# design 1

$ cat config.mk
export PLATFORM = sky130hd
export DESIGN_NAME = face_instr_issuer
export DESIGN_NICKNAME = d
export VERILOG_FILES = /design/src/rtl/face_instr_issuer.sv
export SDC_FILE = /design/constraint.sdc
export NUM_CORES = 1
export LEC_CHECK = 0
export ABC_CLOCK_PERIOD_IN_PS = 3100
export CAP_MARGIN = 40
export CORE_ASPECT_RATIO = 2
export CORE_MARGIN = 2
export CORE_UTILIZATION = 46
export DETAILED_ROUTE_END_ITERATION = 16
export PLACE_DENSITY = 0.77
export SLEW_MARGIN = 20
export SYNTH_ARGS = -nofsm -noshare
export SYNTH_HDL_FRONTEND = slang
export SYNTH_SLANG_ARGS = --single-unit
$ cat constraint.sdc
create_clock -name clk -period 3.1 [get_ports clk]
set_input_delay 0.465 -clock clk [delete_from_list [all_inputs] [get_ports clk]]
set_output_delay 0.465 -clock clk [all_outputs]
set_load 0.01 [all_outputs]
$ cat src/rtl/face_instr_issuer.sv
// FACE accelerator instruction sequencer: fetches a program from BRAM and issues it.
// Define FACE_ISSUE_WDOG_EN to add a busy-wait watchdog that sets err on timeout.
module face_instr_issuer #(
    parameter int unsigned ADDR_W       = 32,
    parameter int unsigned LEN_W        = 16,
    parameter logic [6:0]  SYS_OPCODE   = 7'h0B,
    parameter logic [6:0]  SHA_OPCODE   = 7'h2B,
    parameter logic [7:0]  NOWAIT_SYS   = 8'h01,
    parameter logic [7:0]  NOWAIT_SHA   = 8'h01,
    parameter int unsigned GUARD_CYCLES = 2
`ifdef FACE_ISSUE_WDOG_EN
    ,
    parameter int unsigned WDOG_CYCLES  = 2**20
`endif
) (
    input  logic              clk,
    input  logic              rst_n,
    input  logic              start,
    input  logic              abort,
    input  logic [ADDR_W-1:0] prog_base,
    input  logic [LEN_W-1:0]  prog_len,
    output logic [ADDR_W-1:0] prog_addr,
    output logic              prog_ren,
    input  logic [31:0]       prog_rdata,
    output logic [31:0]       instr,
    output logic              next_instr,
    input  logic [3:0]        bitbusy,
    output logic              busy,
    output logic              done,
    output logic              err,
    output logic [LEN_W-1:0]  issued_cnt
);

    typedef enum logic [2:0] {
        S_IDLE,
        S_FETCH,
        S_LOAD,
        S_DRAIN,
        S_ISSUE,
        S_GUARD,
        S_FINAL
    } state_t;

    localparam logic [3:0] GUARD_LAST = 4'(GUARD_CYCLES - 1);

    state_t            state_q;
    state_t            state_d;
    logic [ADDR_W-1:0] base;
    logic [LEN_W-1:0]  len;
    logic [LEN_W-1:0]  pc;
    logic [LEN_W-1:0]  pc_inc;
    logic [31:0]       ir;
    logic              ir_nowait;
    logic [3:0]        guard_cnt;
    logic              accept;
    logic              timeout;
    logic              wd_hit;
    logic              acc_idle;
    logic [6:0]        ld_op;
    logic [2:0]        ld_func;
    logic              ld_nowait;

    assign acc_idle  = (bitbusy == 4'b0000);
    assign pc_inc    = pc + LEN_W'(1);
    assign ld_op     = prog_rdata[6:0];
    assign ld_func   = prog_rdata[9:7];
    assign ld_nowait = ((ld_op == SYS_OPCODE) && NOWAIT_SYS[ld_func]) ||
                       ((ld_op == SHA_OPCODE) && NOWAIT_SHA[ld_func]);

    assign prog_ren   = (state_q == S_FETCH);
    assign prog_addr  = prog_ren ? base + ADDR_W'(pc) : '0;
    assign next_instr = (state_q == S_ISSUE);
    assign instr      = next_instr ? ir : 32'd0;

`ifdef FACE_ISSUE_WDOG_EN
    localparam int unsigned WD_W = $clog2(WDOG_CYCLES) + 1;

    logic [WD_W-1:0] wd_cnt;

    assign wd_hit = (wd_cnt == WD_W'(WDOG_CYCLES - 1));

    // Restarts on every state change so DRAIN and FINAL each get a full budget.
    always_ff @(posedge clk or negedge rst_n) begin
        if (!rst_n) begin
            wd_cnt <= '0;
        end else if (state_d != state_q) begin
            wd_cnt <= '0;
        end else if (state_q == S_DRAIN || state_q == S_FINAL) begin
            wd_cnt <= wd_cnt + WD_W'(1);
        end
    end
`else
    assign wd_hit = 1'b0;
`endif

    always_ff @(posedge clk or negedge rst_n) begin
        if (!rst_n) begin
            state_q <= S_IDLE;
        end else begin
            state_q <= state_d;
        end
    end

    always_comb begin
        state_d = state_q;
        done    = 1'b0;
        accept  = 1'b0;
        timeout = 1'b0;
        unique case (state_q)
            S_IDLE: begin
                if (start) begin
                    accept  = 1'b1;
                    state_d = (prog_len == '0) ? S_FINAL : S_FETCH;
                end
            end
            S_FETCH: state_d = S_LOAD;
            S_LOAD:  state_d = ld_nowait ? S_ISSUE : S_DRAIN;
            S_DRAIN: begin
                if (acc_idle) begin
                    state_d = S_ISSUE;
                end else if (wd_hit) begin
                    timeout = 1'b1;
                    state_d = S_IDLE;
                end
            end
            S_ISSUE: begin
                if (!ir_nowait) begin
                    state_d = S_GUARD;
                end else begin
                    state_d = (pc_inc == len) ? S_FINAL : S_FETCH;
                end
            end
            S_GUARD: begin
                if (guard_cnt == GUARD_LAST) begin
                    state_d = (pc == len) ? S_FINAL : S_FETCH;
                end
            end
            S_FINAL: begin
                if (acc_idle) begin
                    done    = 1'b1;
                    state_d = S_IDLE;
                end else if (wd_hit) begin
                    timeout = 1'b1;
                    state_d = S_IDLE;
                end
            end
            default: state_d = S_IDLE;
        endcase
        if (abort) begin
            state_d = S_IDLE;
            done    = 1'b0;
            accept  = 1'b0;
            timeout = 1'b0;
        end
    end

    always_ff @(posedge clk or negedge rst_n) begin
        if (!rst_n) begin
            base       <= '0;
            len        <= '0;
            pc         <= '0;
            ir         <= '0;
            ir_nowait  <= 1'b0;
            guard_cnt  <= '0;
            issued_cnt <= '0;
            busy       <= 1'b0;
            err        <= 1'b0;
        end else begin
            if (accept) begin
                base       <= prog_base;
                len        <= prog_len;
                pc         <= '0;
                issued_cnt <= '0;
                err        <= 1'b0;
                busy       <= 1'b1;
            end
            if (state_q == S_LOAD) begin
                ir        <= prog_rdata;
                ir_nowait <= ld_nowait;
            end
            if (state_q == S_ISSUE) begin
                pc         <= pc_inc;
                issued_cnt <= issued_cnt + LEN_W'(1);
                guard_cnt  <= '0;
            end
            if (state_q == S_GUARD) begin
                guard_cnt <= guard_cnt + 4'd1;
            end
            if (done || timeout || abort) begin
                busy <= 1'b0;
            end
            if (timeout) begin
                err <= 1'b1;
            end
        end
    end

endmodule

# design 2

--- src/rtl/idct_pkg.sv ---
// rtl/idct_pkg.sv - shared widths, depths, IDCT coefficients and lane vector type
package idct_pkg;

    localparam int DW    = 16;
    localparam int OW    = 24;
    localparam int LAT   = 3;
    localparam int DEPTH = 4;
    localparam int NVEC  = 4;

    localparam int C64  = 64;
    localparam int C36  = 36;
    localparam int CN64 = -64;
    localparam int CN83 = -83;

    typedef struct packed {
        logic [DW-1:0] c4;
        logic [DW-1:0] c3;
        logic [DW-1:0] c2;
        logic [DW-1:0] c1;
    } idct_vec_t;

    // Index width that stays at least one bit for single-entry structures.
    function automatic int clog2_min1(input int n);
        return (n > 1) ? $clog2(n) : 1;
    endfunction

endpackage

--- src/rtl/idct_out_fifo.sv ---
// rtl/idct_out_fifo.sv - register-based first-word-fall-through result FIFO
module idct_out_fifo
    import idct_pkg::*;
#(
    parameter int WIDTH   = OW + 1,
    parameter int ENTRIES = DEPTH
) (
    input  logic             clk,
    input  logic             rst,
    input  logic             push_i,
    input  logic [WIDTH-1:0] push_data_i,
    input  logic             pop_i,
    output logic [WIDTH-1:0] pop_data_o,
    output logic             full_o,
    output logic             empty_o
);

    localparam int AW = clog2_min1(ENTRIES);
    localparam int CW = $clog2(ENTRIES + 1);

    logic [WIDTH-1:0] mem_q [ENTRIES];
    logic [AW-1:0]    wr_ptr_q;
    logic [AW-1:0]    rd_ptr_q;
    logic [CW-1:0]    count_q;
    logic             do_pop;

    function automatic logic [AW-1:0] next_ptr(input logic [AW-1:0] p);
        return (p == AW'(ENTRIES - 1)) ? '0 : p + 1'b1;
    endfunction

    assign do_pop     = pop_i && !empty_o;
    assign full_o     = (count_q == CW'(ENTRIES));
    assign empty_o    = (count_q == '0);
    assign pop_data_o = mem_q[rd_ptr_q];

    // Storage, pointers and fill count; a push into a full FIFO is only legal alongside a pop.
    always_ff @(posedge clk or posedge rst) begin
        if (rst) begin
            for (int i = 0; i < ENTRIES; i++) begin
                mem_q[i] <= '0;
            end
            wr_ptr_q <= '0;
            rd_ptr_q <= '0;
            count_q  <= '0;
        end else begin
            if (push_i) begin
                mem_q[wr_ptr_q] <= push_data_i;
                wr_ptr_q        <= next_ptr(wr_ptr_q);
            end
            if (do_pop) begin
                rd_ptr_q <= next_ptr(rd_ptr_q);
            end
            case ({push_i, do_pop})
                2'b10:   count_q <= count_q + 1'b1;
                2'b01:   count_q <= count_q - 1'b1;
                default: count_q <= count_q;
            endcase
        end
    end

    a_no_overflow: assert property (@(posedge clk) disable iff (rst) !(push_i && full_o && !pop_i))
        else $fatal(1, "idct_out_fifo overflow");

endmodule

--- src/rtl/idct_issue_ctrl.sv ---
// rtl/idct_issue_ctrl.sv - credit-based issue scheduler with lane skew for the 4-tap IDCT datapath
module idct_issue_ctrl
    import idct_pkg::*;
(
    input  logic          clk,
    input  logic          reset,
    input  logic          s_valid,
    output logic          s_ready,
    input  logic [DW-1:0] s_data_1,
    input  logic [DW-1:0] s_data_2,
    input  logic [DW-1:0] s_data_3,
    input  logic [DW-1:0] s_data_4,
    output logic [DW-1:0] d_in_1,
    output logic [DW-1:0] d_in_2,
    output logic [DW-1:0] d_in_3,
    output logic [DW-1:0] d_in_4,
    input  logic [OW-1:0] dp_out,
    output logic          m_valid,
    input  logic          m_ready,
    output logic [OW-1:0] m_data,
    output logic          m_last,
    output logic          busy
);

    localparam int OCW = $clog2(DEPTH + 1);
    localparam int VW  = clog2_min1(NVEC);

    logic           started_q;
    logic [OCW-1:0] occ_q;
    logic [OCW-1:0] occ_d;
    logic [VW-1:0]  vec_idx_q;
    logic [LAT:0]   vpipe_q;
    logic [LAT:0]   lpipe_q;
    logic [DW-1:0]  lane1_q;
    logic [DW-1:0]  lane2_q [2];
    logic [DW-1:0]  lane3_q [3];
    logic [DW-1:0]  lane4_q [4];
    logic           issue;
    logic           pop;
    logic           fifo_full;
    logic           fifo_empty;
    logic [OW:0]    fifo_rdata;

    // Credits count both buffered and in-flight results, so a granted issue always has a FIFO slot.
    assign s_ready = started_q && (occ_q < OCW'(DEPTH));
    assign issue   = s_valid && s_ready;
    assign pop     = m_valid && m_ready;
    assign busy    = (occ_q != '0);

    assign d_in_1 = lane1_q;
    assign d_in_2 = lane2_q[1];
    assign d_in_3 = lane3_q[2];
    assign d_in_4 = lane4_q[3];

    // Occupancy next state: issue adds a credit in use, pop returns one.
    always_comb begin
        occ_d = occ_q;
        case ({issue, pop})
            2'b10:   occ_d = occ_q + 1'b1;
            2'b01:   occ_d = occ_q - 1'b1;
            default: occ_d = occ_q;
        endcase
    end

    // Control state: ready gate after reset release, credits and block position.
    always_ff @(posedge clk or posedge reset) begin
        if (reset) begin
            started_q <= 1'b0;
            occ_q     <= '0;
            vec_idx_q <= '0;
        end else begin
            started_q <= 1'b1;
            occ_q     <= occ_d;
            if (issue) begin
                vec_idx_q <= (vec_idx_q == VW'(NVEC - 1)) ? '0 : vec_idx_q + 1'b1;
            end
        end
    end

    // Skew lanes: lane k reaches the datapath k cycles after issue; idle cycles inject zeros.
    always_ff @(posedge clk or posedge reset) begin
        if (reset) begin
            lane1_q <= '0;
            for (int i = 0; i < 2; i++) lane2_q[i] <= '0;
            for (int i = 0; i < 3; i++) lane3_q[i] <= '0;
            for (int i = 0; i < 4; i++) lane4_q[i] <= '0;
        end else begin
            lane1_q    <= issue ? s_data_1 : '0;
            lane2_q[0] <= issue ? s_data_2 : '0;
            lane2_q[1] <= lane2_q[0];
            lane3_q[0] <= issue ? s_data_3 : '0;
            lane3_q[1] <= lane3_q[0];
            lane3_q[2] <= lane3_q[1];
            lane4_q[0] <= issue ? s_data_4 : '0;
            lane4_q[1] <= lane4_q[0];
            lane4_q[2] <= lane4_q[1];
            lane4_q[3] <= lane4_q[2];
        end
    end

    // Valid and last-tag pipes track each vector until its sum appears on dp_out.
    always_ff @(posedge clk or posedge reset) begin
        if (reset) begin
            vpipe_q <= '0;
            lpipe_q <= '0;
        end else begin
            vpipe_q <= {vpipe_q[LAT-1:0], issue};
            lpipe_q <= {lpipe_q[LAT-1:0], issue && (vec_idx_q == VW'(NVEC - 1))};
        end
    end

    idct_out_fifo #(
        .WIDTH   (OW + 1),
        .ENTRIES (DEPTH)
    ) u_out_fifo (
        .clk         (clk),
        .rst         (reset),
        .push_i      (vpipe_q[LAT]),
        .push_data_i ({lpipe_q[LAT], dp_out}),
        .pop_i       (pop),
        .pop_data_o  (fifo_rdata),
        .full_o      (fifo_full),
        .empty_o     (fifo_empty)
    );

    assign m_valid = !fifo_empty;
    assign m_data  = fifo_rdata[OW-1:0];
    assign m_last  = fifo_rdata[OW];

endmodule

--- config.mk ---
export PLATFORM = sky130hd
export DESIGN_NAME = idct_issue_ctrl
export DESIGN_NICKNAME = d
export VERILOG_FILES = /design/src/rtl/idct_pkg.sv /design/src/rtl/idct_out_fifo.sv /design/src/rtl/idct_issue_ctrl.sv
export SDC_FILE = /design/constraint.sdc
export NUM_CORES = 1
export LEC_CHECK = 0
export CORE_ASPECT_RATIO = 1.4
export CORE_UTILIZATION = 47
export DETAILED_ROUTE_END_ITERATION = 10
export PLACE_DENSITY = 0.86
export SETUP_SLACK_MARGIN = 0.02
export SLEW_MARGIN = 20
export SYNTH_ARGS = -nofsm -noshare
export SYNTH_HDL_FRONTEND = slang
export SYNTH_SLANG_ARGS = --single-unit
--- constraint.sdc ---
create_clock -name clk -period 9.4 [get_ports clk]
set_input_delay 1.88 -clock clk [delete_from_list [all_inputs] [get_ports clk]]
set_output_delay 1.88 -clock clk [all_outputs]
set_load 0.1 [all_outputs]
# design 3

==> src/rtl/sub_byte_seq.sv <==
// Iterative forward AES SubBytes: substitutes BYTES_PER_CYCLE bytes of a 128-bit
// state per clock through a shared S-box slice, most significant chunk first.
module sub_byte_seq #(
    parameter int BYTES_PER_CYCLE = 1
) (
    input  logic         clock50MHz,
    input  logic         reset,
    input  logic         startTransition,
    input  logic [127:0] inputData,
    output logic         ready,
    output logic         outputValid,
    output logic [127:0] outputData,
    output logic         debugState
);
    // Handshake: a block is accepted on any rising edge where startTransition and
    // ready are both high; outputValid is a one-cycle pulse with no back-pressure.

    localparam int NUM_CHUNKS = 16 / BYTES_PER_CYCLE;
    localparam int CHUNK_BITS = 8 * BYTES_PER_CYCLE;
    localparam int CNT_W      = (NUM_CHUNKS > 1) ? $clog2(NUM_CHUNKS) : 1;
    localparam logic [CNT_W-1:0] LAST_CHUNK = CNT_W'(NUM_CHUNKS - 1);

    generate
        if (!(BYTES_PER_CYCLE == 1 || BYTES_PER_CYCLE == 2 || BYTES_PER_CYCLE == 4 ||
              BYTES_PER_CYCLE == 8 || BYTES_PER_CYCLE == 16)) begin : genBadParam
            $error("sub_byte_seq: BYTES_PER_CYCLE must be 1, 2, 4, 8 or 16");
        end
    endgenerate

    // FIPS-197 forward S-box, entry 0 in the top byte.
    localparam logic [2047:0] SBOX_TABLE = {
        128'h637c777bf26b6fc53001672bfed7ab76,
        128'hca82c97dfa5947f0add4a2af9ca472c0,
        128'hb7fd9326363ff7cc34a5e5f171d83115,
        128'h04c723c31896059a071280e2eb27b275,
        128'h09832c1a1b6e5aa0523bd6b329e32f84,
        128'h53d100ed20fcb15b6acbbe394a4c58cf,
        128'hd0efaafb434d338545f9027f503c9fa8,
        128'h51a3408f929d38f5bcb6da2110fff3d2,
        128'hcd0c13ec5f974417c4a77e3d645d1973,
        128'h60814fdc222a908846eeb814de5e0bdb,
        128'he0323a0a4906245cc2d3ac629195e479,
        128'he7c8376d8dd54ea96c56f4ea657aae08,
        128'hba78252e1ca6b4c6e8dd741f4bbd8b8a,
        128'h703eb5664803f60e613557b986c11d9e,
        128'he1f8981169d98e949b1e87e9ce5528df,
        128'h8ca1890dbfe6426841992d0fb054bb16
    };

    function automatic logic [7:0] sbox(input logic [7:0] b);
        // 2047 - 8*b folds into inverting the byte and appending ones.
        return SBOX_TABLE[{~b, 3'b111} -: 8];
    endfunction

    typedef enum logic {IDLE = 1'b0, BUSY = 1'b1} seqState_t;

    seqState_t             state, nextState;
    logic [CNT_W-1:0]      chunkCount;
    logic [127:0]          workReg, workNext;
    logic [CHUNK_BITS-1:0] chunkIn, chunkOut;
    logic [6:0]            chunkLsb;
    logic                  lastStep, loadWork, stepWork;

    assign lastStep = (chunkCount == LAST_CHUNK);

    always_ff @(posedge clock50MHz or posedge reset) begin
        if (reset) begin
            state <= IDLE;
        end else begin
            state <= nextState;
        end
    end

    always_comb begin
        nextState = state;
        case (state)
            IDLE: if (startTransition) nextState = BUSY;
            BUSY: if (lastStep)        nextState = IDLE;
        endcase
    end

    always_comb begin
        ready      = (state == IDLE);
        debugState = (state == BUSY);
        loadWork   = (state == IDLE) && startTransition;
        stepWork   = (state == BUSY);
    end

    // Chunk 0 is the most significant slice of the working register.
    always_comb begin
        chunkLsb = 7'((NUM_CHUNKS - 1 - int'(chunkCount)) * CHUNK_BITS);
        chunkIn  = workReg[chunkLsb +: CHUNK_BITS];
        chunkOut = '0;
        for (int i = 0; i < BYTES_PER_CYCLE; i++) begin
            chunkOut[8*i +: 8] = sbox(chunkIn[8*i +: 8]);
        end
        workNext = workReg;
        workNext[chunkLsb +: CHUNK_BITS] = chunkOut;
    end

    always_ff @(posedge clock50MHz or posedge reset) begin
        if (reset) begin
            workReg     <= '0;
            chunkCount  <= '0;
            outputData  <= '0;
            outputValid <= 1'b0;
        end else begin
            outputValid <= 1'b0;
            if (loadWork) begin
                workReg    <= inputData;
                chunkCount <= '0;
            end else if (stepWork) begin
                workReg <= workNext;
                if (lastStep) begin
                    outputData  <= workNext;
                    outputValid <= 1'b1;
                    chunkCount  <= '0;
                end else begin
                    chunkCount <= chunkCount + 1'b1;
                end
            end
        end
    end

endmodule

==> config.mk <==
export PLATFORM = sky130hd
export DESIGN_NAME = sub_byte_seq
export DESIGN_NICKNAME = d
export VERILOG_FILES = /design/src/rtl/sub_byte_seq.sv
export SDC_FILE = /design/constraint.sdc
export NUM_CORES = 1
export LEC_CHECK = 0
export CAP_MARGIN = 20
export CORE_MARGIN = 3
export CORE_UTILIZATION = 35
export DETAILED_ROUTE_END_ITERATION = 10
export GPL_TIMING_DRIVEN = 0
export HOLD_SLACK_MARGIN = 0.08
export PLACE_DENSITY = 0.55
export RECOVER_POWER = 25
export SLEW_MARGIN = 15
export SYNTH_ARGS = -nofsm -noshare
export SYNTH_HDL_FRONTEND = slang
export SYNTH_SLANG_ARGS = --single-unit
==> constraint.sdc <==
create_clock -name clock50MHz -period 10.45 [get_ports clock50MHz]
set_input_delay 1.5675 -clock clock50MHz [delete_from_list [all_inputs] [get_ports clock50MHz]]
set_output_delay 1.5675 -clock clock50MHz [all_outputs]
set_load 0.01 [all_outputs]
Design 1, PDN straps and rails:
Pins as bars on the die edge.
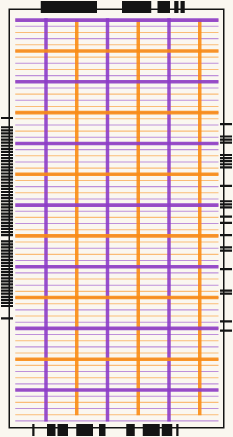
legend:
  orange:
    net: VDD
  purple:
    net: VSS
met1 rails: 66
signal pins: 173
rows: 65
met5 straps: 13
met4 straps: 6

==> results.json, design 1 <==
{
  "synthesis.area_um2": 7450,
  "fp-utilization_pct": 47.0,
  "violations": "setup timing",
  "yosysChipArea_um2": 7450,
  "grt_remaining_overflow": 0,
  "fp_nets": 978,
  "status": "complete, but fails checks",
  "setup_viol": 16,
  "viasPerCell": 5.67,
  "cts.reportedPaths.clkPinSlew_ps": 50,
  "cp_num_cells": 10,
  "edf_count": 0,
  "ys_cells": 869,
  "critPathLaunch": "pc[0]$_DFFE_PN0P_",
  "first_pass_iters": 5,
  "seq_cell_count": 121,
  "rows": 65,
  "cts_tree": "done",
  "fin_area_um2": 10800,
  "final_core_util_pct": 68.0,
  "fin_worst_hold_slack_ps": 95.8,
  "final_layout_size_suffix_gt1_share_pct": 21.5,
  "met1Wirelength_um": 7940,
  "final_hold_viol_count": 0,
  "fin_ws_ps": -288,
  "clock_path_buffers": 2,
  "grt_use_met2_pct": 50.0,
  "synth_seq_share_pct": 40.6,
  "seq_area_um2": 3030,
  "post_drt_wl_per_cell_um": 17.5,
  "startpoint_type": "flip-flop",
  "period_needed_ps": 3390,
  "placed_area_um2": 9780,
  "antenna_found_initial": 0
}
-- design 1: synthesized netlist by cell type (11+ instances only) --
cell / n / area [um^2]
a21oi_1: 22 / 110
and3_1: 48 / 300
clkbuf_1: 37 / 139
dfrtp_1: 121 / 3030
ha_1: 20 / 250
inv_1: 15 / 56.3
mux2_2: 33 / 372
mux2i_1: 11 / 110
nand2_1: 200 / 751
nand3_1: 33 / 165
nand4_1: 19 / 119
nor2_1: 51 / 191
nor3_1: 19 / 95.1
o211ai_1: 12 / 90.1
o21ai_0: 41 / 205
o31ai_1: 14 / 105
xnor2_1: 24 / 210
xor2_1: 15 / 131
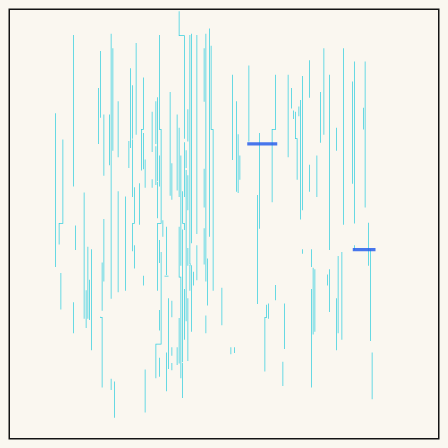
Design 3: routed metal, one color a layer
Two of the layers only.
legend:
  blue:
    layer: M5
    wire_length: 23.9 um
  cyan:
    layer: M4
    wire_length: 4950 um
Routed WL per cell: 36.4 um
vias: 18800
Global Route Usage Sum: 40.6%
final WL: 100000 um

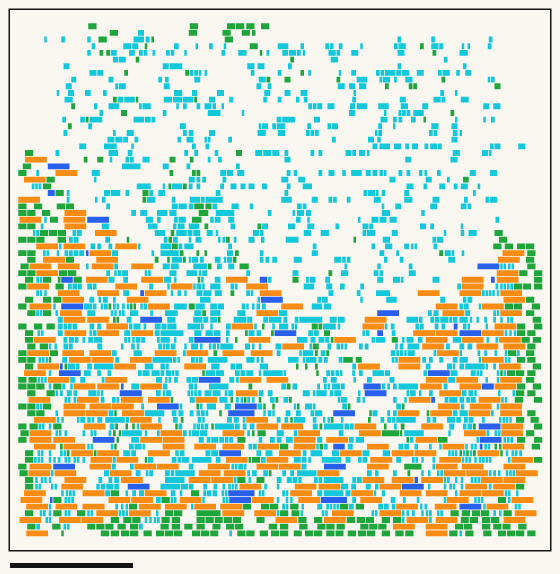
Design 3: cells colored by class
Bar = 50 um.
legend:
  green:
    class: remaining buffers and delay cells
    cells: 419
  cyan:
    class: remaining logic cells
    cells: 1434
  orange:
    class: registers
    cells: 262
  blue:
    class: clock drivers and dummy loads
    cells: 48

==> results.json, design 3 <==
{
  "cp_slowest_cell": "nor2_1",
  "crit_required_ps": 10840,
  "routabilityCongestion": 1.05,
  "drv_cap": 2,
  "antenna_left": 0,
  "path_max_fanout": 12,
  "path_buffers": 5,
  "mi_logic_area_um2": 8670,
  "rrSetupSlack_ps": 1830,
  "crit_chain": "buf_4 -> buf_12 -> mux2i_1 -> o221ai_1 -> o22a_1 -> nand2_2 -> clkinv_1 -> ha_1 -> clkbuf_1 -> inv_1 -> nand3_1 -> a22oi_1 -> a221oi_1 -> a211oi_1 -> a31oi_1 -> nor2_1 -> a21oi_1",
  "layout_top_cells": "407 x nand2_1, 262 x dfrtp_1, 259 x clkdlybuf4s50_1",
  "ys_ff": 262,
  "clock_latency_ps": 590,
  "buffers": 419,
  "edf_count": 0,
  "period_needed_ps": 8620,
  "nets": 2293,
  "viasPerCell": 6.80,
  "holdPathEnd": "outputData[65]$_DFFE_PP0P_",
  "logic_family": "AND-OR/OR-AND gates",
  "violations": "capacitance limit, slew limit",
  "slew_violations": 178,
  "io_pins": 262,
  "cts.reportedPaths.clkPinSlew_ps": 70,
  "r2r-end": "workReg[100]$_DFFE_PP0P_",
  "fp_nets": 1995,
  "inv_count": 26,
  "area_leaders": "dfrtp_1 41%, nand2_1 9.5%, a21oi_1 5.1%",
  "core-area_um2": 44800,
  "placed_cells": 2706,
  "synthAoiAreaFrac_pct": 27.7,
  "critPathLaunch": "chunkCount[0]$_DFFE_PP0P_",
  "hp-class": "reg2reg",
  "status": "complete, but fails checks"
}
==> design 3: metrics by stage <==
step                      utilization [%]  hold WS, ps
final                                45.6          467
after global routing                 45.6          496
after CTS                            45.6          469
after detailed placement             43.5          455
after global placement               43.3          454
after floorplan                         -          455
==> design 3: flip-flops by register name, indices dropped and copies added (netlist names) <==
name         flops
chunkCount       4
outputValid      1
debugState       1
workReg        128
outputData     128
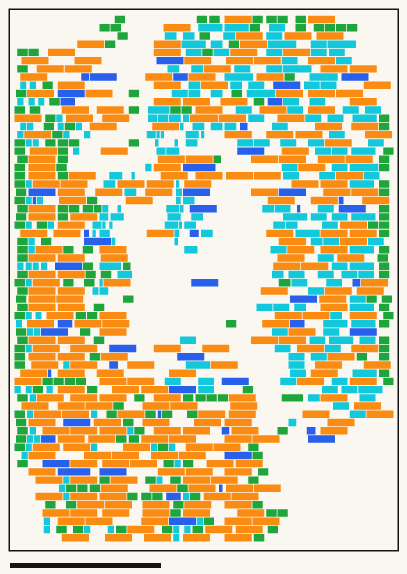
Design 2: cells colored by class
Bar = 50 um.
legend:
  cyan:
    class: remaining logic cells
    cells: 242
  blue:
    class: clock drivers and dummy loads
    cells: 50
  orange:
    class: registers
    cells: 281
  green:
    class: remaining buffers and delay cells
    cells: 188

==> results.json, design 2 <==
{
  "hold_buffers": 0,
  "hp-class": "reg2reg",
  "yosys_warnings": 0,
  "inv_count": 12,
  "core-area_um2": 21900,
  "rrSetupSlack_ps": 7100,
  "clock_latency_ps": 530,
  "grt_max_degree": 172,
  "critPathKind": "reg2out",
  "fp-utilization_pct": 47.9,
  "cts_tree": "done",
  "fin_ws_ps": 4380,
  "ctsRootBufferMaster": "clkbuf_16",
  "timing.fmax_mhz": 199,
  "seq_share_pct": 53.8,
  "ff_type": "dfrtp_1",
  "top_cells_by_count": "281 x dfrtp_1, 80 x mux2_4, 65 x and3_1, 49 x buf_4, 24 x mux2_2",
  "nets": 842,
  "xor_share_pct": 0.502,
  "holdPathEnd": "d_in_2[5]$_DFF_PP0_",
  "die_x_um": 128,
  "dp_hpwl_um": 11900,
  "port_buffers": 183,
  "mi_logic_area_um2": 2810,
  "relSlewSlack_pct": 29.5,
  "grt_pass1_vias": 5609,
  "nMultiInputCombCells": 230,
  "status": "complete, no violations",
  "final_common_cell": "dfrtp_1",
  "place_worst_setup_slack_ps": 4880,
  "seq_cell_count": 281,
  "drv_cap": 0,
  "critical_path.endpoint": "m_data[1]",
  "nClkBuffers": 39,
  "viasPerCell": 4.80,
  "comb_share_pct": 21.5,
  "area_leaders": "dfrtp_1 67%, mux2_4 11%, and3_1 3.9%",
  "grt_remaining_overflow": 0,
  "slew_violations": 0,
  "seq_area_um2": 7030,
  "r2r-end": "occ_q[2]$_DFFE_PP0P_",
  "fin_area_um2": 13100,
  "routabilityCongestion": 0.751,
  "numCtsBuffers": 27,
  "critPathTopFamily": "buffers and inverters",
  "layout_top_cells": "280 x dfrtp_1, 183 x clkdlybuf4s50_1, 80 x mux2_4",
  "end_kind": "primary output",
  "first_pass_iters": 4,
  "clk_share_pct": 7.02,
  "cp_num_cells": 2,
  "edf_count": 0,
  "timing.rr.start": "started_q$_DFF_PP0_",
  "cts.reportedPaths.clkPinSlew_ps": 60,
  "fp_nets": 703,
  "instances_no_fill": 1059,
  "tightest_slew_ps": 1050,
  "finalSetupTns_ps": 0
}
-- design 2: state kept, by name, summed over array words and instances, names as in the netlist, 16 cells and up --
register,cells
u_out_fifo.mem_q,100
lane4_q,48
lane3_q,32
d_in_1,16
d_in_2,16
d_in_3,16
d_in_4,16
lane2_q,16
-- design 2: routing by layer --
metal | global-route usage (%) | part of all wire, % | vias up
met2 | 30.6 | 53 | 154
met5 | 0 | 0 | -
li1 | - | - | 2286
met4 | 5.69 | 2.2 | 0
met3 | 4.47 | 6.4 | 31
met1 | 20.1 | 39 | 2608

# design 4

===== src/rtl/afifo_rd_packer.sv =====
// rtl/afifo_rd_packer.sv - packs show-ahead FIFO words into wide valid/ready beats
// Optional accepted-beat counter port beat_cnt is built when AFIFO_PACK_STAT_EN is defined.
module afifo_rd_packer #(
  parameter int DATA_WIDTH = 32,
  parameter int PACK_RATIO = 4,
  parameter int CNT_W      = 3
) (
  input  logic                             CLK,
  input  logic                             RST_X,
  input  logic                             fifo_empty,
  input  logic [DATA_WIDTH-1:0]            fifo_data,
  output logic                             fifo_deq,
  input  logic                             flush,
  output logic                             out_valid,
  input  logic                             out_ready,
  output logic [DATA_WIDTH*PACK_RATIO-1:0] out_data,
  output logic [CNT_W-1:0]                 out_count,
  output logic                             out_last
`ifdef AFIFO_PACK_STAT_EN
  ,
  output logic [15:0]                      beat_cnt
`endif
);

  typedef enum logic {FILL = 1'b0, HOLD = 1'b1} state_t;

  localparam logic [CNT_W-1:0] LAST_IDX = CNT_W'(PACK_RATIO - 1);
  localparam logic [CNT_W-1:0] FULL_CNT = CNT_W'(PACK_RATIO);

  state_t                state_q, state_d;
  logic [CNT_W-1:0]      cnt_q, cnt_d;
  logic [CNT_W-1:0]      count_q, count_d;
  logic                  last_q, last_d;
  logic                  flush_pend_q, flush_pend_d;
  logic [DATA_WIDTH-1:0] slot_q [PACK_RATIO];
  logic [DATA_WIDTH-1:0] slot_d [PACK_RATIO];
  logic                  flush_any;

  assign flush_any = flush | flush_pend_q;
  assign fifo_deq  = RST_X & (state_q == FILL) & ~fifo_empty & ~flush_any;
  assign out_valid = (state_q == HOLD);
  assign out_count = count_q;
  assign out_last  = last_q;

  always_comb begin
    out_data = '0;
    for (int k = 0; k < PACK_RATIO; k++) begin
      out_data[k*DATA_WIDTH +: DATA_WIDTH] = slot_q[k];
    end
  end

  always_comb begin
    state_d      = state_q;
    cnt_d        = cnt_q;
    count_d      = count_q;
    last_d       = last_q;
    flush_pend_d = flush_pend_q;
    slot_d       = slot_q;
    case (state_q)
      FILL: begin
        if (fifo_deq) begin
          for (int k = 0; k < PACK_RATIO; k++) begin
            if (cnt_q == CNT_W'(k)) slot_d[k] = fifo_data;
          end
          cnt_d = cnt_q + CNT_W'(1);
          if (cnt_q == LAST_IDX) begin
            state_d = HOLD;
            count_d = FULL_CNT;
            last_d  = 1'b0;
          end
        end else if (flush_any) begin
          // An empty accumulator swallows the flush without emitting a beat
          flush_pend_d = 1'b0;
          if (cnt_q != '0) begin
            state_d = HOLD;
            count_d = cnt_q;
            last_d  = 1'b1;
          end
        end
      end
      HOLD: begin
        if (flush) flush_pend_d = 1'b1;
        if (out_ready) begin
          state_d = FILL;
          cnt_d   = '0;
          count_d = '0;
          last_d  = 1'b0;
          for (int k = 0; k < PACK_RATIO; k++) slot_d[k] = '0;
        end
      end
      default: state_d = FILL;
    endcase
  end

  always_ff @(posedge CLK) begin
    if (!RST_X) begin
      state_q      <= FILL;
      cnt_q        <= '0;
      count_q      <= '0;
      last_q       <= 1'b0;
      flush_pend_q <= 1'b0;
      for (int k = 0; k < PACK_RATIO; k++) slot_q[k] <= '0;
    end else begin
      state_q      <= state_d;
      cnt_q        <= cnt_d;
      count_q      <= count_d;
      last_q       <= last_d;
      flush_pend_q <= flush_pend_d;
      slot_q       <= slot_d;
    end
  end

`ifdef AFIFO_PACK_STAT_EN
  logic [15:0] beat_cnt_q;

  always_ff @(posedge CLK) begin
    if (!RST_X) begin
      beat_cnt_q <= '0;
    end else if (out_valid && out_ready) begin
      beat_cnt_q <= beat_cnt_q + 16'd1;
    end
  end

  assign beat_cnt = beat_cnt_q;
`endif

endmodule


===== config.mk =====
export PLATFORM = sky130hd
export DESIGN_NAME = afifo_rd_packer
export DESIGN_NICKNAME = d
export VERILOG_FILES = /design/src/rtl/afifo_rd_packer.sv
export SDC_FILE = /design/constraint.sdc
export NUM_CORES = 1
export LEC_CHECK = 0
export CAP_MARGIN = 40
export CORE_MARGIN = 2
export CORE_UTILIZATION = 44
export DETAILED_ROUTE_END_ITERATION = 8
export PLACE_DENSITY = 0.81
export SLEW_MARGIN = 20
export SYNTH_ARGS = -nofsm -noshare
export SYNTH_HDL_FRONTEND = slang
export SYNTH_SLANG_ARGS = --single-unit

===== constraint.sdc =====
create_clock -name CLK -period 1.75 [get_ports CLK]
set_input_delay 0.4375 -clock CLK [delete_from_list [all_inputs] [get_ports CLK]]
set_output_delay 0.4375 -clock CLK [all_outputs]
set_load 0.01 [all_outputs]

# design 5

### src/rtl/operand_seq3_pkg.sv
// Shared definitions for the three-operand adder feeder: operand width and sequencer states.
package operand_seq3_pkg;

    localparam int SEQ_W = 4;

    typedef enum logic [2:0] {
        S_A   = 3'd0,
        S_B   = 3'd1,
        S_C   = 3'd2,
        S_SUM = 3'd3,
        S_OUT = 3'd4
    } state_t;

endpackage

### src/rtl/operand_seq3.sv
// Collects three operands from a valid/ready stream, feeds an external 4-bit three-operand adder,
// and presents the registered {cout,s} result on a valid/ready output stream.
module operand_seq3
    import operand_seq3_pkg::*;
#(
    parameter int W = SEQ_W
) (
    input  logic         clk,
    input  logic         rst_n,
    input  logic         clr,
    input  logic         in_valid,
    output logic         in_ready,
    input  logic [W-1:0] in_data,
    output logic [W-1:0] add_x,
    output logic [W-1:0] add_y,
    output logic [W-1:0] add_z,
    input  logic [W:0]   add_s,
    input  logic         add_cout,
    output logic         out_valid,
    input  logic         out_ready,
    output logic [W+1:0] out_data
);

    state_t state;
    state_t state_next;
    logic   accept;

    // Handshake outputs are forced low for the whole reset cycle, not only after the edge.
    always_comb begin
        in_ready  = rst_n && ((state == S_A) || (state == S_B) || (state == S_C));
        out_valid = rst_n && (state == S_OUT);
        accept    = in_valid && in_ready && !clr;
    end

    always_comb begin
        state_next = state;
        if (clr) begin
            state_next = S_A;
        end else begin
            case (state)
                S_A:     if (accept)    state_next = S_B;
                S_B:     if (accept)    state_next = S_C;
                S_C:     if (accept)    state_next = S_SUM;
                S_SUM:                  state_next = S_OUT;
                S_OUT:   if (out_ready) state_next = S_A;
                default:                state_next = S_A;
            endcase
        end
    end

    always_ff @(posedge clk) begin
        if (!rst_n) begin
            state    <= S_A;
            add_x    <= '0;
            add_y    <= '0;
            add_z    <= '0;
            out_data <= '0;
        end else begin
            state <= state_next;
            if (clr) begin
                // Abort keeps the last result word; only its valid flag goes away via the state.
                add_x <= '0;
                add_y <= '0;
                add_z <= '0;
            end else begin
                if (accept && state == S_A) add_x <= in_data;
                if (accept && state == S_B) add_y <= in_data;
                if (accept && state == S_C) add_z <= in_data;
                if (state == S_SUM)         out_data <= {add_cout, add_s};
            end
        end
    end

endmodule

### config.mk
export PLATFORM = sky130hd
export DESIGN_NAME = operand_seq3
export DESIGN_NICKNAME = d
export VERILOG_FILES = /design/src/rtl/operand_seq3_pkg.sv /design/src/rtl/operand_seq3.sv
export SDC_FILE = /design/constraint.sdc
export NUM_CORES = 1
export LEC_CHECK = 0
export CORE_MARGIN = 10
export CORE_UTILIZATION = 45
export DETAILED_ROUTE_END_ITERATION = 10
export PLACE_DENSITY = 0.82
export SYNTH_ARGS = -nofsm -noshare
export SYNTH_HDL_FRONTEND = slang
export SYNTH_SLANG_ARGS = --single-unit
### constraint.sdc
create_clock -name clk -period 3 [get_ports clk]
set_input_delay 0.6 -clock clk [delete_from_list [all_inputs] [get_ports clk]]
set_output_delay 0.6 -clock clk [all_outputs]
set_load 0.05 [all_outputs]
Design 5, routed metal, one color a layer:
Two of the layers only.
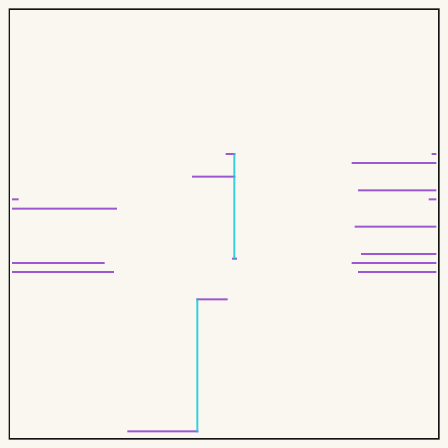
legend:
  purple:
    layer: M3
    wire_length: 139 um
  cyan:
    layer: M4
    wire_length: 35.4 um
vias: 836
final WL: 2250 um
Routed WL per cell: 14.1 um

==> results.json, design 5 <==
{
  "yosysChipArea_um2": 873,
  "rr_worst_depth": 3,
  "die_area_um2": 4100,
  "arrival_ps": 1650,
  "critPathKind": "in2out",
  "grt.busiest_layer": "met2",
  "use_met3_pct": 3.66,
  "crit_required_ps": 2400,
  "crit_chain": "clkdlybuf4s50_1 -> nand2b_1 -> a21oi_1 -> buf_12",
  "cts_num_sinks": 21,
  "synth_top_area_share_pct": 48.1,
  "grt_use_met2_pct": 18.0,
  "rrSetupSlack_ps": 1600,
  "instances_no_fill": 160,
  "ctsRootBufferMaster": "clkbuf_4",
  "setup_viol": 0,
  "critical_path.endpoint": "in_ready",
  "status": "complete, no violations",
  "die_x_um": 64.1,
  "ys_cells": 103
}
[design 5: area by class of cell]
class,count,share of cell area (%)
Sequential cell,21,33.4
Multi-Input combinational cell,75,32.7
Timing Repair Buffer,35,29.2
Tap cell,25,2.49
Clock buffer,3,1.79
Clock inverter,1,0.398
[design 5: report_power, final]
part           switching (uW)  internal (uW)  leakage [uW]  total [uW]
Sequential               2.87            282      0.000170         285
Clock                    88.5           49.7     0.0000177         138
Combinational            31.8           30.4      0.000231        62.2
Total                     123            362      0.000418         485
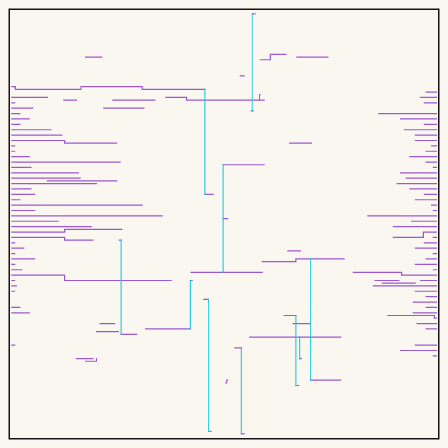
Design 4: routed metal, one color a layer
Two of the layers only.
legend:
  purple:
    layer: M3
    wire_length: 972 um
  cyan:
    layer: M4
    wire_length: 223 um

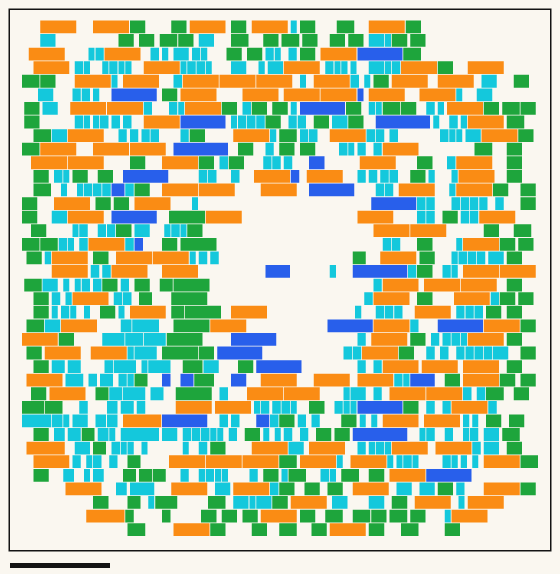
Design 4: cells colored by class
Bar = 20 um.
legend:
  green:
    class: remaining buffers and delay cells
    cells: 194
  blue:
    class: clock drivers and dummy loads
    cells: 31
  cyan:
    class: remaining logic cells
    cells: 341
  orange:
    class: registers
    cells: 137
final core occ: 67.3%
core area: 10700 um^2
flop share of the area: 38.2%
Finished Cell Area: 7190 um^2

==> results.json, design 4 <==
{
  "status": "complete, no violations",
  "path_max_fanout": 3,
  "rows": 38,
  "place_worst_setup_slack_ps": -495,
  "die_area_um2": 11700,
  "period_needed_ps": 1690,
  "ys_ff": 137,
  "ctsRootBufferMaster": "clkbuf_8",
  "fp_nets": 563,
  "ff_type": "dfxtp_1",
  "swShare_pct": 22.3,
  "post_cts_resized": 141,
  "ys_types": 34,
  "p_leak_uw": 0.00336,
  "use_met1_pct": 26.8,
  "setup_viol": 0,
  "fin_crit_sh_pct": 96.5,
  "synthAoiAreaFrac_pct": 17.7,
  "drc": 0,
  "antenna_left": 0,
  "met1Wirelength_um": 5620,
  "cts_setup_buffers": 0,
  "fin_worst_hold_slack_ps": 346,
  "top_cells_by_count": "137 x dfxtp_1, 100 x nand2_1, 97 x o21ai_0, 70 x nand3_1, 32 x a22o_1",
  "logic_family": "simple AND/OR/NAND/NOR gates",
  "met3WireLength_um": 972,
  "power_leader": "clock",
  "timing.rr.start": "cnt_q[0]$_SDFFE_PN0P_",
  "dr_wl_met2_um": 6540,
  "holdPathEnd": "cnt_q[2]$_SDFFE_PN0P_",
  "highest_layer": "met4",
  "fin_ws_ps": 60.9
}
==> design 4: state kept, by name, summed over array words and instances (netlist names) <==
register,cells
out_count,3
out_data,128
out_valid,1
flush_pend_q,1
cnt_q,3
out_last,1
==> design 4: critical path: cells and delay by family (launching register included) <==
family                 cells  cell delay [ps]
buffers and inverters      2              170
AND/OR/NAND/NOR            2              220
flip-flops                 1              330
==> design 4: final cells by class <==
cell class | instances | area [um^2]
fillers | 893 | 3500
clock inverters | 12 | 175
repair buffers | 194 | 1830
inverters | 6 | 22.5
multi-input cells | 335 | 1810
clock buffers | 19 | 432
flip-flops and latches | 137 | 2750
well taps | 140 | 175

==> gallery <==
PDN straps and rails.
Pins as bars on the die edge.
Plate I
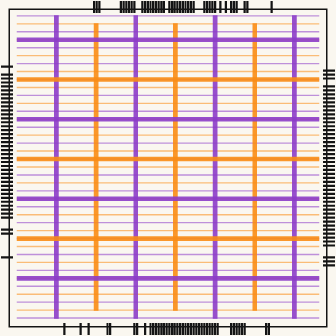
Plate II
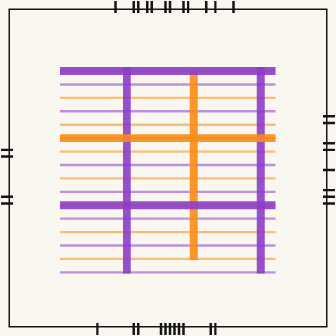
- most pins: Plate I
- largest die: Plate I
design 4: Plate I
design 5: Plate II

Key to Plate II:
legend:
  purple:
    net: VSS
  orange:
    net: VDD
signal pins: 35
met4 straps: 3
rows: 15
met1 rails: 16


# design 6

Design 6, routed metal, one color a layer:
Two of the layers only.
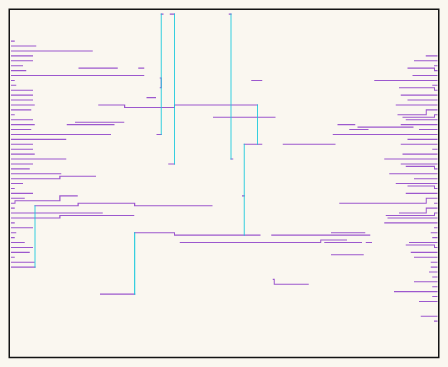

## src/rtl/adder_rr_arbiter.sv

```systemverilog
// adder_rr_arbiter: round-robin front end that shares one external
// combinational W-bit adder among NREQ requesters. A grant is taken in IDLE,
// the operands are registered (ISSUE), and the sum is captured and held in
// RESP until the consumer accepts it.
// Optional feature: define ADDER_RR_ARBITER_SUB_EN to add a per-requester
// req_sub input that selects a - b (b inverted, carry-in forced to 1).
module adder_rr_arbiter #(
  parameter int NREQ = 4,
  parameter int W    = 16,
  parameter int IDW  = 2
) (
  input  logic              clk,
  input  logic              rst_n,
  input  logic [NREQ-1:0]   req_valid,
  input  logic [NREQ*W-1:0] req_a,
  input  logic [NREQ*W-1:0] req_b,
  input  logic [NREQ-1:0]   req_cin,
`ifdef ADDER_RR_ARBITER_SUB_EN
  input  logic [NREQ-1:0]   req_sub,
`endif
  output logic [NREQ-1:0]   req_ready,
  output logic [W-1:0]      add_a,
  output logic [W-1:0]      add_b,
  output logic [1:0]        add_c,
  input  logic [W-1:0]      add_sum,
  output logic              rsp_valid,
  input  logic              rsp_ready,
  output logic [W-1:0]      rsp_data,
  output logic              rsp_cout,
  output logic [IDW-1:0]    rsp_id,
  output logic              busy
);

  typedef enum logic [1:0] {
    IDLE  = 2'd0,
    ISSUE = 2'd1,
    RESP  = 2'd2
  } state_t;

  state_t         state;
  state_t         state_nxt;
  logic [IDW-1:0] ptr;
  logic [IDW-1:0] winner;
  logic           grant_any;

  logic [W-1:0]   a_p0;
  logic [W-1:0]   b_p0;
  logic           cin_p0;
  logic [IDW-1:0] id_p0;
  logic [W-1:0]   b_eff;
  logic           cin_eff;
`ifdef ADDER_RR_ARBITER_SUB_EN
  logic           sub_p0;
`endif

  // Carry-out recovered from the operand and sum MSBs only, since the
  // external adder exposes no carry output.
  function automatic logic carry_out(input logic [W-1:0] a,
                                     input logic [W-1:0] b,
                                     input logic [W-1:0] s);
    return (a[W-1] & b[W-1]) | ((a[W-1] ^ b[W-1]) & ~s[W-1]);
  endfunction

  // Round-robin search: first valid requester after the last winner, with wrap.
  always_comb begin
    winner    = '0;
    grant_any = 1'b0;
    for (int k = 1; k <= NREQ; k++) begin
      if (!grant_any && req_valid[(int'(ptr) + k) % NREQ]) begin
        grant_any = 1'b1;
        winner    = IDW'((int'(ptr) + k) % NREQ);
      end
    end
  end

  // Next-state and grant strobe; a grant is only offered in IDLE.
  always_comb begin
    state_nxt = state;
    req_ready = '0;
    case (state)
      IDLE: begin
        if (grant_any && rst_n) begin
          req_ready = NREQ'(1) << winner;
          state_nxt = ISSUE;
        end
      end
      ISSUE:   state_nxt = RESP;
      RESP:    if (rsp_ready) state_nxt = IDLE;
      default: state_nxt = IDLE;
    endcase
  end

  // State register.
  always_ff @(posedge clk or negedge rst_n) begin
    if (!rst_n) state <= IDLE;
    else        state <= state_nxt;
  end

  // ---- stage p0: operands of the granted requester are registered ----
  // Latch winner's operands and advance the round-robin pointer on a grant.
  always_ff @(posedge clk or negedge rst_n) begin
    if (!rst_n) begin
      ptr    <= IDW'(NREQ - 1);
      a_p0   <= '0;
      b_p0   <= '0;
      cin_p0 <= 1'b0;
      id_p0  <= '0;
`ifdef ADDER_RR_ARBITER_SUB_EN
      sub_p0 <= 1'b0;
`endif
    end else if (state == IDLE && grant_any) begin
      ptr    <= winner;
      a_p0   <= req_a[int'(winner)*W +: W];
      b_p0   <= req_b[int'(winner)*W +: W];
      cin_p0 <= req_cin[winner];
      id_p0  <= winner;
`ifdef ADDER_RR_ARBITER_SUB_EN
      sub_p0 <= req_sub[winner];
`endif
    end
  end

  // Subtraction is a + ~b + 1; the requester's own carry-in is then ignored.
`ifdef ADDER_RR_ARBITER_SUB_EN
  assign b_eff   = sub_p0 ? ~b_p0 : b_p0;
  assign cin_eff = sub_p0 | cin_p0;
`else
  assign b_eff   = b_p0;
  assign cin_eff = cin_p0;
`endif

  assign add_a = a_p0;
  assign add_b = b_eff;
  assign add_c = {2{cin_eff}};
  assign busy  = (state != IDLE);

  // ---- stage p1: adder result captured and held until consumed ----
  // Capture the sum at the end of ISSUE; drop valid once the consumer takes it.
  always_ff @(posedge clk or negedge rst_n) begin
    if (!rst_n) begin
      rsp_valid <= 1'b0;
      rsp_data  <= '0;
      rsp_cout  <= 1'b0;
      rsp_id    <= '0;
    end else if (state == ISSUE) begin
      rsp_valid <= 1'b1;
      rsp_data  <= add_sum;
      rsp_cout  <= carry_out(add_a, add_b, add_sum);
      rsp_id    <= id_p0;
    end else if (state == RESP && rsp_ready) begin
      rsp_valid <= 1'b0;
    end
  end

endmodule

```

## config.mk

```make
export PLATFORM = sky130hd
export DESIGN_NAME = adder_rr_arbiter
export DESIGN_NICKNAME = d
export VERILOG_FILES = /design/src/rtl/adder_rr_arbiter.sv
export SDC_FILE = /design/constraint.sdc
export NUM_CORES = 1
export LEC_CHECK = 0
export CORE_ASPECT_RATIO = 0.8
export CORE_MARGIN = 3
export CORE_UTILIZATION = 34
export DETAILED_ROUTE_END_ITERATION = 6
export PLACE_DENSITY_LB_ADDON = 0.08
export REMOVE_ABC_BUFFERS = 1
export SKIP_CTS_REPAIR_TIMING = 1
export SYNTH_ARGS = -nofsm -noshare
export SYNTH_HDL_FRONTEND = slang
export SYNTH_SLANG_ARGS = --single-unit
```

## constraint.sdc

```tcl
create_clock -name clk -period 2.3 [get_ports clk]
set_input_delay 0.46 -clock clk [delete_from_list [all_inputs] [get_ports clk]]
set_output_delay 0.46 -clock clk [all_outputs]
set_load 0.02 [all_outputs]
```

# design 7

==> src/rtl/dup_detect_param.sv <==
// Duplicate/range checker for HQC fixed-weight support sampling; optional reject counters via DUP_DETECT_STATS_EN.
// Latency: 2 cycles per candidate (ISSUE + CHECK), then WEIGHT valid/ready transfers from the accepted array.
// Backpressure: out_loc is held stable while out_ready is low; MODE 0 halts on a reject until resume.
module dup_detect_param #(
    parameter int LOC_W    = 15,
    parameter int WEIGHT   = 75,
    parameter int LIST_LEN = 96,
    parameter int ADDR_W   = 7,
    parameter int RANGE    = 17669,
    parameter int MODE     = 0
) (
    input  logic              clk,
    input  logic              rst,
    input  logic              start,
    output logic              rd_en,
    output logic [ADDR_W-1:0] rd_addr,
    input  logic [LOC_W-1:0]  rd_data,
    output logic              collision,
    output logic [ADDR_W-1:0] coll_addr,
    input  logic              resume,
    output logic              out_valid,
    input  logic              out_ready,
    output logic [LOC_W-1:0]  out_loc,
    output logic              busy,
    output logic              done,
    output logic              fail
`ifdef DUP_DETECT_STATS_EN
    ,
    output logic [7:0]        rej_dup,
    output logic [7:0]        rej_range
`endif
);

    localparam int CNT_W = $clog2(WEIGHT + 1);
    localparam logic [CNT_W-1:0]  CNT_LAST = CNT_W'(WEIGHT - 1);
    localparam logic [CNT_W-1:0]  CNT_ONE  = CNT_W'(1);
    localparam logic [ADDR_W:0]   PTR_END  = (ADDR_W + 1)'(LIST_LEN);
    localparam logic [ADDR_W:0]   PTR_ONE  = (ADDR_W + 1)'(1);
    localparam logic [LOC_W:0]    RANGE_V  = (LOC_W + 1)'(RANGE);

    typedef enum logic [2:0] {
        S_IDLE, S_ISSUE, S_CHECK, S_HALT, S_EMIT, S_FAIL, S_DONE
    } state_t;

    state_t              state_q, state_d;
    logic [ADDR_W:0]     ptr_q;
    logic [CNT_W-1:0]    cnt_q;
    logic [CNT_W-1:0]    idx_q;
    logic [WEIGHT-1:0]   acc_vld;
    logic [LOC_W-1:0]    acc [WEIGHT];

    logic                dup_hit;
    logic                in_range;
    logic                cand_ok;
    logic [ADDR_W:0]     ptr_inc;
    logic                last_cand;
    logic                last_acc;

    // Only slots filled in this run take part, so stale contents never match.
    always_comb begin
        dup_hit = 1'b0;
        for (int k = 0; k < WEIGHT; k++) begin
            if (acc_vld[k] && (acc[k] == rd_data)) begin
                dup_hit = 1'b1;
            end
        end
    end

    assign in_range  = ({1'b0, rd_data} < RANGE_V);
    assign cand_ok   = in_range && !dup_hit;
    assign ptr_inc   = ptr_q + PTR_ONE;
    assign last_cand = (ptr_inc == PTR_END);
    assign last_acc  = (cnt_q == CNT_LAST);

    always_comb begin
        state_d = state_q;
        case (state_q)
            S_IDLE:  if (start) state_d = S_ISSUE;
            S_ISSUE: state_d = S_CHECK;
            S_CHECK: begin
                if (cand_ok) begin
                    if (last_acc)
                        state_d = S_EMIT;
                    else if ((MODE != 0) && last_cand)
                        state_d = S_FAIL;
                    else
                        state_d = S_ISSUE;
                end else if (MODE == 0) begin
                    state_d = S_HALT;
                end else if (last_cand) begin
                    state_d = S_FAIL;
                end else begin
                    state_d = S_ISSUE;
                end
            end
            S_HALT:  if (resume) state_d = S_ISSUE;
            S_EMIT:  if (out_ready && (idx_q == CNT_LAST)) state_d = S_DONE;
            S_FAIL:  state_d = S_IDLE;
            S_DONE:  state_d = S_IDLE;
            default: state_d = S_IDLE;
        endcase
    end

    // Outputs decode straight from state so an async reset clears them at once.
    always_comb begin
        rd_en     = (state_q == S_ISSUE);
        rd_addr   = rd_en ? ptr_q[ADDR_W-1:0] : '0;
        collision = (state_q == S_HALT);
        coll_addr = collision ? ptr_q[ADDR_W-1:0] : '0;
        out_valid = (state_q == S_EMIT);
        out_loc   = out_valid ? acc[idx_q] : '0;
        busy      = (state_q == S_ISSUE) || (state_q == S_CHECK) ||
                    (state_q == S_HALT)  || (state_q == S_EMIT);
        done      = (state_q == S_DONE) || (state_q == S_FAIL);
        fail      = (state_q == S_FAIL);
    end

    always_ff @(posedge clk or negedge rst) begin
        if (!rst) begin
            state_q <= S_IDLE;
            ptr_q   <= '0;
            cnt_q   <= '0;
            idx_q   <= '0;
            acc_vld <= '0;
        end else begin
            state_q <= state_d;
            if ((state_q == S_IDLE) && start) begin
                ptr_q   <= '0;
                cnt_q   <= '0;
                idx_q   <= '0;
                acc_vld <= '0;
            end
            if (state_q == S_CHECK) begin
                if (cand_ok) begin
                    acc_vld[cnt_q] <= 1'b1;
                    cnt_q          <= cnt_q + CNT_ONE;
                    ptr_q          <= ptr_inc;
                end else if (MODE != 0) begin
                    ptr_q <= ptr_inc;
                end
            end
            if ((state_q == S_EMIT) && out_ready) begin
                idx_q <= idx_q + CNT_ONE;
            end
        end
    end

    always_ff @(posedge clk) begin
        if ((state_q == S_CHECK) && cand_ok) begin
            acc[cnt_q] <= rd_data;
        end
    end

`ifdef DUP_DETECT_STATS_EN
    logic [7:0] rej_dup_q;
    logic [7:0] rej_range_q;

    // Range takes priority when classifying, since an out-of-range value may also match nothing.
    always_ff @(posedge clk or negedge rst) begin
        if (!rst) begin
            rej_dup_q   <= '0;
            rej_range_q <= '0;
        end else if ((state_q == S_IDLE) && start) begin
            rej_dup_q   <= '0;
            rej_range_q <= '0;
        end else if ((state_q == S_CHECK) && !cand_ok) begin
            if (!in_range) begin
                if (rej_range_q != 8'hFF) rej_range_q <= rej_range_q + 8'd1;
            end else begin
                if (rej_dup_q != 8'hFF) rej_dup_q <= rej_dup_q + 8'd1;
            end
        end
    end

    assign rej_dup   = rej_dup_q;
    assign rej_range = rej_range_q;
`endif

endmodule

==> config.mk <==
export PLATFORM = sky130hd
export DESIGN_NAME = dup_detect_param
export DESIGN_NICKNAME = d
export VERILOG_FILES = /design/src/rtl/dup_detect_param.sv
export SDC_FILE = /design/constraint.sdc
export NUM_CORES = 2
export LEC_CHECK = 0
export ABC_CLOCK_PERIOD_IN_PS = 5200
export CORE_MARGIN = 1.5
export CORE_UTILIZATION = 45
export CTS_BUF_LIST = sky130_fd_sc_hd__clkbuf_4
export DETAILED_ROUTE_END_ITERATION = 8
export GPL_ROUTABILITY_DRIVEN = 0
export SLEW_MARGIN = 20
export SYNTH_ARGS = -nofsm -noshare
export SYNTH_HDL_FRONTEND = slang
export SYNTH_SLANG_ARGS = --single-unit
==> constraint.sdc <==
create_clock -name clk -period 5.2 [get_ports clk]
set_input_delay 1.04 -clock clk [delete_from_list [all_inputs] [get_ports clk]]
set_output_delay 1.04 -clock clk [all_outputs]
set_load 0.05 [all_outputs]
Design 6, clock wiring as the flow saved it:
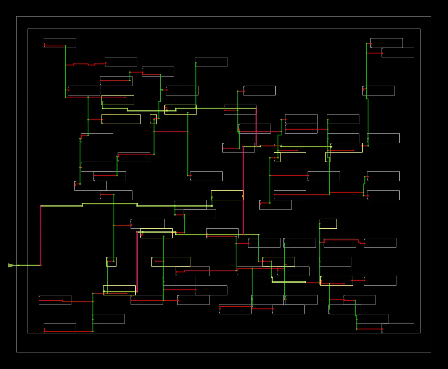
CTS sink count: 59
Seq cells: 59
cts bufs inserted: 9
Worst Clk Skew: 9.50 ps

About 'routed metal, one color a layer' of design 6:
legend:
  cyan:
    layer: M4
    wire_length: 185 um
  purple:
    layer: M3
    wire_length: 1170 um

==> results.json, design 6 <==
{
  "fillers": 843,
  "final_layout_size_suffix_gt1_share_pct": 19.3,
  "timing.rr.start": "ptr[1]$_DFFE_PN1P_",
  "synthArstFlopShare_pct": 100,
  "hp-class": "in2async",
  "yosys_warnings": 0,
  "end_kind": "primary output",
  "critPathKind": "reg2out",
  "instances_no_fill": 676,
  "cp_slowest_cell": "dfstp_2",
  "antenna_left": 0,
  "placed_area_um2": 5810,
  "fin_ws_ps": 34.9,
  "grt_pass1_vias": 3614,
  "antenna_cells": 0,
  "highest_layer": "met4",
  "routabilityCongestion": 0.774,
  "setup_viol": 0,
  "dp_hpwl_um": 8820,
  "clock_latency_ps": 330,
  "critPathLaunch": "ptr[1]$_DFFE_PN1P_",
  "ys_ff": 59,
  "arrival_ps": 1810,
  "rows": 32,
  "ys_cells": 316,
  "track_usage_pct": 21.9,
  "ff_type": "dfrtp_1",
  "fin_crit_sh_pct": 98.5,
  "grt_pass1_wl_um": 19500,
  "startpoint_type": "flip-flop",
  "final_common_cell": "clkdlybuf4s50_1",
  "io_pins": 214,
  "use_met1_pct": 26.6,
  "tap_cells": 136,
  "relSlewSlack_pct": 47.3,
  "nets": 691,
  "finalPower_uw": 7900,
  "drc": 0,
  "period_needed_ps": 2270,
  "placed_cells": 658,
  "fp-utilization_pct": 35.2,
  "grt.busiest_layer": "met2",
  "fin_worst_hold_slack_ps": 374,
  "layout_top_cells": "204 x clkdlybuf4s50_1, 57 x dfrtp_1, 39 x a21oi_1",
  "status": "complete, no violations",
  "synth_top_area_share_pct": 41.4,
  "path_max_fanout": 5
}
==> design 6: worst max-delay path: cells and delay by family, from the launching register on <==
family / cells / cell delay (ps)
DFF: 1 / 580
buffers and inverters: 2 / 330
and+or+nand+nor: 2 / 230
muxes: 1 / 230
AOI/OAI and AO/OA: 1 / 90
==> design 6: cells by family after synthesis <==
kind of cell,synth area share [%]
DFF,43.0
muxes,19.7
and+or+nand+nor,8.32
buffers and inverters,4.83
adders and majority gates,0.363
AOI/OAI and AO/OA,23.8
==> design 6: power breakdown <==
group	internal (uW)	total [uW]	switching, uW
logic	2300	4540	2240
registers	1580	1890	307
clock network	974	1470	499
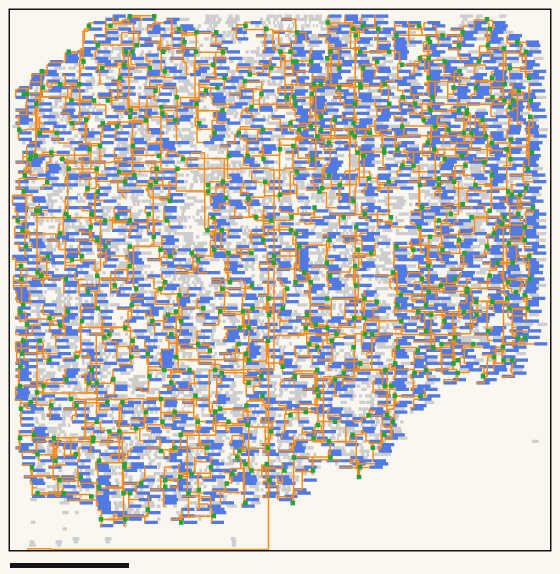
Design 7: clock distribution
Bar = 100 um.
legend:
  orange:
    item: clock wires
    length: 28.6 mm
  blue:
    item: flip-flops
    count: 2019
  green:
    item: clock-net drivers
    count: 552
routed clock nets: 553
flops lie: spread over the die

==> results.json, design 7 <==
{
  "drc": 0,
  "crit_chain": "buf_16 -> buf_12 -> buf_16 -> mux4_2 -> mux4_2 -> mux4_2 -> mux2i_1 -> buf_4 -> nor2_1 -> buf_6",
  "ctsHtreeMaxLevel": 6,
  "track_usage_pct": 27.3,
  "critPathLaunch": "idx_q[0]$_DFFE_PN0P_",
  "setup_viol": 15,
  "end_kind": "primary output",
  "irDropWorstVdd_v": 0.000201,
  "synthAdderAreaFrac_pct": 0.0688,
  "ff_type": "edfxtp_1",
  "holdPathStages": 1,
  "nets": 5829,
  "violations": "setup timing",
  "fp_nets": 5002,
  "drtIter0Drc": 6400,
  "area_growth_pct": 17.6,
  "post_drt_wl_per_cell_um": 31.6,
  "yosys.area.top_type": "edfxtp_1",
  "yosysChipArea_um2": 91000,
  "dp_hpwl_um": 189000,
  "vias": 52100,
  "warnings": 33,
  "clk_share_pct": 6.30,
  "power_frac_seq_pct": 52.5,
  "switchingPower_uw": 8370,
  "seq_share_pct": 56.2,
  "grt_remaining_overflow": 0,
  "avgSynthCellArea_um2": 18.3,
  "most_common_cell": "edfxtp_1",
  "tightest_slew_ps": 1220,
  "status": "complete, but fails checks",
  "final_layout_size_suffix_gt1_share_pct": 33.7,
  "first_pass_iters": 6,
  "seq_area_um2": 60200,
  "synthesis.area_um2": 91000,
  "timing.rr.start": "acc[66][5]$_DFFE_PP_",
  "comb-power_uw": 2300,
  "path_common_cell": "mux4_2",
  "rsz0062_at_grt": "true",
  "antenna_found_initial": 15,
  "postSynthCellCount": 4977,
  "place_worst_setup_slack_ps": -539,
  "hold_start": "rd_data[0]",
  "cts_num_sinks": 2019,
  "cts.reportedPaths.clkPinSlew_ps": 60,
  "fin_ws_ps": -668
}
[design 7: metal layers]
layer  GRT usage, %  part of all wire (%)  up-vias
met1           37.2                    40    27300
met4           10.6                   3.9        4
met5              0                 0.010        -
li1               -                     -    21800
met3           5.48                   8.2      487
met2           43.4                    48     2478
[design 7: state kept, by name, summed over array words and instances, names as in the netlist]
| name | count |
|---|---|
| acc | 1920 |
| acc_vld | 75 |
| cnt_q | 7 |
| idx_q | 7 |
| ptr_q | 7 |
| state_q | 3 |

==> screenshots <==
PDN straps and rails.
Pins as bars on the die edge.
image #1
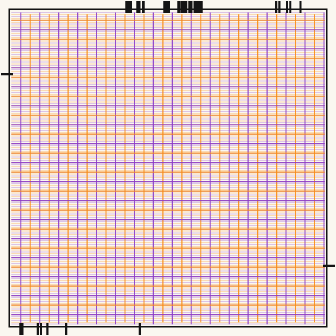
image #2
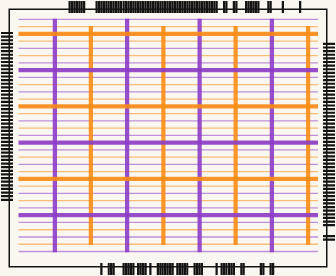
design 6 -> image #2
design 7 -> image #1
Of these, most pins: image #2
Of these, largest die: image #1


# design 8

Design 8, clock distribution:
Bar = 20 um.
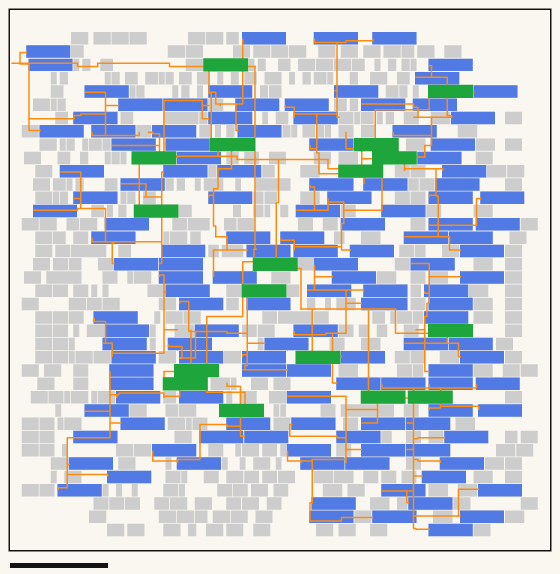

## src/rtl/serial_add_sub.sv

```systemverilog
// Bit-serial (or digit-serial) adder/subtractor: BITS_PER_CYCLE bits per clock,
// LSB group first, with carry, signed-overflow and zero flags on completion.
module serial_add_sub #(
  parameter int unsigned WIDTH          = 32,
  parameter int unsigned BITS_PER_CYCLE = 1
) (
  input  logic             CLK,
  input  logic             RST,
  input  logic             START,
  input  logic             SUB,
  input  logic             CI,
  input  logic [WIDTH-1:0] A,
  input  logic [WIDTH-1:0] B,
  output logic [WIDTH-1:0] Y,
  output logic             CO,
  output logic             V,
  output logic             ZERO,
  output logic             BUSY,
  output logic             DONE
);

  localparam int unsigned K     = BITS_PER_CYCLE;
  localparam int unsigned STEPS = (K == 0) ? 1 : WIDTH / K;
  localparam int unsigned CntW  = (STEPS > 1) ? $clog2(STEPS) : 1;

  if (WIDTH < 2 || K < 1 || K > WIDTH || (WIDTH % K) != 0) begin : g_bad_params
    $error("serial_add_sub: BITS_PER_CYCLE must be in 1..WIDTH and divide WIDTH (WIDTH >= 2)");
  end

  typedef enum logic [1:0] {StIdle, StRun, StDoneSt} state_e;

  state_e           state_q, state_d;
  logic [WIDTH-1:0] a_q, a_d, b_q, b_d, sum_q, sum_d, y_q, y_d;
  logic             carry_q, carry_d, co_q, co_d, v_q, v_d, zero_q, zero_d;
  logic [CntW-1:0]  cnt_q, cnt_d;

  logic [K:0]       c;
  logic [K-1:0]     gsum;
  logic [WIDTH-1:0] gsum_ext, sum_next;
  logic             last_step;

  // Ripple chain of full-adder cells over the current low-order group.
  always_comb begin
    c[0] = carry_q;
    gsum = '0;
    for (int i = 0; i < int'(K); i++) begin
      gsum[i]  = a_q[i] ^ b_q[i] ^ c[i];
      c[i + 1] = (a_q[i] & b_q[i]) | (c[i] & (a_q[i] ^ b_q[i]));
    end
  end

  // New group enters at the top so that after STEPS shifts sum_q is LSB-aligned.
  always_comb begin
    gsum_ext         = '0;
    gsum_ext[K-1:0]  = gsum;
    sum_next         = (sum_q >> K) | (gsum_ext << (WIDTH - K));
    last_step        = (cnt_q == CntW'(STEPS - 1));
  end

  always_comb begin
    state_d = state_q;
    a_d     = a_q;
    b_d     = b_q;
    sum_d   = sum_q;
    carry_d = carry_q;
    cnt_d   = cnt_q;
    y_d     = y_q;
    co_d    = co_q;
    v_d     = v_q;
    zero_d  = zero_q;
    unique case (state_q)
      StIdle, StDoneSt: begin
        state_d = StIdle;
        if (START) begin
          a_d     = A;
          b_d     = B ^ {WIDTH{SUB}};
          carry_d = CI ^ SUB;
          sum_d   = '0;
          cnt_d   = '0;
          state_d = StRun;
        end
      end
      StRun: begin
        a_d     = a_q >> K;
        b_d     = b_q >> K;
        sum_d   = sum_next;
        carry_d = c[K];
        cnt_d   = cnt_q + CntW'(1);
        if (last_step) begin
          y_d     = sum_next;
          co_d    = c[K];
          v_d     = c[K] ^ c[K-1];
          zero_d  = (sum_next == '0);
          state_d = StDoneSt;
        end
      end
      default: state_d = StIdle;
    endcase
  end

  always_ff @(posedge CLK or negedge RST) begin
    if (!RST) begin
      state_q <= StIdle;
      a_q     <= '0;
      b_q     <= '0;
      sum_q   <= '0;
      carry_q <= 1'b0;
      cnt_q   <= '0;
      y_q     <= '0;
      co_q    <= 1'b0;
      v_q     <= 1'b0;
      zero_q  <= 1'b1;
    end else begin
      state_q <= state_d;
      a_q     <= a_d;
      b_q     <= b_d;
      sum_q   <= sum_d;
      carry_q <= carry_d;
      cnt_q   <= cnt_d;
      y_q     <= y_d;
      co_q    <= co_d;
      v_q     <= v_d;
      zero_q  <= zero_d;
    end
  end

  assign Y    = y_q;
  assign CO   = co_q;
  assign V    = v_q;
  assign ZERO = zero_q;
  assign BUSY = (state_q == StRun);
  assign DONE = (state_q == StDoneSt);

endmodule

```

## config.mk

```make
export PLATFORM = sky130hd
export DESIGN_NAME = serial_add_sub
export DESIGN_NICKNAME = d
export VERILOG_FILES = /design/src/rtl/serial_add_sub.sv
export SDC_FILE = /design/constraint.sdc
export NUM_CORES = 1
export LEC_CHECK = 0
export CAP_MARGIN = 20
export CORE_MARGIN = 2
export CORE_UTILIZATION = 52
export DETAILED_ROUTE_END_ITERATION = 10
export GPL_ROUTABILITY_DRIVEN = 0
export HOLD_SLACK_MARGIN = 0.1
export PLACE_DENSITY_LB_ADDON = 0.08
export SYNTH_ARGS = -nofsm -noshare
export SYNTH_HDL_FRONTEND = slang
export SYNTH_SLANG_ARGS = --single-unit
```

## constraint.sdc

```tcl
create_clock -name CLK -period 2.4 [get_ports CLK]
set_input_delay 0.36 -clock CLK [delete_from_list [all_inputs] [get_ports CLK]]
set_output_delay 0.36 -clock CLK [all_outputs]
set_load 0.005 [all_outputs]
```

# design 9

## config.mk

```make
export PLATFORM = sky130hd
export DESIGN_NAME = frame_transmitter_flat
export DESIGN_NICKNAME = d
export VERILOG_FILES = /design/src/rtl/frame_transmitter_if.sv /design/src/rtl/frame_transmitter.sv /design/src/flat_wrapper.sv
export SDC_FILE = /design/constraint.sdc
export NUM_CORES = 1
export LEC_CHECK = 0
export CAP_MARGIN = 10
export CELL_PAD_IN_SITES_DETAIL_PLACEMENT = 0
export CELL_PAD_IN_SITES_GLOBAL_PLACEMENT = 1
export CORE_AREA = 2 2 152 154
export CTS_BUF_LIST = sky130_fd_sc_hd__clkbuf_8
export CTS_CLUSTER_SIZE = 24
export DETAILED_ROUTE_END_ITERATION = 7
export DIE_AREA = 0 0 154 156
export PLACE_DENSITY = 0.74
export SLEW_MARGIN = 10
export SYNTH_ARGS = -nofsm -noshare
export SYNTH_HDL_FRONTEND = slang
export SYNTH_SLANG_ARGS = --single-unit
export TNS_END_PERCENT = 50
```

## constraint.sdc

```tcl
create_clock -name clk -period 2.28 [get_ports clk]
set_input_delay 0.456 -clock clk [delete_from_list [all_inputs] [get_ports clk]]
set_output_delay 0.456 -clock clk [all_outputs]
set_load 0.02 [all_outputs]
```

## src/rtl/frame_transmitter_if.sv

```systemverilog
// Bundles the payload stream, frame-control inputs and the transmitted byte stream of
// frame_transmitter.
interface frame_transmitter_if;
  logic [7:0]  in_data;
  logic        in_valid;
  logic        in_ready;
  logic        hdr_sel;
  logic        err_inject;
  logic        tx_enable;
  logic [7:0]  tx_data;
  logic        tx_sof;
  logic        tx_active;
  logic [3:0]  tx_byte_position;
  logic [15:0] frames_sent;

  modport master (
    output in_data, in_valid, hdr_sel, err_inject, tx_enable,
    input  in_ready, tx_data, tx_sof, tx_active, tx_byte_position, frames_sent
  );

  modport slave (
    input  in_data, in_valid, hdr_sel, err_inject, tx_enable,
    output in_ready, tx_data, tx_sof, tx_active, tx_byte_position, frames_sent
  );
endinterface

```

## src/rtl/frame_transmitter.sv

```systemverilog
// Framed byte link transmitter: two 10-byte ping-pong payload banks feeding a registered
// 12-byte frame emitter (2-byte header + 10 payload bytes) with an idle filler between frames.
module frame_transmitter #(
  parameter logic [7:0] IDLE_BYTE = 8'h00
) (
  input logic clk,
  input logic reset,
  frame_transmitter_if.slave bus
);

  localparam int unsigned BankBytes = 10;
  localparam logic [3:0]  LastWrPtr = 4'd9;
  localparam logic [3:0]  LastPos   = 4'd11;

  typedef enum logic [1:0] {
    StIdle,
    StHdrLsb,
    StHdrMsb,
    StPayload
  } state_e;

  // Write side
  logic [1:0] full_q;
  logic       wr_bank_q;
  logic [3:0] wr_ptr_q;
  logic [1:0] hdr_sel_q;
  logic [1:0] err_q;
  logic [7:0] mem_q [2][BankBytes];

  // Read side
  state_e      state_q;
  logic        rd_bank_q;
  logic [3:0]  pos_q;
  logic [7:0]  tx_data_q;
  logic        tx_sof_q;
  logic        tx_active_q;
  logic [15:0] frames_sent_q;

  logic in_ready;
  logic accept;
  logic release_bank;
  logic nxt_bank;

  assign in_ready     = ~full_q[wr_bank_q];
  assign accept       = bus.in_valid & in_ready;
  assign release_bank = (state_q == StPayload) && (pos_q == LastPos);
  assign nxt_bank     = ~rd_bank_q;

  assign bus.in_ready         = in_ready;
  assign bus.tx_data          = tx_data_q;
  assign bus.tx_sof           = tx_sof_q;
  assign bus.tx_active        = tx_active_q;
  assign bus.tx_byte_position = pos_q;
  assign bus.frames_sent      = frames_sent_q;

  function automatic logic [7:0] hdr_lsb(input logic sel);
    return sel ? 8'h55 : 8'hAA;
  endfunction

  function automatic logic [7:0] hdr_msb(input logic sel, input logic err);
    logic [7:0] msb;
    msb = sel ? 8'hBA : 8'hAF;
    return err ? ~msb : msb;
  endfunction

  // Payload storage carries no reset: a bank's contents are only read once its full flag is set.
  always_ff @(posedge clk) begin
    if (accept) begin
      mem_q[wr_bank_q][wr_ptr_q] <= bus.in_data;
    end
  end

  // Release and fill always target different banks, so both updates can land on one edge.
  always_ff @(posedge clk) begin
    if (reset) begin
      full_q    <= 2'b00;
      wr_bank_q <= 1'b0;
      wr_ptr_q  <= 4'd0;
      hdr_sel_q <= 2'b00;
      err_q     <= 2'b00;
    end else begin
      if (release_bank) begin
        full_q[rd_bank_q] <= 1'b0;
      end
      if (accept) begin
        if (wr_ptr_q == LastWrPtr) begin
          full_q[wr_bank_q]    <= 1'b1;
          hdr_sel_q[wr_bank_q] <= bus.hdr_sel;
          err_q[wr_bank_q]     <= bus.err_inject;
          wr_bank_q            <= ~wr_bank_q;
          wr_ptr_q             <= 4'd0;
        end else begin
          wr_ptr_q <= wr_ptr_q + 4'd1;
        end
      end
    end
  end

  // Outputs are registered alongside the state, so tx_* always describe the current state.
  always_ff @(posedge clk) begin
    if (reset) begin
      state_q       <= StIdle;
      rd_bank_q     <= 1'b0;
      pos_q         <= 4'd0;
      tx_data_q     <= IDLE_BYTE;
      tx_sof_q      <= 1'b0;
      tx_active_q   <= 1'b0;
      frames_sent_q <= 16'd0;
    end else begin
      unique case (state_q)
        StIdle: begin
          if (bus.tx_enable && full_q[rd_bank_q]) begin
            state_q     <= StHdrLsb;
            tx_data_q   <= hdr_lsb(hdr_sel_q[rd_bank_q]);
            tx_sof_q    <= 1'b1;
            tx_active_q <= 1'b1;
            pos_q       <= 4'd0;
          end
        end
        StHdrLsb: begin
          state_q   <= StHdrMsb;
          tx_data_q <= hdr_msb(hdr_sel_q[rd_bank_q], err_q[rd_bank_q]);
          tx_sof_q  <= 1'b0;
          pos_q     <= 4'd1;
        end
        StHdrMsb: begin
          state_q   <= StPayload;
          tx_data_q <= mem_q[rd_bank_q][0];
          pos_q     <= 4'd2;
        end
        StPayload: begin
          if (pos_q != LastPos) begin
            // Next position p+1 carries payload index p-1.
            tx_data_q <= mem_q[rd_bank_q][pos_q - 4'd1];
            pos_q     <= pos_q + 4'd1;
          end else begin
            rd_bank_q     <= nxt_bank;
            frames_sent_q <= frames_sent_q + 16'd1;
            pos_q         <= 4'd0;
            if (bus.tx_enable && full_q[nxt_bank]) begin
              state_q     <= StHdrLsb;
              tx_data_q   <= hdr_lsb(hdr_sel_q[nxt_bank]);
              tx_sof_q    <= 1'b1;
              tx_active_q <= 1'b1;
            end else begin
              state_q     <= StIdle;
              tx_data_q   <= IDLE_BYTE;
              tx_sof_q    <= 1'b0;
              tx_active_q <= 1'b0;
            end
          end
        end
        default: begin
          state_q     <= StIdle;
          tx_data_q   <= IDLE_BYTE;
          tx_sof_q    <= 1'b0;
          tx_active_q <= 1'b0;
          pos_q       <= 4'd0;
        end
      endcase
    end
  end

endmodule

```

## src/flat_wrapper.sv

```systemverilog
// flat-port wrapper written by rule: the top's interface ports become plain ports
module frame_transmitter_flat 
#(
  parameter logic [7:0] IDLE_BYTE = 8'h00
)
  (clk, reset, bus_in_data, bus_in_valid, bus_hdr_sel, bus_err_inject, bus_tx_enable, bus_in_ready, bus_tx_data, bus_tx_sof, bus_tx_active, bus_tx_byte_position, bus_frames_sent);
  frame_transmitter_if bus_i ();
  input logic clk;
  input logic reset;
  input wire logic [$bits(bus_i.in_data)-1:0] bus_in_data;
  input wire logic [$bits(bus_i.in_valid)-1:0] bus_in_valid;
  input wire logic [$bits(bus_i.hdr_sel)-1:0] bus_hdr_sel;
  input wire logic [$bits(bus_i.err_inject)-1:0] bus_err_inject;
  input wire logic [$bits(bus_i.tx_enable)-1:0] bus_tx_enable;
  output wire logic [$bits(bus_i.in_ready)-1:0] bus_in_ready;
  output wire logic [$bits(bus_i.tx_data)-1:0] bus_tx_data;
  output wire logic [$bits(bus_i.tx_sof)-1:0] bus_tx_sof;
  output wire logic [$bits(bus_i.tx_active)-1:0] bus_tx_active;
  output wire logic [$bits(bus_i.tx_byte_position)-1:0] bus_tx_byte_position;
  output wire logic [$bits(bus_i.frames_sent)-1:0] bus_frames_sent;
  assign bus_i.in_data = bus_in_data;
  assign bus_i.in_valid = bus_in_valid;
  assign bus_i.hdr_sel = bus_hdr_sel;
  assign bus_i.err_inject = bus_err_inject;
  assign bus_i.tx_enable = bus_tx_enable;
  assign bus_in_ready = bus_i.in_ready;
  assign bus_tx_data = bus_i.tx_data;
  assign bus_tx_sof = bus_i.tx_sof;
  assign bus_tx_active = bus_i.tx_active;
  assign bus_tx_byte_position = bus_i.tx_byte_position;
  assign bus_frames_sent = bus_i.frames_sent;
  frame_transmitter #(.IDLE_BYTE(IDLE_BYTE)) u_core (.clk(clk), .reset(reset), .bus(bus_i));
endmodule
```

# design 10

File: config.mk
export PLATFORM = sky130hd
export DESIGN_NAME = magnitude_scheduler_flat
export DESIGN_NICKNAME = d
export VERILOG_FILES = /design/src/rtl/magnitude_scheduler_if.sv /design/src/rtl/magnitude_scheduler.sv /design/src/flat_wrapper.sv
export SDC_FILE = /design/constraint.sdc
export NUM_CORES = 1
export LEC_CHECK = 0
export CAP_MARGIN = 20
export CORE_MARGIN = 2
export CORE_UTILIZATION = 54
export DETAILED_ROUTE_END_ITERATION = 6
export PLACE_DENSITY = 0.91
export SLEW_MARGIN = 10
export SYNTH_ARGS = -nofsm -noshare
export SYNTH_HDL_FRONTEND = slang
export SYNTH_SLANG_ARGS = --single-unit
File: constraint.sdc
create_clock -name clk -period 3.09 [get_ports clk]
set_clock_uncertainty 0.05 [all_clocks]
set_input_delay 0.618 -clock clk [delete_from_list [all_inputs] [get_ports clk]]
set_output_delay 0.618 -clock clk [all_outputs]
set_load 0.02 [all_outputs]
File: src/rtl/magnitude_scheduler_if.sv
// Signal bundle between the Sobel gradient datapath, the magnitude unit and the pixel sink.
// timeout_err exists only when MAG_WATCHDOG_EN is defined.
interface magnitude_scheduler_if;
    logic               in_valid;
    logic               in_ready;
    logic signed [10:0] in_gx;
    logic signed [10:0] in_gy;
    logic signed [10:0] mag_a;
    logic signed [10:0] mag_b;
    logic               mag_start;
    logic [7:0]         mag_result;
    logic               mag_done;
    logic               out_valid;
    logic               out_ready;
    logic [7:0]         out_pixel;
    logic               busy;
`ifdef MAG_WATCHDOG_EN
    logic               timeout_err;
`endif

    // master is the scheduler; slave is the surrounding datapath, unit and sink
    modport master (
        input  in_valid, in_gx, in_gy, mag_result, mag_done, out_ready,
        output in_ready, mag_a, mag_b, mag_start, out_valid, out_pixel, busy
`ifdef MAG_WATCHDOG_EN
        , output timeout_err
`endif
    );

    modport slave (
        output in_valid, in_gx, in_gy, mag_result, mag_done, out_ready,
        input  in_ready, mag_a, mag_b, mag_start, out_valid, out_pixel, busy
`ifdef MAG_WATCHDOG_EN
        , input timeout_err
`endif
    );
endinterface

File: src/rtl/magnitude_scheduler.sv
// Queues (gx, gy) pairs and runs the multi-cycle magnitude unit one pair at a time.
// Optional WAIT watchdog enabled by defining MAG_WATCHDOG_EN.
//
// state  | meaning
// IDLE   | waiting for a queued pair and an empty output buffer
// LAUNCH | operands loaded, mag_start asserted for this cycle only
// WAIT   | magnitude unit running; result captured on mag_done
module magnitude_scheduler #(
    parameter int DEPTH       = 4,
    parameter int MAG_TIMEOUT = 64
) (
    input  logic                  clk,
    input  logic                  reset,
    magnitude_scheduler_if.master bus
);
    typedef enum logic [1:0] {
        IDLE   = 2'd0,
        LAUNCH = 2'd1,
        WAIT   = 2'd2
    } state_t;

    localparam int AW = $clog2(DEPTH);
    localparam int CW = AW + 1;
    localparam logic [CW-1:0] FULL_COUNT = CW'(DEPTH);

    state_t        state;
    state_t        state_nxt;
    logic [21:0]   queue_mem [DEPTH];
    logic [AW-1:0] wr_ptr;
    logic [AW-1:0] rd_ptr;
    logic [CW-1:0] count;
    logic          push;
    logic          pop;
    logic          done_hit;
    logic          timeout_hit;

    // in_ready comes from the registered count, so a same-cycle pop never opens a slot
    assign bus.in_ready  = (count != FULL_COUNT);
    assign push          = bus.in_valid && bus.in_ready;
    assign bus.mag_start = (state == LAUNCH);
    assign bus.busy      = (state != IDLE) || (count != '0) || bus.out_valid;

`ifdef MAG_WATCHDOG_EN
    localparam int TW = $clog2(MAG_TIMEOUT + 1);
    localparam logic [TW-1:0] TIMER_LOAD = TW'(MAG_TIMEOUT - 1);

    logic [TW-1:0] wait_timer;

    // down-counter reloaded outside WAIT, so it starts fresh on every entry
    always_ff @(posedge clk or posedge reset) begin
        if (reset) begin
            wait_timer <= TIMER_LOAD;
        end else if (state != WAIT) begin
            wait_timer <= TIMER_LOAD;
        end else if (wait_timer != '0) begin
            wait_timer <= wait_timer - 1'b1;
        end
    end

    assign timeout_hit = (state == WAIT) && !bus.mag_done && (wait_timer == '0);

    always_ff @(posedge clk or posedge reset) begin
        if (reset) begin
            bus.timeout_err <= 1'b0;
        end else if (timeout_hit) begin
            bus.timeout_err <= 1'b1;
        end
    end
`else
    logic unused_timeout;

    assign unused_timeout = ^MAG_TIMEOUT;
    assign timeout_hit    = 1'b0;
`endif

    always_ff @(posedge clk or posedge reset) begin
        if (reset) begin
            state <= IDLE;
        end else begin
            state <= state_nxt;
        end
    end

    always_comb begin
        state_nxt = state;
        pop       = 1'b0;
        done_hit  = 1'b0;
        case (state)
            IDLE: begin
                // only one result may be outstanding; hold off while out_valid is up
                if ((count != '0) && !bus.out_valid) begin
                    pop       = 1'b1;
                    state_nxt = LAUNCH;
                end
            end
            LAUNCH: begin
                state_nxt = WAIT;
            end
            WAIT: begin
                if (bus.mag_done || timeout_hit) begin
                    done_hit  = 1'b1;
                    state_nxt = IDLE;
                end
            end
            default: begin
                state_nxt = IDLE;
            end
        endcase
    end

    always_ff @(posedge clk) begin
        if (push) begin
            queue_mem[wr_ptr] <= {bus.in_gx, bus.in_gy};
        end
    end

    always_ff @(posedge clk or posedge reset) begin
        if (reset) begin
            wr_ptr <= '0;
            rd_ptr <= '0;
            count  <= '0;
        end else begin
            if (push) begin
                wr_ptr <= wr_ptr + 1'b1;
            end
            if (pop) begin
                rd_ptr <= rd_ptr + 1'b1;
            end
            case ({push, pop})
                2'b10:   count <= count + 1'b1;
                2'b01:   count <= count - 1'b1;
                default: count <= count;
            endcase
        end
    end

    always_ff @(posedge clk or posedge reset) begin
        if (reset) begin
            bus.mag_a     <= '0;
            bus.mag_b     <= '0;
            bus.out_valid <= 1'b0;
            bus.out_pixel <= '0;
        end else begin
            if (pop) begin
                bus.mag_a <= queue_mem[rd_ptr][21:11];
                bus.mag_b <= queue_mem[rd_ptr][10:0];
            end
            if (done_hit) begin
                bus.out_valid <= 1'b1;
                bus.out_pixel <= timeout_hit ? 8'hFF : bus.mag_result;
            end else if (bus.out_valid && bus.out_ready) begin
                bus.out_valid <= 1'b0;
            end
        end
    end
endmodule

File: src/flat_wrapper.sv
// flat-port wrapper written by rule: the top's interface ports become plain ports
module magnitude_scheduler_flat 
#(
    parameter int DEPTH       = 4,
    parameter int MAG_TIMEOUT = 64
)
  (clk, reset, bus_in_valid, bus_in_gx, bus_in_gy, bus_mag_result, bus_mag_done, bus_out_ready, bus_in_ready, bus_mag_a, bus_mag_b, bus_mag_start, bus_out_valid, bus_out_pixel, bus_busy);
  magnitude_scheduler_if bus_i ();
  input  logic clk;
  input  logic reset;
  input wire logic [$bits(bus_i.in_valid)-1:0] bus_in_valid;
  input wire logic [$bits(bus_i.in_gx)-1:0] bus_in_gx;
  input wire logic [$bits(bus_i.in_gy)-1:0] bus_in_gy;
  input wire logic [$bits(bus_i.mag_result)-1:0] bus_mag_result;
  input wire logic [$bits(bus_i.mag_done)-1:0] bus_mag_done;
  input wire logic [$bits(bus_i.out_ready)-1:0] bus_out_ready;
  output wire logic [$bits(bus_i.in_ready)-1:0] bus_in_ready;
  output wire logic [$bits(bus_i.mag_a)-1:0] bus_mag_a;
  output wire logic [$bits(bus_i.mag_b)-1:0] bus_mag_b;
  output wire logic [$bits(bus_i.mag_start)-1:0] bus_mag_start;
  output wire logic [$bits(bus_i.out_valid)-1:0] bus_out_valid;
  output wire logic [$bits(bus_i.out_pixel)-1:0] bus_out_pixel;
  output wire logic [$bits(bus_i.busy)-1:0] bus_busy;
  assign bus_i.in_valid = bus_in_valid;
  assign bus_i.in_gx = bus_in_gx;
  assign bus_i.in_gy = bus_in_gy;
  assign bus_i.mag_result = bus_mag_result;
  assign bus_i.mag_done = bus_mag_done;
  assign bus_i.out_ready = bus_out_ready;
  assign bus_in_ready = bus_i.in_ready;
  assign bus_mag_a = bus_i.mag_a;
  assign bus_mag_b = bus_i.mag_b;
  assign bus_mag_start = bus_i.mag_start;
  assign bus_out_valid = bus_i.out_valid;
  assign bus_out_pixel = bus_i.out_pixel;
  assign bus_busy = bus_i.busy;
  magnitude_scheduler #(.DEPTH(DEPTH), .MAG_TIMEOUT(MAG_TIMEOUT)) u_core (.clk(clk), .reset(reset), .bus(bus_i));
endmodule
# design 11

File: src/rtl/ahfp_pkg.sv
// Shared definitions for the AHFP arithmetic blocks: rounding-mode codes,
// operand classes and the exponent bias helper.
package ahfp_pkg;

  typedef logic [1:0] round_mode_t;

  localparam round_mode_t MODE_FLOOR = 2'b00;
  localparam round_mode_t MODE_CEIL  = 2'b01;
  localparam round_mode_t MODE_TRUNC = 2'b10;
  localparam round_mode_t MODE_RNE   = 2'b11;

  // ZERO: +/-0, NORM: has fraction bits to round, INTEGRAL: no fraction bits,
  // SUB1: 0 < |x| < 1 (denormals included), INF, NAN.
  typedef enum logic [2:0] {
    CLS_ZERO,
    CLS_NORM,
    CLS_INTEGRAL,
    CLS_SUB1,
    CLS_INF,
    CLS_NAN
  } fp_class_e;

  // Exponent bias of an IEEE-style format with exp_w exponent bits.
  function automatic int unsigned bias(input int unsigned exp_w);
    return (32'd1 << (exp_w - 32'd1)) - 32'd1;
  endfunction

endpackage

File: src/rtl/ahfp_round_decide.sv
// Round-up decision from mode, sign and the guard/sticky/lsb summary of the
// discarded fraction. Purely combinational.
module ahfp_round_decide
  import ahfp_pkg::*;
(
  input  round_mode_t mode,
  input  logic        sign,
  input  logic        frac_nz,
  input  logic        guard,
  input  logic        sticky,
  input  logic        lsb,
  output logic        round_up
);

  // Magnitude increment needed to reach the rounded integral value.
  always_comb begin
    // NOTE: the default keeps round_up assigned on every path, so no latch is inferred.
    round_up = 1'b0;
    unique case (mode)
      MODE_FLOOR: round_up = sign & frac_nz;
      MODE_CEIL:  round_up = ~sign & frac_nz;
      MODE_TRUNC: round_up = 1'b0;
      MODE_RNE:   round_up = guard & (sticky | lsb);
      default:    round_up = 1'b0;
    endcase
  end

endmodule

File: src/rtl/ahfp_round_pipe.sv
// Pipelined floating-point round-to-integral unit with valid/ready flow
// control. S1 classifies and builds the fraction mask, S2 applies the mask and
// decides rounding, S3 increments and registers the result and flags.
module ahfp_round_pipe
  import ahfp_pkg::*;
#(
  parameter int EXP_W = 8,
  parameter int MAN_W = 23,
  parameter int TAG_W = 4
) (
  input  logic                 clk,
  input  logic                 rst_n,
  input  logic                 in_valid,
  output logic                 in_ready,
  input  logic [EXP_W+MAN_W:0] in_data,
  input  logic [1:0]           in_mode,
  input  logic [TAG_W-1:0]     in_tag,
  output logic                 out_valid,
  input  logic                 out_ready,
  output logic [EXP_W+MAN_W:0] out_data,
  output logic [TAG_W-1:0]     out_tag,
  output logic                 out_inexact,
  output logic                 out_nan
);

  localparam int unsigned      BIAS      = bias(EXP_W);
  localparam int unsigned      INT_LIM   = BIAS + MAN_W;
  localparam logic [EXP_W-1:0] EXP_MAX   = '1;
  localparam logic [EXP_W-1:0] EXP_ZERO  = '0;
  localparam logic [EXP_W-1:0] EXP_ONE   = EXP_W'(BIAS);
  localparam logic [EXP_W-1:0] EXP_HALF  = EXP_W'(BIAS - 1);
  localparam logic [EXP_W-1:0] EXP_INC   = EXP_W'(1);
  localparam logic [MAN_W-1:0] MAN_ZERO  = '0;
  localparam logic [MAN_W-1:0] MAN_ALL   = '1;
  localparam logic [MAN_W-1:0] MAN_QUIET = {1'b1, {(MAN_W-1){1'b0}}};
  localparam logic [MAN_W:0]   POS_ONE   = {{MAN_W{1'b0}}, 1'b1};

  // All stages move together; a stalled S3 freezes the whole pipe.
  logic advance;
  assign advance  = ~out_valid | out_ready;
  assign in_ready = advance;

  // ---------------- S1: classify, unbiased exponent, fraction mask ----------
  logic             in_sign;
  logic [EXP_W-1:0] in_exp;
  logic [MAN_W-1:0] in_man;
  logic [31:0]      exp_u;
  logic [31:0]      frac_bits;
  fp_class_e        cls_c;
  logic [MAN_W-1:0] mask_c;

  assign {in_sign, in_exp, in_man} = in_data;
  assign exp_u     = 32'(in_exp);
  assign frac_bits = INT_LIM - exp_u;

  // Class of the incoming operand and, for NORM, the mask of MAN_W-e fraction bits.
  always_comb begin
    cls_c  = CLS_NORM;
    mask_c = MAN_ZERO;
    if (in_exp == EXP_MAX)                   cls_c = (|in_man) ? CLS_NAN : CLS_INF;
    else if (in_exp == EXP_ZERO && !(|in_man)) cls_c = CLS_ZERO;
    else if (exp_u < BIAS)                   cls_c = CLS_SUB1;
    else if (exp_u >= INT_LIM)               cls_c = CLS_INTEGRAL;
    else                                     mask_c = ~(MAN_ALL << frac_bits);
  end

  logic             s1_valid;
  logic             s1_sign;
  logic [EXP_W-1:0] s1_exp;
  logic [MAN_W-1:0] s1_man;
  logic [MAN_W-1:0] s1_mask;
  logic             s1_half;
  round_mode_t      s1_mode;
  logic [TAG_W-1:0] s1_tag;
  fp_class_e        s1_cls;

  // ---------------- S2: apply mask, guard/sticky, round decision ------------
  logic [MAN_W-1:0] frac_c;
  logic [MAN_W-1:0] kept_c;
  logic [MAN_W:0]   pos_c;
  logic             dec_frac_nz;
  logic             dec_guard;
  logic             dec_sticky;
  logic             dec_lsb;
  logic             dec_up;

  assign frac_c = s1_man & s1_mask;
  assign kept_c = s1_man & ~s1_mask;
  assign pos_c  = {1'b0, s1_mask} + POS_ONE;

  // Summaries of the discarded fraction; |x|<1 maps onto the same decision
  // with the hidden one as guard when e = -1.
  always_comb begin
    dec_frac_nz = |frac_c;
    dec_guard   = |(s1_man & s1_mask & ~(s1_mask >> 1));
    dec_sticky  = |(s1_man & (s1_mask >> 1));
    dec_lsb     = |({1'b1, s1_man} & pos_c);
    if (s1_cls == CLS_SUB1) begin
      dec_frac_nz = 1'b1;
      dec_guard   = s1_half;
      dec_sticky  = |s1_man;
      dec_lsb     = 1'b0;
    end
  end

  ahfp_round_decide u_decide (
    .mode     (s1_mode),
    .sign     (s1_sign),
    .frac_nz  (dec_frac_nz),
    .guard    (dec_guard),
    .sticky   (dec_sticky),
    .lsb      (dec_lsb),
    .round_up (dec_up)
  );

  logic             s2_valid;
  logic             s2_sign;
  logic [EXP_W-1:0] s2_exp;
  logic [MAN_W-1:0] s2_man;
  logic [MAN_W:0]   s2_pos;
  logic             s2_up;
  logic             s2_inexact;
  logic [TAG_W-1:0] s2_tag;
  fp_class_e        s2_cls;

  // ---------------- S3: increment, exponent carry, result select ------------
  logic [MAN_W:0]       sum_c;
  logic [EXP_W+MAN_W:0] res_c;

  assign sum_c = {1'b1, s2_man} + s2_pos;

  // Final value per class; losing the hidden one in sum_c means the
  // significand carried into the next binade.
  always_comb begin
    res_c = {s2_sign, s2_exp, s2_man};
    unique case (s2_cls)
      CLS_NAN:  res_c = {s2_sign, s2_exp, s2_man | MAN_QUIET};
      CLS_SUB1: res_c = s2_up ? {s2_sign, EXP_ONE, MAN_ZERO} : {s2_sign, EXP_ZERO, MAN_ZERO};
      CLS_NORM: begin
        if (s2_up) begin
          if (!sum_c[MAN_W]) res_c = {s2_sign, s2_exp + EXP_INC, MAN_ZERO};
          else               res_c = {s2_sign, s2_exp, sum_c[MAN_W-1:0]};
        end
      end
      default:  res_c = {s2_sign, s2_exp, s2_man};
    endcase
  end

  // Stage valids and the output registers; these are the only state that must
  // come out of reset clean.
  always_ff @(posedge clk or negedge rst_n) begin
    if (!rst_n) begin
      s1_valid    <= 1'b0;
      s2_valid    <= 1'b0;
      out_valid   <= 1'b0;
      out_data    <= '0;
      out_tag     <= '0;
      out_inexact <= 1'b0;
      out_nan     <= 1'b0;
    end else if (advance) begin
      // NOTE: non-blocking assignments let every stage read its predecessor's old value on the same edge.
      s1_valid  <= in_valid;
      s2_valid  <= s1_valid;
      out_valid <= s2_valid;
      if (s2_valid) begin
        out_data    <= res_c;
        out_tag     <= s2_tag;
        out_inexact <= s2_inexact;
        out_nan     <= (s2_cls == CLS_NAN);
      end
    end
  end

  // Stage payloads, loaded only alongside a valid operand.
  // NOTE: payload registers are deliberately not reset; the valid bits qualify them.
  always_ff @(posedge clk) begin
    if (advance && in_valid) begin
      s1_sign <= in_sign;
      s1_exp  <= in_exp;
      s1_man  <= in_man;
      s1_mask <= mask_c;
      s1_half <= (in_exp == EXP_HALF);
      s1_mode <= in_mode;
      s1_tag  <= in_tag;
      s1_cls  <= cls_c;
    end
    if (advance && s1_valid) begin
      s2_sign    <= s1_sign;
      s2_exp     <= s1_exp;
      s2_man     <= (s1_cls == CLS_NORM) ? kept_c : s1_man;
      s2_pos     <= pos_c;
      s2_up      <= dec_up & ((s1_cls == CLS_NORM) | (s1_cls == CLS_SUB1));
      s2_inexact <= ((s1_cls == CLS_NORM) & (|frac_c)) | (s1_cls == CLS_SUB1);
      s2_tag     <= s1_tag;
      s2_cls     <= s1_cls;
    end
  end

endmodule

File: config.mk
export PLATFORM = sky130hd
export DESIGN_NAME = ahfp_round_pipe
export DESIGN_NICKNAME = d
export VERILOG_FILES = /design/src/rtl/ahfp_pkg.sv /design/src/rtl/ahfp_round_decide.sv /design/src/rtl/ahfp_round_pipe.sv
export SDC_FILE = /design/constraint.sdc
export NUM_CORES = 1
export LEC_CHECK = 0
export ABC_AREA = 0
export CAP_MARGIN = 20
export CORE_MARGIN = 2
export CORE_UTILIZATION = 50
export CTS_CLUSTER_DIAMETER = 60
export CTS_CLUSTER_SIZE = 28
export DETAILED_ROUTE_END_ITERATION = 10
export MAX_ROUTING_LAYER = met4
export PLACE_DENSITY_LB_ADDON = 0.1
export SKIP_CTS_REPAIR_TIMING = 1
export SYNTH_ARGS = -nofsm -noshare
export SYNTH_HDL_FRONTEND = slang
export SYNTH_SLANG_ARGS = --single-unit
File: constraint.sdc
create_clock -name clk -period 2.99 [get_ports clk]
set_input_delay 0.598 -clock clk [delete_from_list [all_inputs] [get_ports clk]]
set_output_delay 0.598 -clock clk [all_outputs]
set_load 0.1 [all_outputs]
Design 10, clock wiring as the flow saved it:
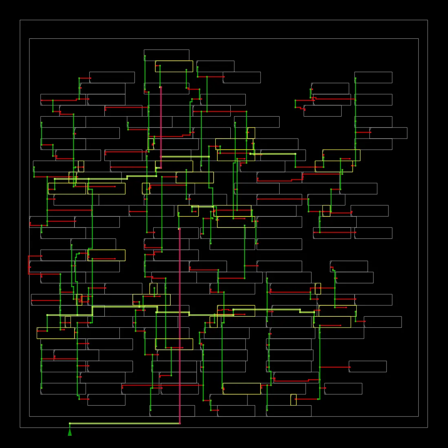
cts bufs inserted: 17
clock latency (worst-skew pair): 510 ps
clock network power: 1780 uW

==> results.json, design 10 <==
{
  "drtIter0Drc": 135,
  "holdPathEnd": "u_core.bus.mag_b[7]$_DFFE_PP0P_",
  "fin_ws_ps": 423,
  "cp_slowest_cell": "clkdlybuf4s50_1",
  "yosys-mux-area-fraction_pct": 18.9,
  "die_h_um": 99.8,
  "die_x_um": 99.8,
  "antenna_left": 0,
  "first_pass_iters": 5,
  "r2r-end": "u_core.count[2]$_DFFE_PP0P_",
  "timing.rr.start": "u_core.count[0]$_DFFE_PP0P_",
  "fp_nets": 269,
  "status": "complete, no violations",
  "top_cells_by_count": "88 x edfxtp_1, 40 x dfrtp_1, 18 x mux2_4, 18 x mux4_2, 13 x mux2_2",
  "largestClassByArea": "sequential cells",
  "final_common_cell": "edfxtp_1",
  "p_int_uw": 4850,
  "crit_required_ps": 2420
}
design 10: flip-flops by register name, indices dropped and copies added, names as in the netlist:
register / flops
u_core.bus.mag_a: 11
u_core.bus.mag_b: 11
u_core.bus.out_pixel: 8
u_core.bus.out_valid: 1
u_core.count: 3
u_core.queue_mem: 88
u_core.rd_ptr: 2
u_core.state: 2
u_core.wr_ptr: 2
design 10: metrics by stage:
stage	total power (uW)	utilization, %	cell area, um^2	hold slack, ps
global route	7190	71.4	6290	473
global placement	5000	65.2	5740	435
floorplan	4330	-	4950	424
finish	6870	71.4	6290	454
CTS	6950	71.4	6290	456
detailed placement	5140	65.2	5740	444
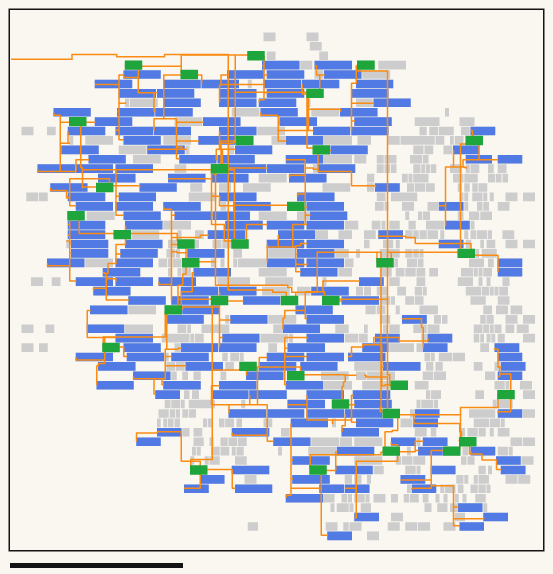
Design 9: clock distribution
Bar = 50 um.
legend:
  green:
    item: clock-net drivers
    count: 35
  orange:
    item: clock wires
    length: 2610 um
  blue:
    item: flip-flops
    count: 205
routed clock nets: 36
clock power share: 29.7%
Worst Clk Skew: 24.7 ps

==> results.json, design 9 <==
{
  "status": "complete, no violations",
  "yosys.area.top_type": "edfxtp_1",
  "grt_remaining_overflow": 0,
  "tightest_slew_ps": 506,
  "placed_cells": 918,
  "hold_buffers": 0,
  "routabilityCongestion": 0.835,
  "viasPerCell": 5.50,
  "instances_no_fill": 979,
  "grt_pass1_wl_um": 31100,
  "rsz0062_at_grt": "false",
  "cp_num_cells": 1,
  "use_met1_pct": 21.9,
  "fp_nets": 588,
  "place_worst_setup_slack_ps": 55.5,
  "r2r-end": "u_core.bus.frames_sent[15]$_SDFFE_PP0N_",
  "use_met3_pct": 3.47,
  "grt_pass1_vias": 5441,
  "vias": 5380,
  "yosys-mux-area-fraction_pct": 14.7,
  "largest-register": "u_core.mem_q",
  "holdPathStages": 2,
  "cts_num_sinks": 205,
  "antenna_found_initial": 0,
  "p_leak_uw": 0.00345,
  "synthAdderAreaFrac_pct": 1.14,
  "port_buffers": 44,
  "met1Wirelength_um": 8940,
  "ys_cells": 566,
  "postSynthCellCount": 566,
  "fp-utilization_pct": 39.3,
  "area_growth_pct": 18.8,
  "rows": 55,
  "numCtsBuffers": 35,
  "warnings": 32,
  "drtIter0Drc": 382,
  "synth_top_area_share_pct": 54.7,
  "fin_area_um2": 10400,
  "drc": 0,
  "dp_hpwl_um": 13900,
  "hp-class": "reg2reg",
  "critPathKind": "reg2out",
  "synth_seq_share_pct": 65.0,
  "power_leader": "sequential cells",
  "fin_ws_ps": 137,
  "clk-power_uw": 2930,
  "largest_register_ffs": 160,
  "xor_share_pct": 2.11,
  "finalSetupTns_ps": 0,
  "area_leaders": "edfxtp_1 55%, mux4_2 11%, dfxtp_1 10%",
  "yosysChipArea_um2": 8780,
  "end_kind": "primary output",
  "most_common_cell": "edfxtp_1",
  "track_usage_pct": 17.1,
  "antenna_left": 0,
  "ctsRootBufferMaster": "clkbuf_8",
  "swShare_pct": 30.8,
  "power_frac_seq_pct": 43.3,
  "final_common_cell": "edfxtp_1",
  "relSlewSlack_pct": 65.9,
  "path_max_fanout": 10,
  "clock_latency_ps": 540,
  "nets": 692
}
==> design 9: layout make-up <==
type / count / area, um^2 / area share [%]
sequential: 205 / 5710 / 54.7
timing repair buffer: 96 / 857 / 8.22
multi-input combinational: 320 / 2850 / 27.3
tap: 285 / 357 / 3.42
clock inverter: 25 / 123 / 1.18
clock buffer: 36 / 495 / 4.75
inverter: 12 / 45.0 / 0.432
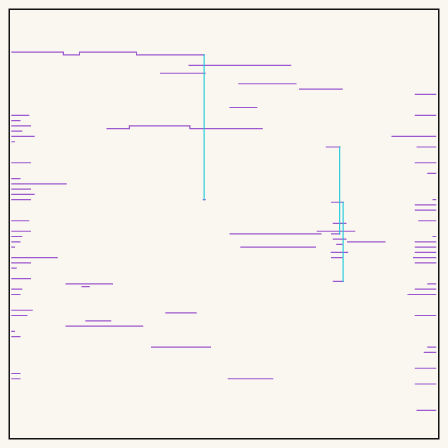
Design 8: routed metal, one color a layer
Two of the layers only.
legend:
  purple:
    layer: M3
    wire_length: 558 um
  cyan:
    layer: M4
    wire_length: 80.2 um
final WL: 11800 um
Global Route Usage Sum: 20.6%
Routed WL per cell: 16.3 um

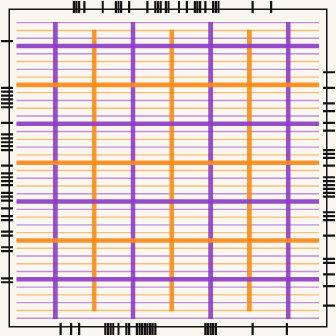
Design 8: PDN straps and rails
Pins as bars on the die edge.
legend:
  purple:
    net: VSS
  orange:
    net: VDD
met4 straps: 7
met5 straps: 7
met1 rails: 39
rows: 38
signal pins: 106
core area: 10900 um^2
Die Y-Extent: 111 um
Die X: 111 um
Peak VDD IR: 0.000692 V

Notes on 'clock distribution' of design 8 above:
legend:
  orange:
    item: clock wires
    length: 1490 um
  blue:
    item: flip-flops
    count: 138
  green:
    item: clock-net drivers
    count: 17
routed clock nets: 18

==> results.json, design 8 <==
{
  "synth_seq_share_pct": 58.6,
  "clock_latency_ps": 410,
  "timing.rr.start": "cnt_q[0]$_DFFE_PN0P_",
  "seq_cell_count": 138,
  "antenna_found_initial": 0,
  "power_leader": "sequential cells",
  "relSlewSlack_pct": 41.9,
  "fp-utilization_pct": 53.9,
  "cts_num_sinks": 138,
  "nMultiInputCombCells": 292,
  "vias": 4123,
  "cp_num_cells": 3,
  "use_met3_pct": 5.21,
  "fin_crit_sh_pct": 95.2,
  "final_hold_viol_count": 0,
  "finalSetupTns_ps": 0,
  "critPathLaunch": "state_q[0]$_DFFE_PN0P_",
  "status": "complete, no violations",
  "comb_share_pct": 28.7,
  "fillers": 849,
  "use_met1_pct": 28.7,
  "edf_count": 0,
  "switchingPower_uw": 3030,
  "met3WireLength_um": 557,
  "holdPathStages": 1,
  "avgSynthCellArea_um2": 12.5
}
design 8: registers in the layout, summed over array words and instances, names as in the netlist:
signal   count
CO           1
V            1
Y           32
ZERO         1
a_q         32
b_q         32
carry_q      1
cnt_q        5
state_q      2
sum_q       31
design 8: logic make-up after synthesis:
| group | Yosys count | share of synthesized area [%] |
|---|---|---|
| muxes | 35 | 6.64 |
| and+or+nand+nor | 117 | 9.20 |
| xor gates and xnor gates | 34 | 5.05 |
| adders and majority gates | 3 | 0.763 |
| AOI/OAI and AO/OA | 103 | 15.1 |
| buffers and inverters | 42 | 4.71 |
| DFF | 138 | 58.6 |
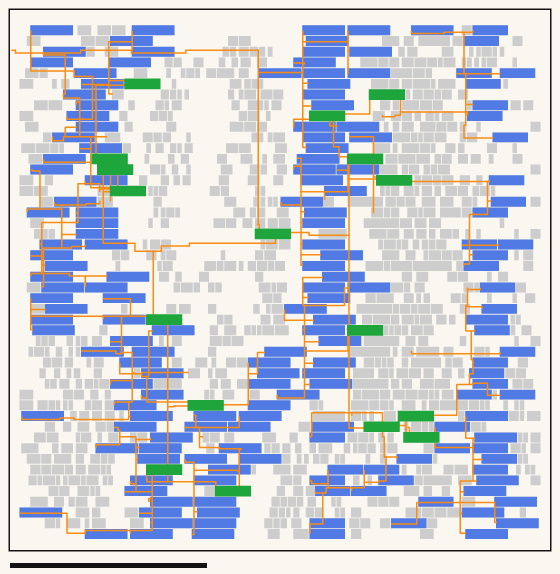
Design 11: clock distribution
Bar = 50 um.
legend:
  blue:
    item: flip-flops
    count: 171
  orange:
    item: clock wires
    length: 1970 um
  green:
    item: clock-net drivers
    count: 17
flops lie: spread over the die
routed clock nets: 18
Worst Clk Skew: 10.6 ps
clock latency (worst-skew pair): 430 ps

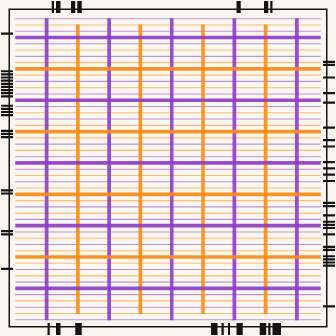
Design 11: PDN straps and rails
Pins as bars on the die edge.
legend:
  orange:
    net: VDD
  purple:
    net: VSS
signal pins: 82
rows: 48
met5 straps: 9
Die Y-Extent: 137 um
Die X: 137 um
Peak VDD IR: 0.00105 V

==> results.json, design 11 <==
{
  "status": "complete, no violations",
  "p_clk_share_pct": 21.3,
  "fp-utilization_pct": 51.2,
  "final_layout_size_suffix_gt1_share_pct": 18.4,
  "cts_num_sinks": 171,
  "seq_share_pct": 45.0,
  "largestClassByArea": "sequential cells",
  "numCtsBuffers": 17,
  "timing.fmax_mhz": 345,
  "nets": 1007,
  "yosys.area.top_type": "edfxtp_1",
  "hp-class": "in2async",
  "clock_path_buffers": 2,
  "routed_wl_um": 23300,
  "comb_share_pct": 34.9,
  "end_kind": "flip-flop",
  "io_pins": 82,
  "period_needed_ps": 2900,
  "antenna_cells": 0,
  "final_common_cell": "edfxtp_1",
  "routabilityCongestion": 1.04,
  "slew_violations": 0,
  "switchingPower_uw": 4470,
  "cellPowerDensity_nw_per_um2": 912,
  "fin_area_um2": 11000,
  "relSlewSlack_pct": 41.5,
  "inv_count": 17,
  "swShare_pct": 44.7,
  "finalPower_uw": 9990,
  "final_core_util_pct": 63.4,
  "cts.reportedPaths.clkPinSlew_ps": 70,
  "synth_seq_share_pct": 55.7,
  "largestRegisters": "out_data: 32 flops, s2_pos: 24 flops",
  "die_area_um2": 18800,
  "grt_remaining_overflow": 0,
  "use_met3_pct": 3.81,
  "grt.busiest_layer": "met2",
  "ys_types": 65
}
[design 11: Yosys cell counts, types with 8 or more instances]
library cell    n
clkbuf_1       32
inv_1          17
a21o_1         12
ha_1           28
xnor2_1        30
a31oi_1        13
a22oi_1        19
nor2_1         57
dfrtp_1        41
nand2_1        98
nor3_1         12
and2_1          8
nor4_1         11
o21ai_0        26
nand3_1        18
a21boi_0       24
and3_1         13
xor2_1         20
nand4_1        17
edfxtp_1      130
a221oi_1       16
o31ai_1        15
a21oi_1        53
o22ai_1        10

# design 12

Design 12, PDN straps and rails:
Pins as bars on the die edge.
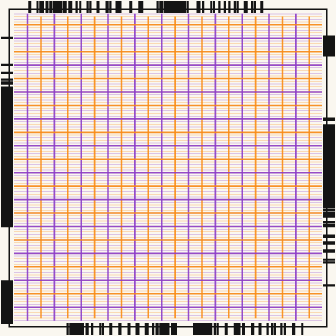
Design 12, cells colored by class:
Bar = 100 um.
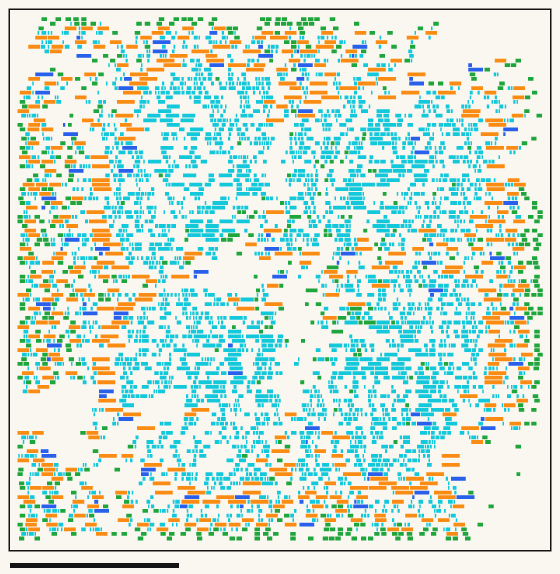
===== src/rtl/cordic_vertex_rotator_if.sv =====
// Transaction bundle for the vertex rotator: input handshake, vertices, angle and sideband in;
// rotated result and handshake out.
interface cordic_vertex_rotator_if #(
  parameter int W   = 19,
  parameter int ZW  = 9,
  parameter int NV  = 4,
  parameter int SBW = 39
);
  logic            in_valid;
  logic            in_ready;
  logic            in_bypass;
  logic [NV*W-1:0] in_vx;
  logic [NV*W-1:0] in_vy;
  logic [ZW-1:0]   in_z;
  logic [SBW-1:0]  in_sb;
  logic            out_valid;
  logic            out_ready;
  logic [NV*W-1:0] out_vx;
  logic [NV*W-1:0] out_vy;
  logic [ZW-1:0]   out_z;
  logic [SBW-1:0]  out_sb;

  modport master (
    output in_valid, in_bypass, in_vx, in_vy, in_z, in_sb, out_ready,
    input  in_ready, out_valid, out_vx, out_vy, out_z, out_sb
  );

  modport slave (
    input  in_valid, in_bypass, in_vx, in_vy, in_z, in_sb, out_ready,
    output in_ready, out_valid, out_vx, out_vy, out_z, out_sb
  );
endinterface


===== src/rtl/cordic_vertex_rotator.sv =====
// Iterative CORDIC rotator: NV vertices turned by one signed angle (degrees), one micro-rotation per clock.
//   state  | meaning
//   IDLE   | ready for a transaction; outputs hold the last result
//   ROTATE | one micro-rotation per edge on all vertices
//   DONE   | result valid, held until out_ready
module cordic_vertex_rotator #(
  parameter int W    = 19,
  parameter int ZW   = 9,
  parameter int NV   = 4,
  parameter int ITER = 8,
  parameter int SBW  = 39
) (
  input  logic                   clk,
  input  logic                   reset,
  cordic_vertex_rotator_if.slave bus,
  output logic                   busy
);
  typedef enum logic [1:0] {IDLE, ROTATE, DONE} state_t;

  state_t                state_q;
  logic [3:0]            iter_q;
  logic signed [W-1:0]   x_q [NV];
  logic signed [W-1:0]   y_q [NV];
  logic signed [W-1:0]   x_d [NV];
  logic signed [W-1:0]   y_d [NV];
  logic signed [ZW-1:0]  z_q, z_d;
  logic [SBW-1:0]        sb_q;
  logic [NV*W-1:0]       rot_vx_d, rot_vy_d;
  logic [NV*W-1:0]       out_vx_q, out_vy_q;
  logic [ZW-1:0]         out_z_q;
  logic [SBW-1:0]        out_sb_q;

  function automatic logic signed [ZW-1:0] atan_deg(input logic [3:0] i);
    case (i)
      4'd0:    atan_deg = ZW'(45);
      4'd1:    atan_deg = ZW'(27);
      4'd2:    atan_deg = ZW'(14);
      4'd3:    atan_deg = ZW'(7);
      4'd4:    atan_deg = ZW'(4);
      4'd5:    atan_deg = ZW'(2);
      4'd6:    atan_deg = ZW'(1);
      default: atan_deg = '0;
    endcase
  endfunction

  // A negative residual angle rotates clockwise (d = -1).
  always_comb begin
    rot_vx_d = '0;
    rot_vy_d = '0;
    for (int k = 0; k < NV; k++) begin
      x_d[k] = z_q[ZW-1] ? x_q[k] + (y_q[k] >>> iter_q) : x_q[k] - (y_q[k] >>> iter_q);
      y_d[k] = z_q[ZW-1] ? y_q[k] - (x_q[k] >>> iter_q) : y_q[k] + (x_q[k] >>> iter_q);
      rot_vx_d[k*W +: W] = x_d[k];
      rot_vy_d[k*W +: W] = y_d[k];
    end
    z_d = z_q[ZW-1] ? z_q + atan_deg(iter_q) : z_q - atan_deg(iter_q);
  end

  always_ff @(posedge clk) begin
    if (!reset) begin
      state_q  <= IDLE;
      iter_q   <= '0;
      z_q      <= '0;
      sb_q     <= '0;
      out_vx_q <= '0;
      out_vy_q <= '0;
      out_z_q  <= '0;
      out_sb_q <= '0;
      for (int k = 0; k < NV; k++) begin
        x_q[k] <= '0;
        y_q[k] <= '0;
      end
    end else begin
      case (state_q)
        IDLE: begin
          if (bus.in_valid) begin
            for (int k = 0; k < NV; k++) begin
              x_q[k] <= bus.in_vx[k*W +: W];
              y_q[k] <= bus.in_vy[k*W +: W];
            end
            z_q    <= bus.in_z;
            sb_q   <= bus.in_sb;
            iter_q <= '0;
            if (bus.in_bypass) begin
              state_q  <= DONE;
              out_vx_q <= bus.in_vx;
              out_vy_q <= bus.in_vy;
              out_z_q  <= bus.in_z;
              out_sb_q <= bus.in_sb;
            end else begin
              state_q <= ROTATE;
            end
          end
        end
        ROTATE: begin
          for (int k = 0; k < NV; k++) begin
            x_q[k] <= x_d[k];
            y_q[k] <= y_d[k];
          end
          z_q <= z_d;
          if (iter_q == 4'(ITER-1)) begin
            state_q  <= DONE;
            out_vx_q <= rot_vx_d;
            out_vy_q <= rot_vy_d;
            out_z_q  <= z_d;
            out_sb_q <= sb_q;
          end else begin
            iter_q <= iter_q + 4'd1;
          end
        end
        DONE: begin
          if (bus.out_ready) state_q <= IDLE;
        end
        default: state_q <= IDLE;
      endcase
    end
  end

  assign bus.in_ready  = (state_q == IDLE);
  assign bus.out_valid = (state_q == DONE);
  assign bus.out_vx    = out_vx_q;
  assign bus.out_vy    = out_vy_q;
  assign bus.out_z     = out_z_q;
  assign bus.out_sb    = out_sb_q;
  assign busy          = (state_q != IDLE);
endmodule


===== src/flat_wrapper.sv =====
// flat-port wrapper written by rule: the top's interface ports become plain ports
module cordic_vertex_rotator_flat 
#(
  parameter int W    = 19,
  parameter int ZW   = 9,
  parameter int NV   = 4,
  parameter int ITER = 8,
  parameter int SBW  = 39
)
  (clk, reset, busy, bus_in_valid, bus_in_bypass, bus_in_vx, bus_in_vy, bus_in_z, bus_in_sb, bus_out_ready, bus_in_ready, bus_out_valid, bus_out_vx, bus_out_vy, bus_out_z, bus_out_sb);
  cordic_vertex_rotator_if #(.W(W), .ZW(ZW), .NV(NV), .SBW(SBW)) bus_i ();
  input  logic clk;
  input  logic reset;
  output logic busy;
  input wire logic [$bits(bus_i.in_valid)-1:0] bus_in_valid;
  input wire logic [$bits(bus_i.in_bypass)-1:0] bus_in_bypass;
  input wire logic [$bits(bus_i.in_vx)-1:0] bus_in_vx;
  input wire logic [$bits(bus_i.in_vy)-1:0] bus_in_vy;
  input wire logic [$bits(bus_i.in_z)-1:0] bus_in_z;
  input wire logic [$bits(bus_i.in_sb)-1:0] bus_in_sb;
  input wire logic [$bits(bus_i.out_ready)-1:0] bus_out_ready;
  output wire logic [$bits(bus_i.in_ready)-1:0] bus_in_ready;
  output wire logic [$bits(bus_i.out_valid)-1:0] bus_out_valid;
  output wire logic [$bits(bus_i.out_vx)-1:0] bus_out_vx;
  output wire logic [$bits(bus_i.out_vy)-1:0] bus_out_vy;
  output wire logic [$bits(bus_i.out_z)-1:0] bus_out_z;
  output wire logic [$bits(bus_i.out_sb)-1:0] bus_out_sb;
  assign bus_i.in_valid = bus_in_valid;
  assign bus_i.in_bypass = bus_in_bypass;
  assign bus_i.in_vx = bus_in_vx;
  assign bus_i.in_vy = bus_in_vy;
  assign bus_i.in_z = bus_in_z;
  assign bus_i.in_sb = bus_in_sb;
  assign bus_i.out_ready = bus_out_ready;
  assign bus_in_ready = bus_i.in_ready;
  assign bus_out_valid = bus_i.out_valid;
  assign bus_out_vx = bus_i.out_vx;
  assign bus_out_vy = bus_i.out_vy;
  assign bus_out_z = bus_i.out_z;
  assign bus_out_sb = bus_i.out_sb;
  cordic_vertex_rotator #(.W(W), .ZW(ZW), .NV(NV), .ITER(ITER), .SBW(SBW)) u_core (.clk(clk), .reset(reset), .bus(bus_i), .busy(busy));
endmodule

===== config.mk =====
export PLATFORM = sky130hd
export DESIGN_NAME = cordic_vertex_rotator_flat
export DESIGN_NICKNAME = d
export VERILOG_FILES = /design/src/rtl/cordic_vertex_rotator_if.sv /design/src/rtl/cordic_vertex_rotator.sv /design/src/flat_wrapper.sv
export SDC_FILE = /design/constraint.sdc
export NUM_CORES = 2
export LEC_CHECK = 0
export CORE_MARGIN = 4
export CORE_UTILIZATION = 35
export CTS_BUF_LIST = sky130_fd_sc_hd__clkbuf_4 sky130_fd_sc_hd__clkbuf_8 sky130_fd_sc_hd__clkbuf_16
export DETAILED_ROUTE_END_ITERATION = 12
export HOLD_SLACK_MARGIN = 0.02
export PLACE_DENSITY = 0.53
export REMOVE_ABC_BUFFERS = 1
export SLEW_MARGIN = 5
export SYNTH_ARGS = -nofsm -noshare
export SYNTH_HDL_FRONTEND = slang
export SYNTH_SLANG_ARGS = --single-unit
export TNS_END_PERCENT = 100

===== constraint.sdc =====
create_clock -name clk -period 6.17 [get_ports clk]
set_input_delay 0.9255 -clock clk [delete_from_list [all_inputs] [get_ports clk]]
set_output_delay 0.9255 -clock clk [all_outputs]
set_load 0.02 [all_outputs]

==> results.json <==
{
  "status": "complete, no violations",
  "die_x_um": 320,
  "ctsRootBufferMaster": "clkbuf_16",
  "ys_cells": 3930,
  "drc": 0,
  "hp-class": "reg2reg",
  "clock_path_buffers": 3,
  "cts_setup_buffers": 0,
  "cellPowerDensity_nw_per_um2": 312,
  "switchingPower_uw": 5290,
  "highest_layer": "met5",
  "first_pass_iters": 5,
  "rsz0062_at_grt": "false",
  "place_worst_setup_slack_ps": 444,
  "synthAoiAreaFrac_pct": 23.3,
  "pg_seq_uw": 3570,
  "io_pins": 408,
  "instances_no_fill": 5534,
  "finalSetupTns_ps": 0,
  "grt_pass1_vias": 31300,
  "use_met1_pct": 33.3,
  "setup_viol": 0,
  "relSlewSlack_pct": 20.0,
  "comb_share_pct": 55.6,
  "inv_count": 85,
  "holdPathStages": 2,
  "yosys-mux-area-fraction_pct": 14.8,
  "track_usage_pct": 24.8,
  "edf_count": 152,
  "dr_wl_met2_um": 58000,
  "seq_share_pct": 23.5,
  "drv_cap": 0,
  "vias": 32200,
  "swShare_pct": 41.2,
  "slew_violations": 0,
  "area_growth_pct": 21.0,
  "comb-power_uw": 6150,
  "die_h_um": 320,
  "grt_use_met2_pct": 38.6,
  "fp-utilization_pct": 35.2,
  "seq_cell_count": 406,
  "rr_worst_depth": 19,
  "final_core_util_pct": 42.6,
  "top_cells_by_count": "468 x nand2_1, 366 x nor2_1, 314 x o21ai_0, 287 x a21oi_1, 254 x dfxtp_1",
  "met1Wirelength_um": 57100,
  "critical_path.endpoint": "u_core.y_q[0][18]$_DFFE_PP_",
  "antenna_cells": 9,
  "yosys.area.top_type": "dfxtp_1",
  "placed_area_um2": 39300,
  "grt.busiest_layer": "met2",
  "tap_cells": 1276
}
About 'PDN straps and rails' of design 12:
legend:
  purple:
    net: VSS
  orange:
    net: VDD
rows: 114
met1 rails: 115
met4 straps: 22
met5 straps: 22
signal pins: 408

About 'cells colored by class' of design 12:
legend:
  cyan:
    class: remaining logic cells
    cells: 3237
  orange:
    class: registers
    cells: 406
  blue:
    class: clock drivers and dummy loads
    cells: 94
  green:
    class: remaining buffers and delay cells
    cells: 512
Finished Cell Area: 41100 um^2
core area: 96600 um^2

registers in the layout, indices dropped and copies added (netlist names):
| signal | cells |
|---|---|
| u_core.iter_q | 4 |
| u_core.bus.out_vx | 76 |
| u_core.sb_q | 39 |
| u_core.y_q | 76 |
| u_core.bus.out_vy | 76 |
| u_core.state_q | 2 |
| u_core.x_q | 76 |
| u_core.z_q | 9 |
| u_core.bus.out_sb | 39 |
| u_core.bus.out_z | 9 |


==> layout pictures side by side <==
PDN straps and rails.
Pins as bars on the die edge.
picture 1
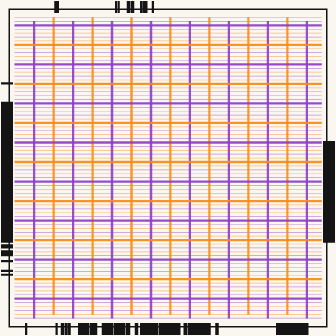
picture 2
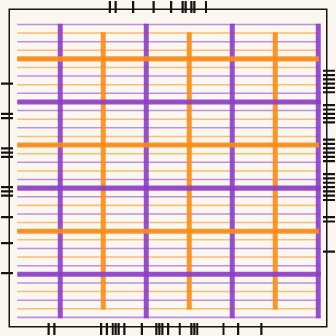
picture 3
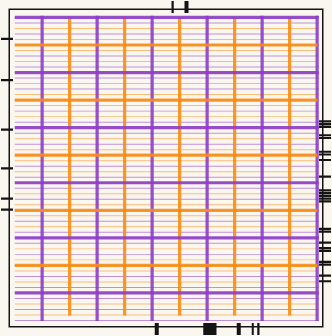
picture 4
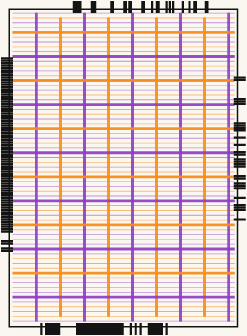
- picture 3 = design 9
- picture 4 = design 2
- picture 1 = design 3
- picture 2 = design 10

Key to picture 1:
legend:
  orange:
    net: VDD
  purple:
    net: VSS
signal pins: 262
met5 straps: 15
rows: 77


==> layout pictures side by side <==
Clock wiring as the flow saved it.
panel A
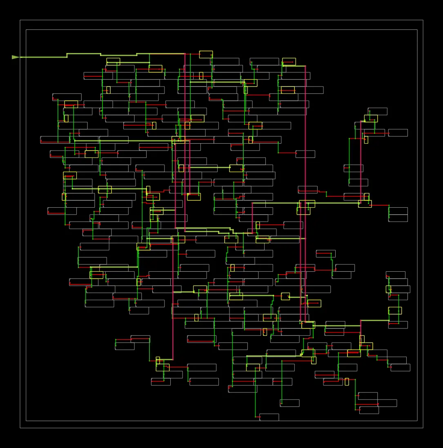
panel B
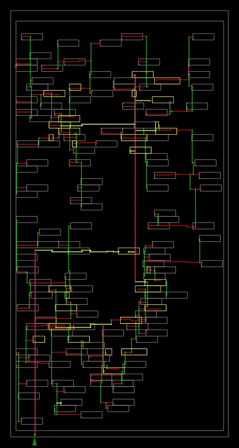
panel C
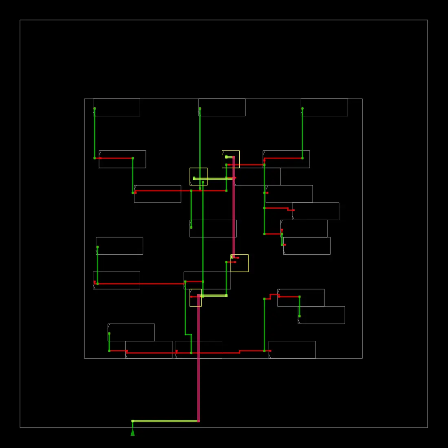
panel D
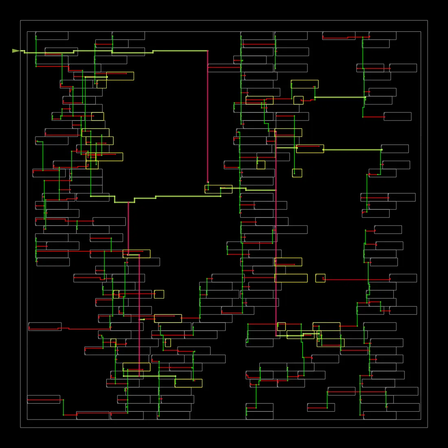
panel E
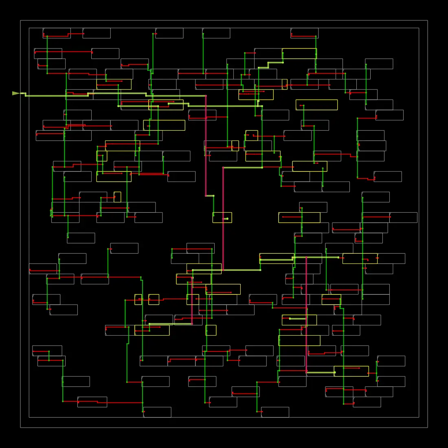
panel F
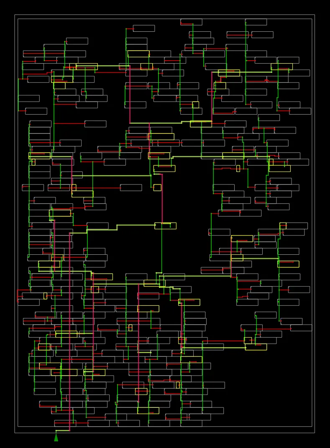
| from | picture |
|---|---|
| design 9 | panel A |
| design 2 | panel F |
| design 11 | panel D |
| design 5 | panel C |
| design 1 | panel B |
| design 4 | panel E |
Of these, fewest sequential cells: panel C

Power is estimated from default activity; no workload was simulated.
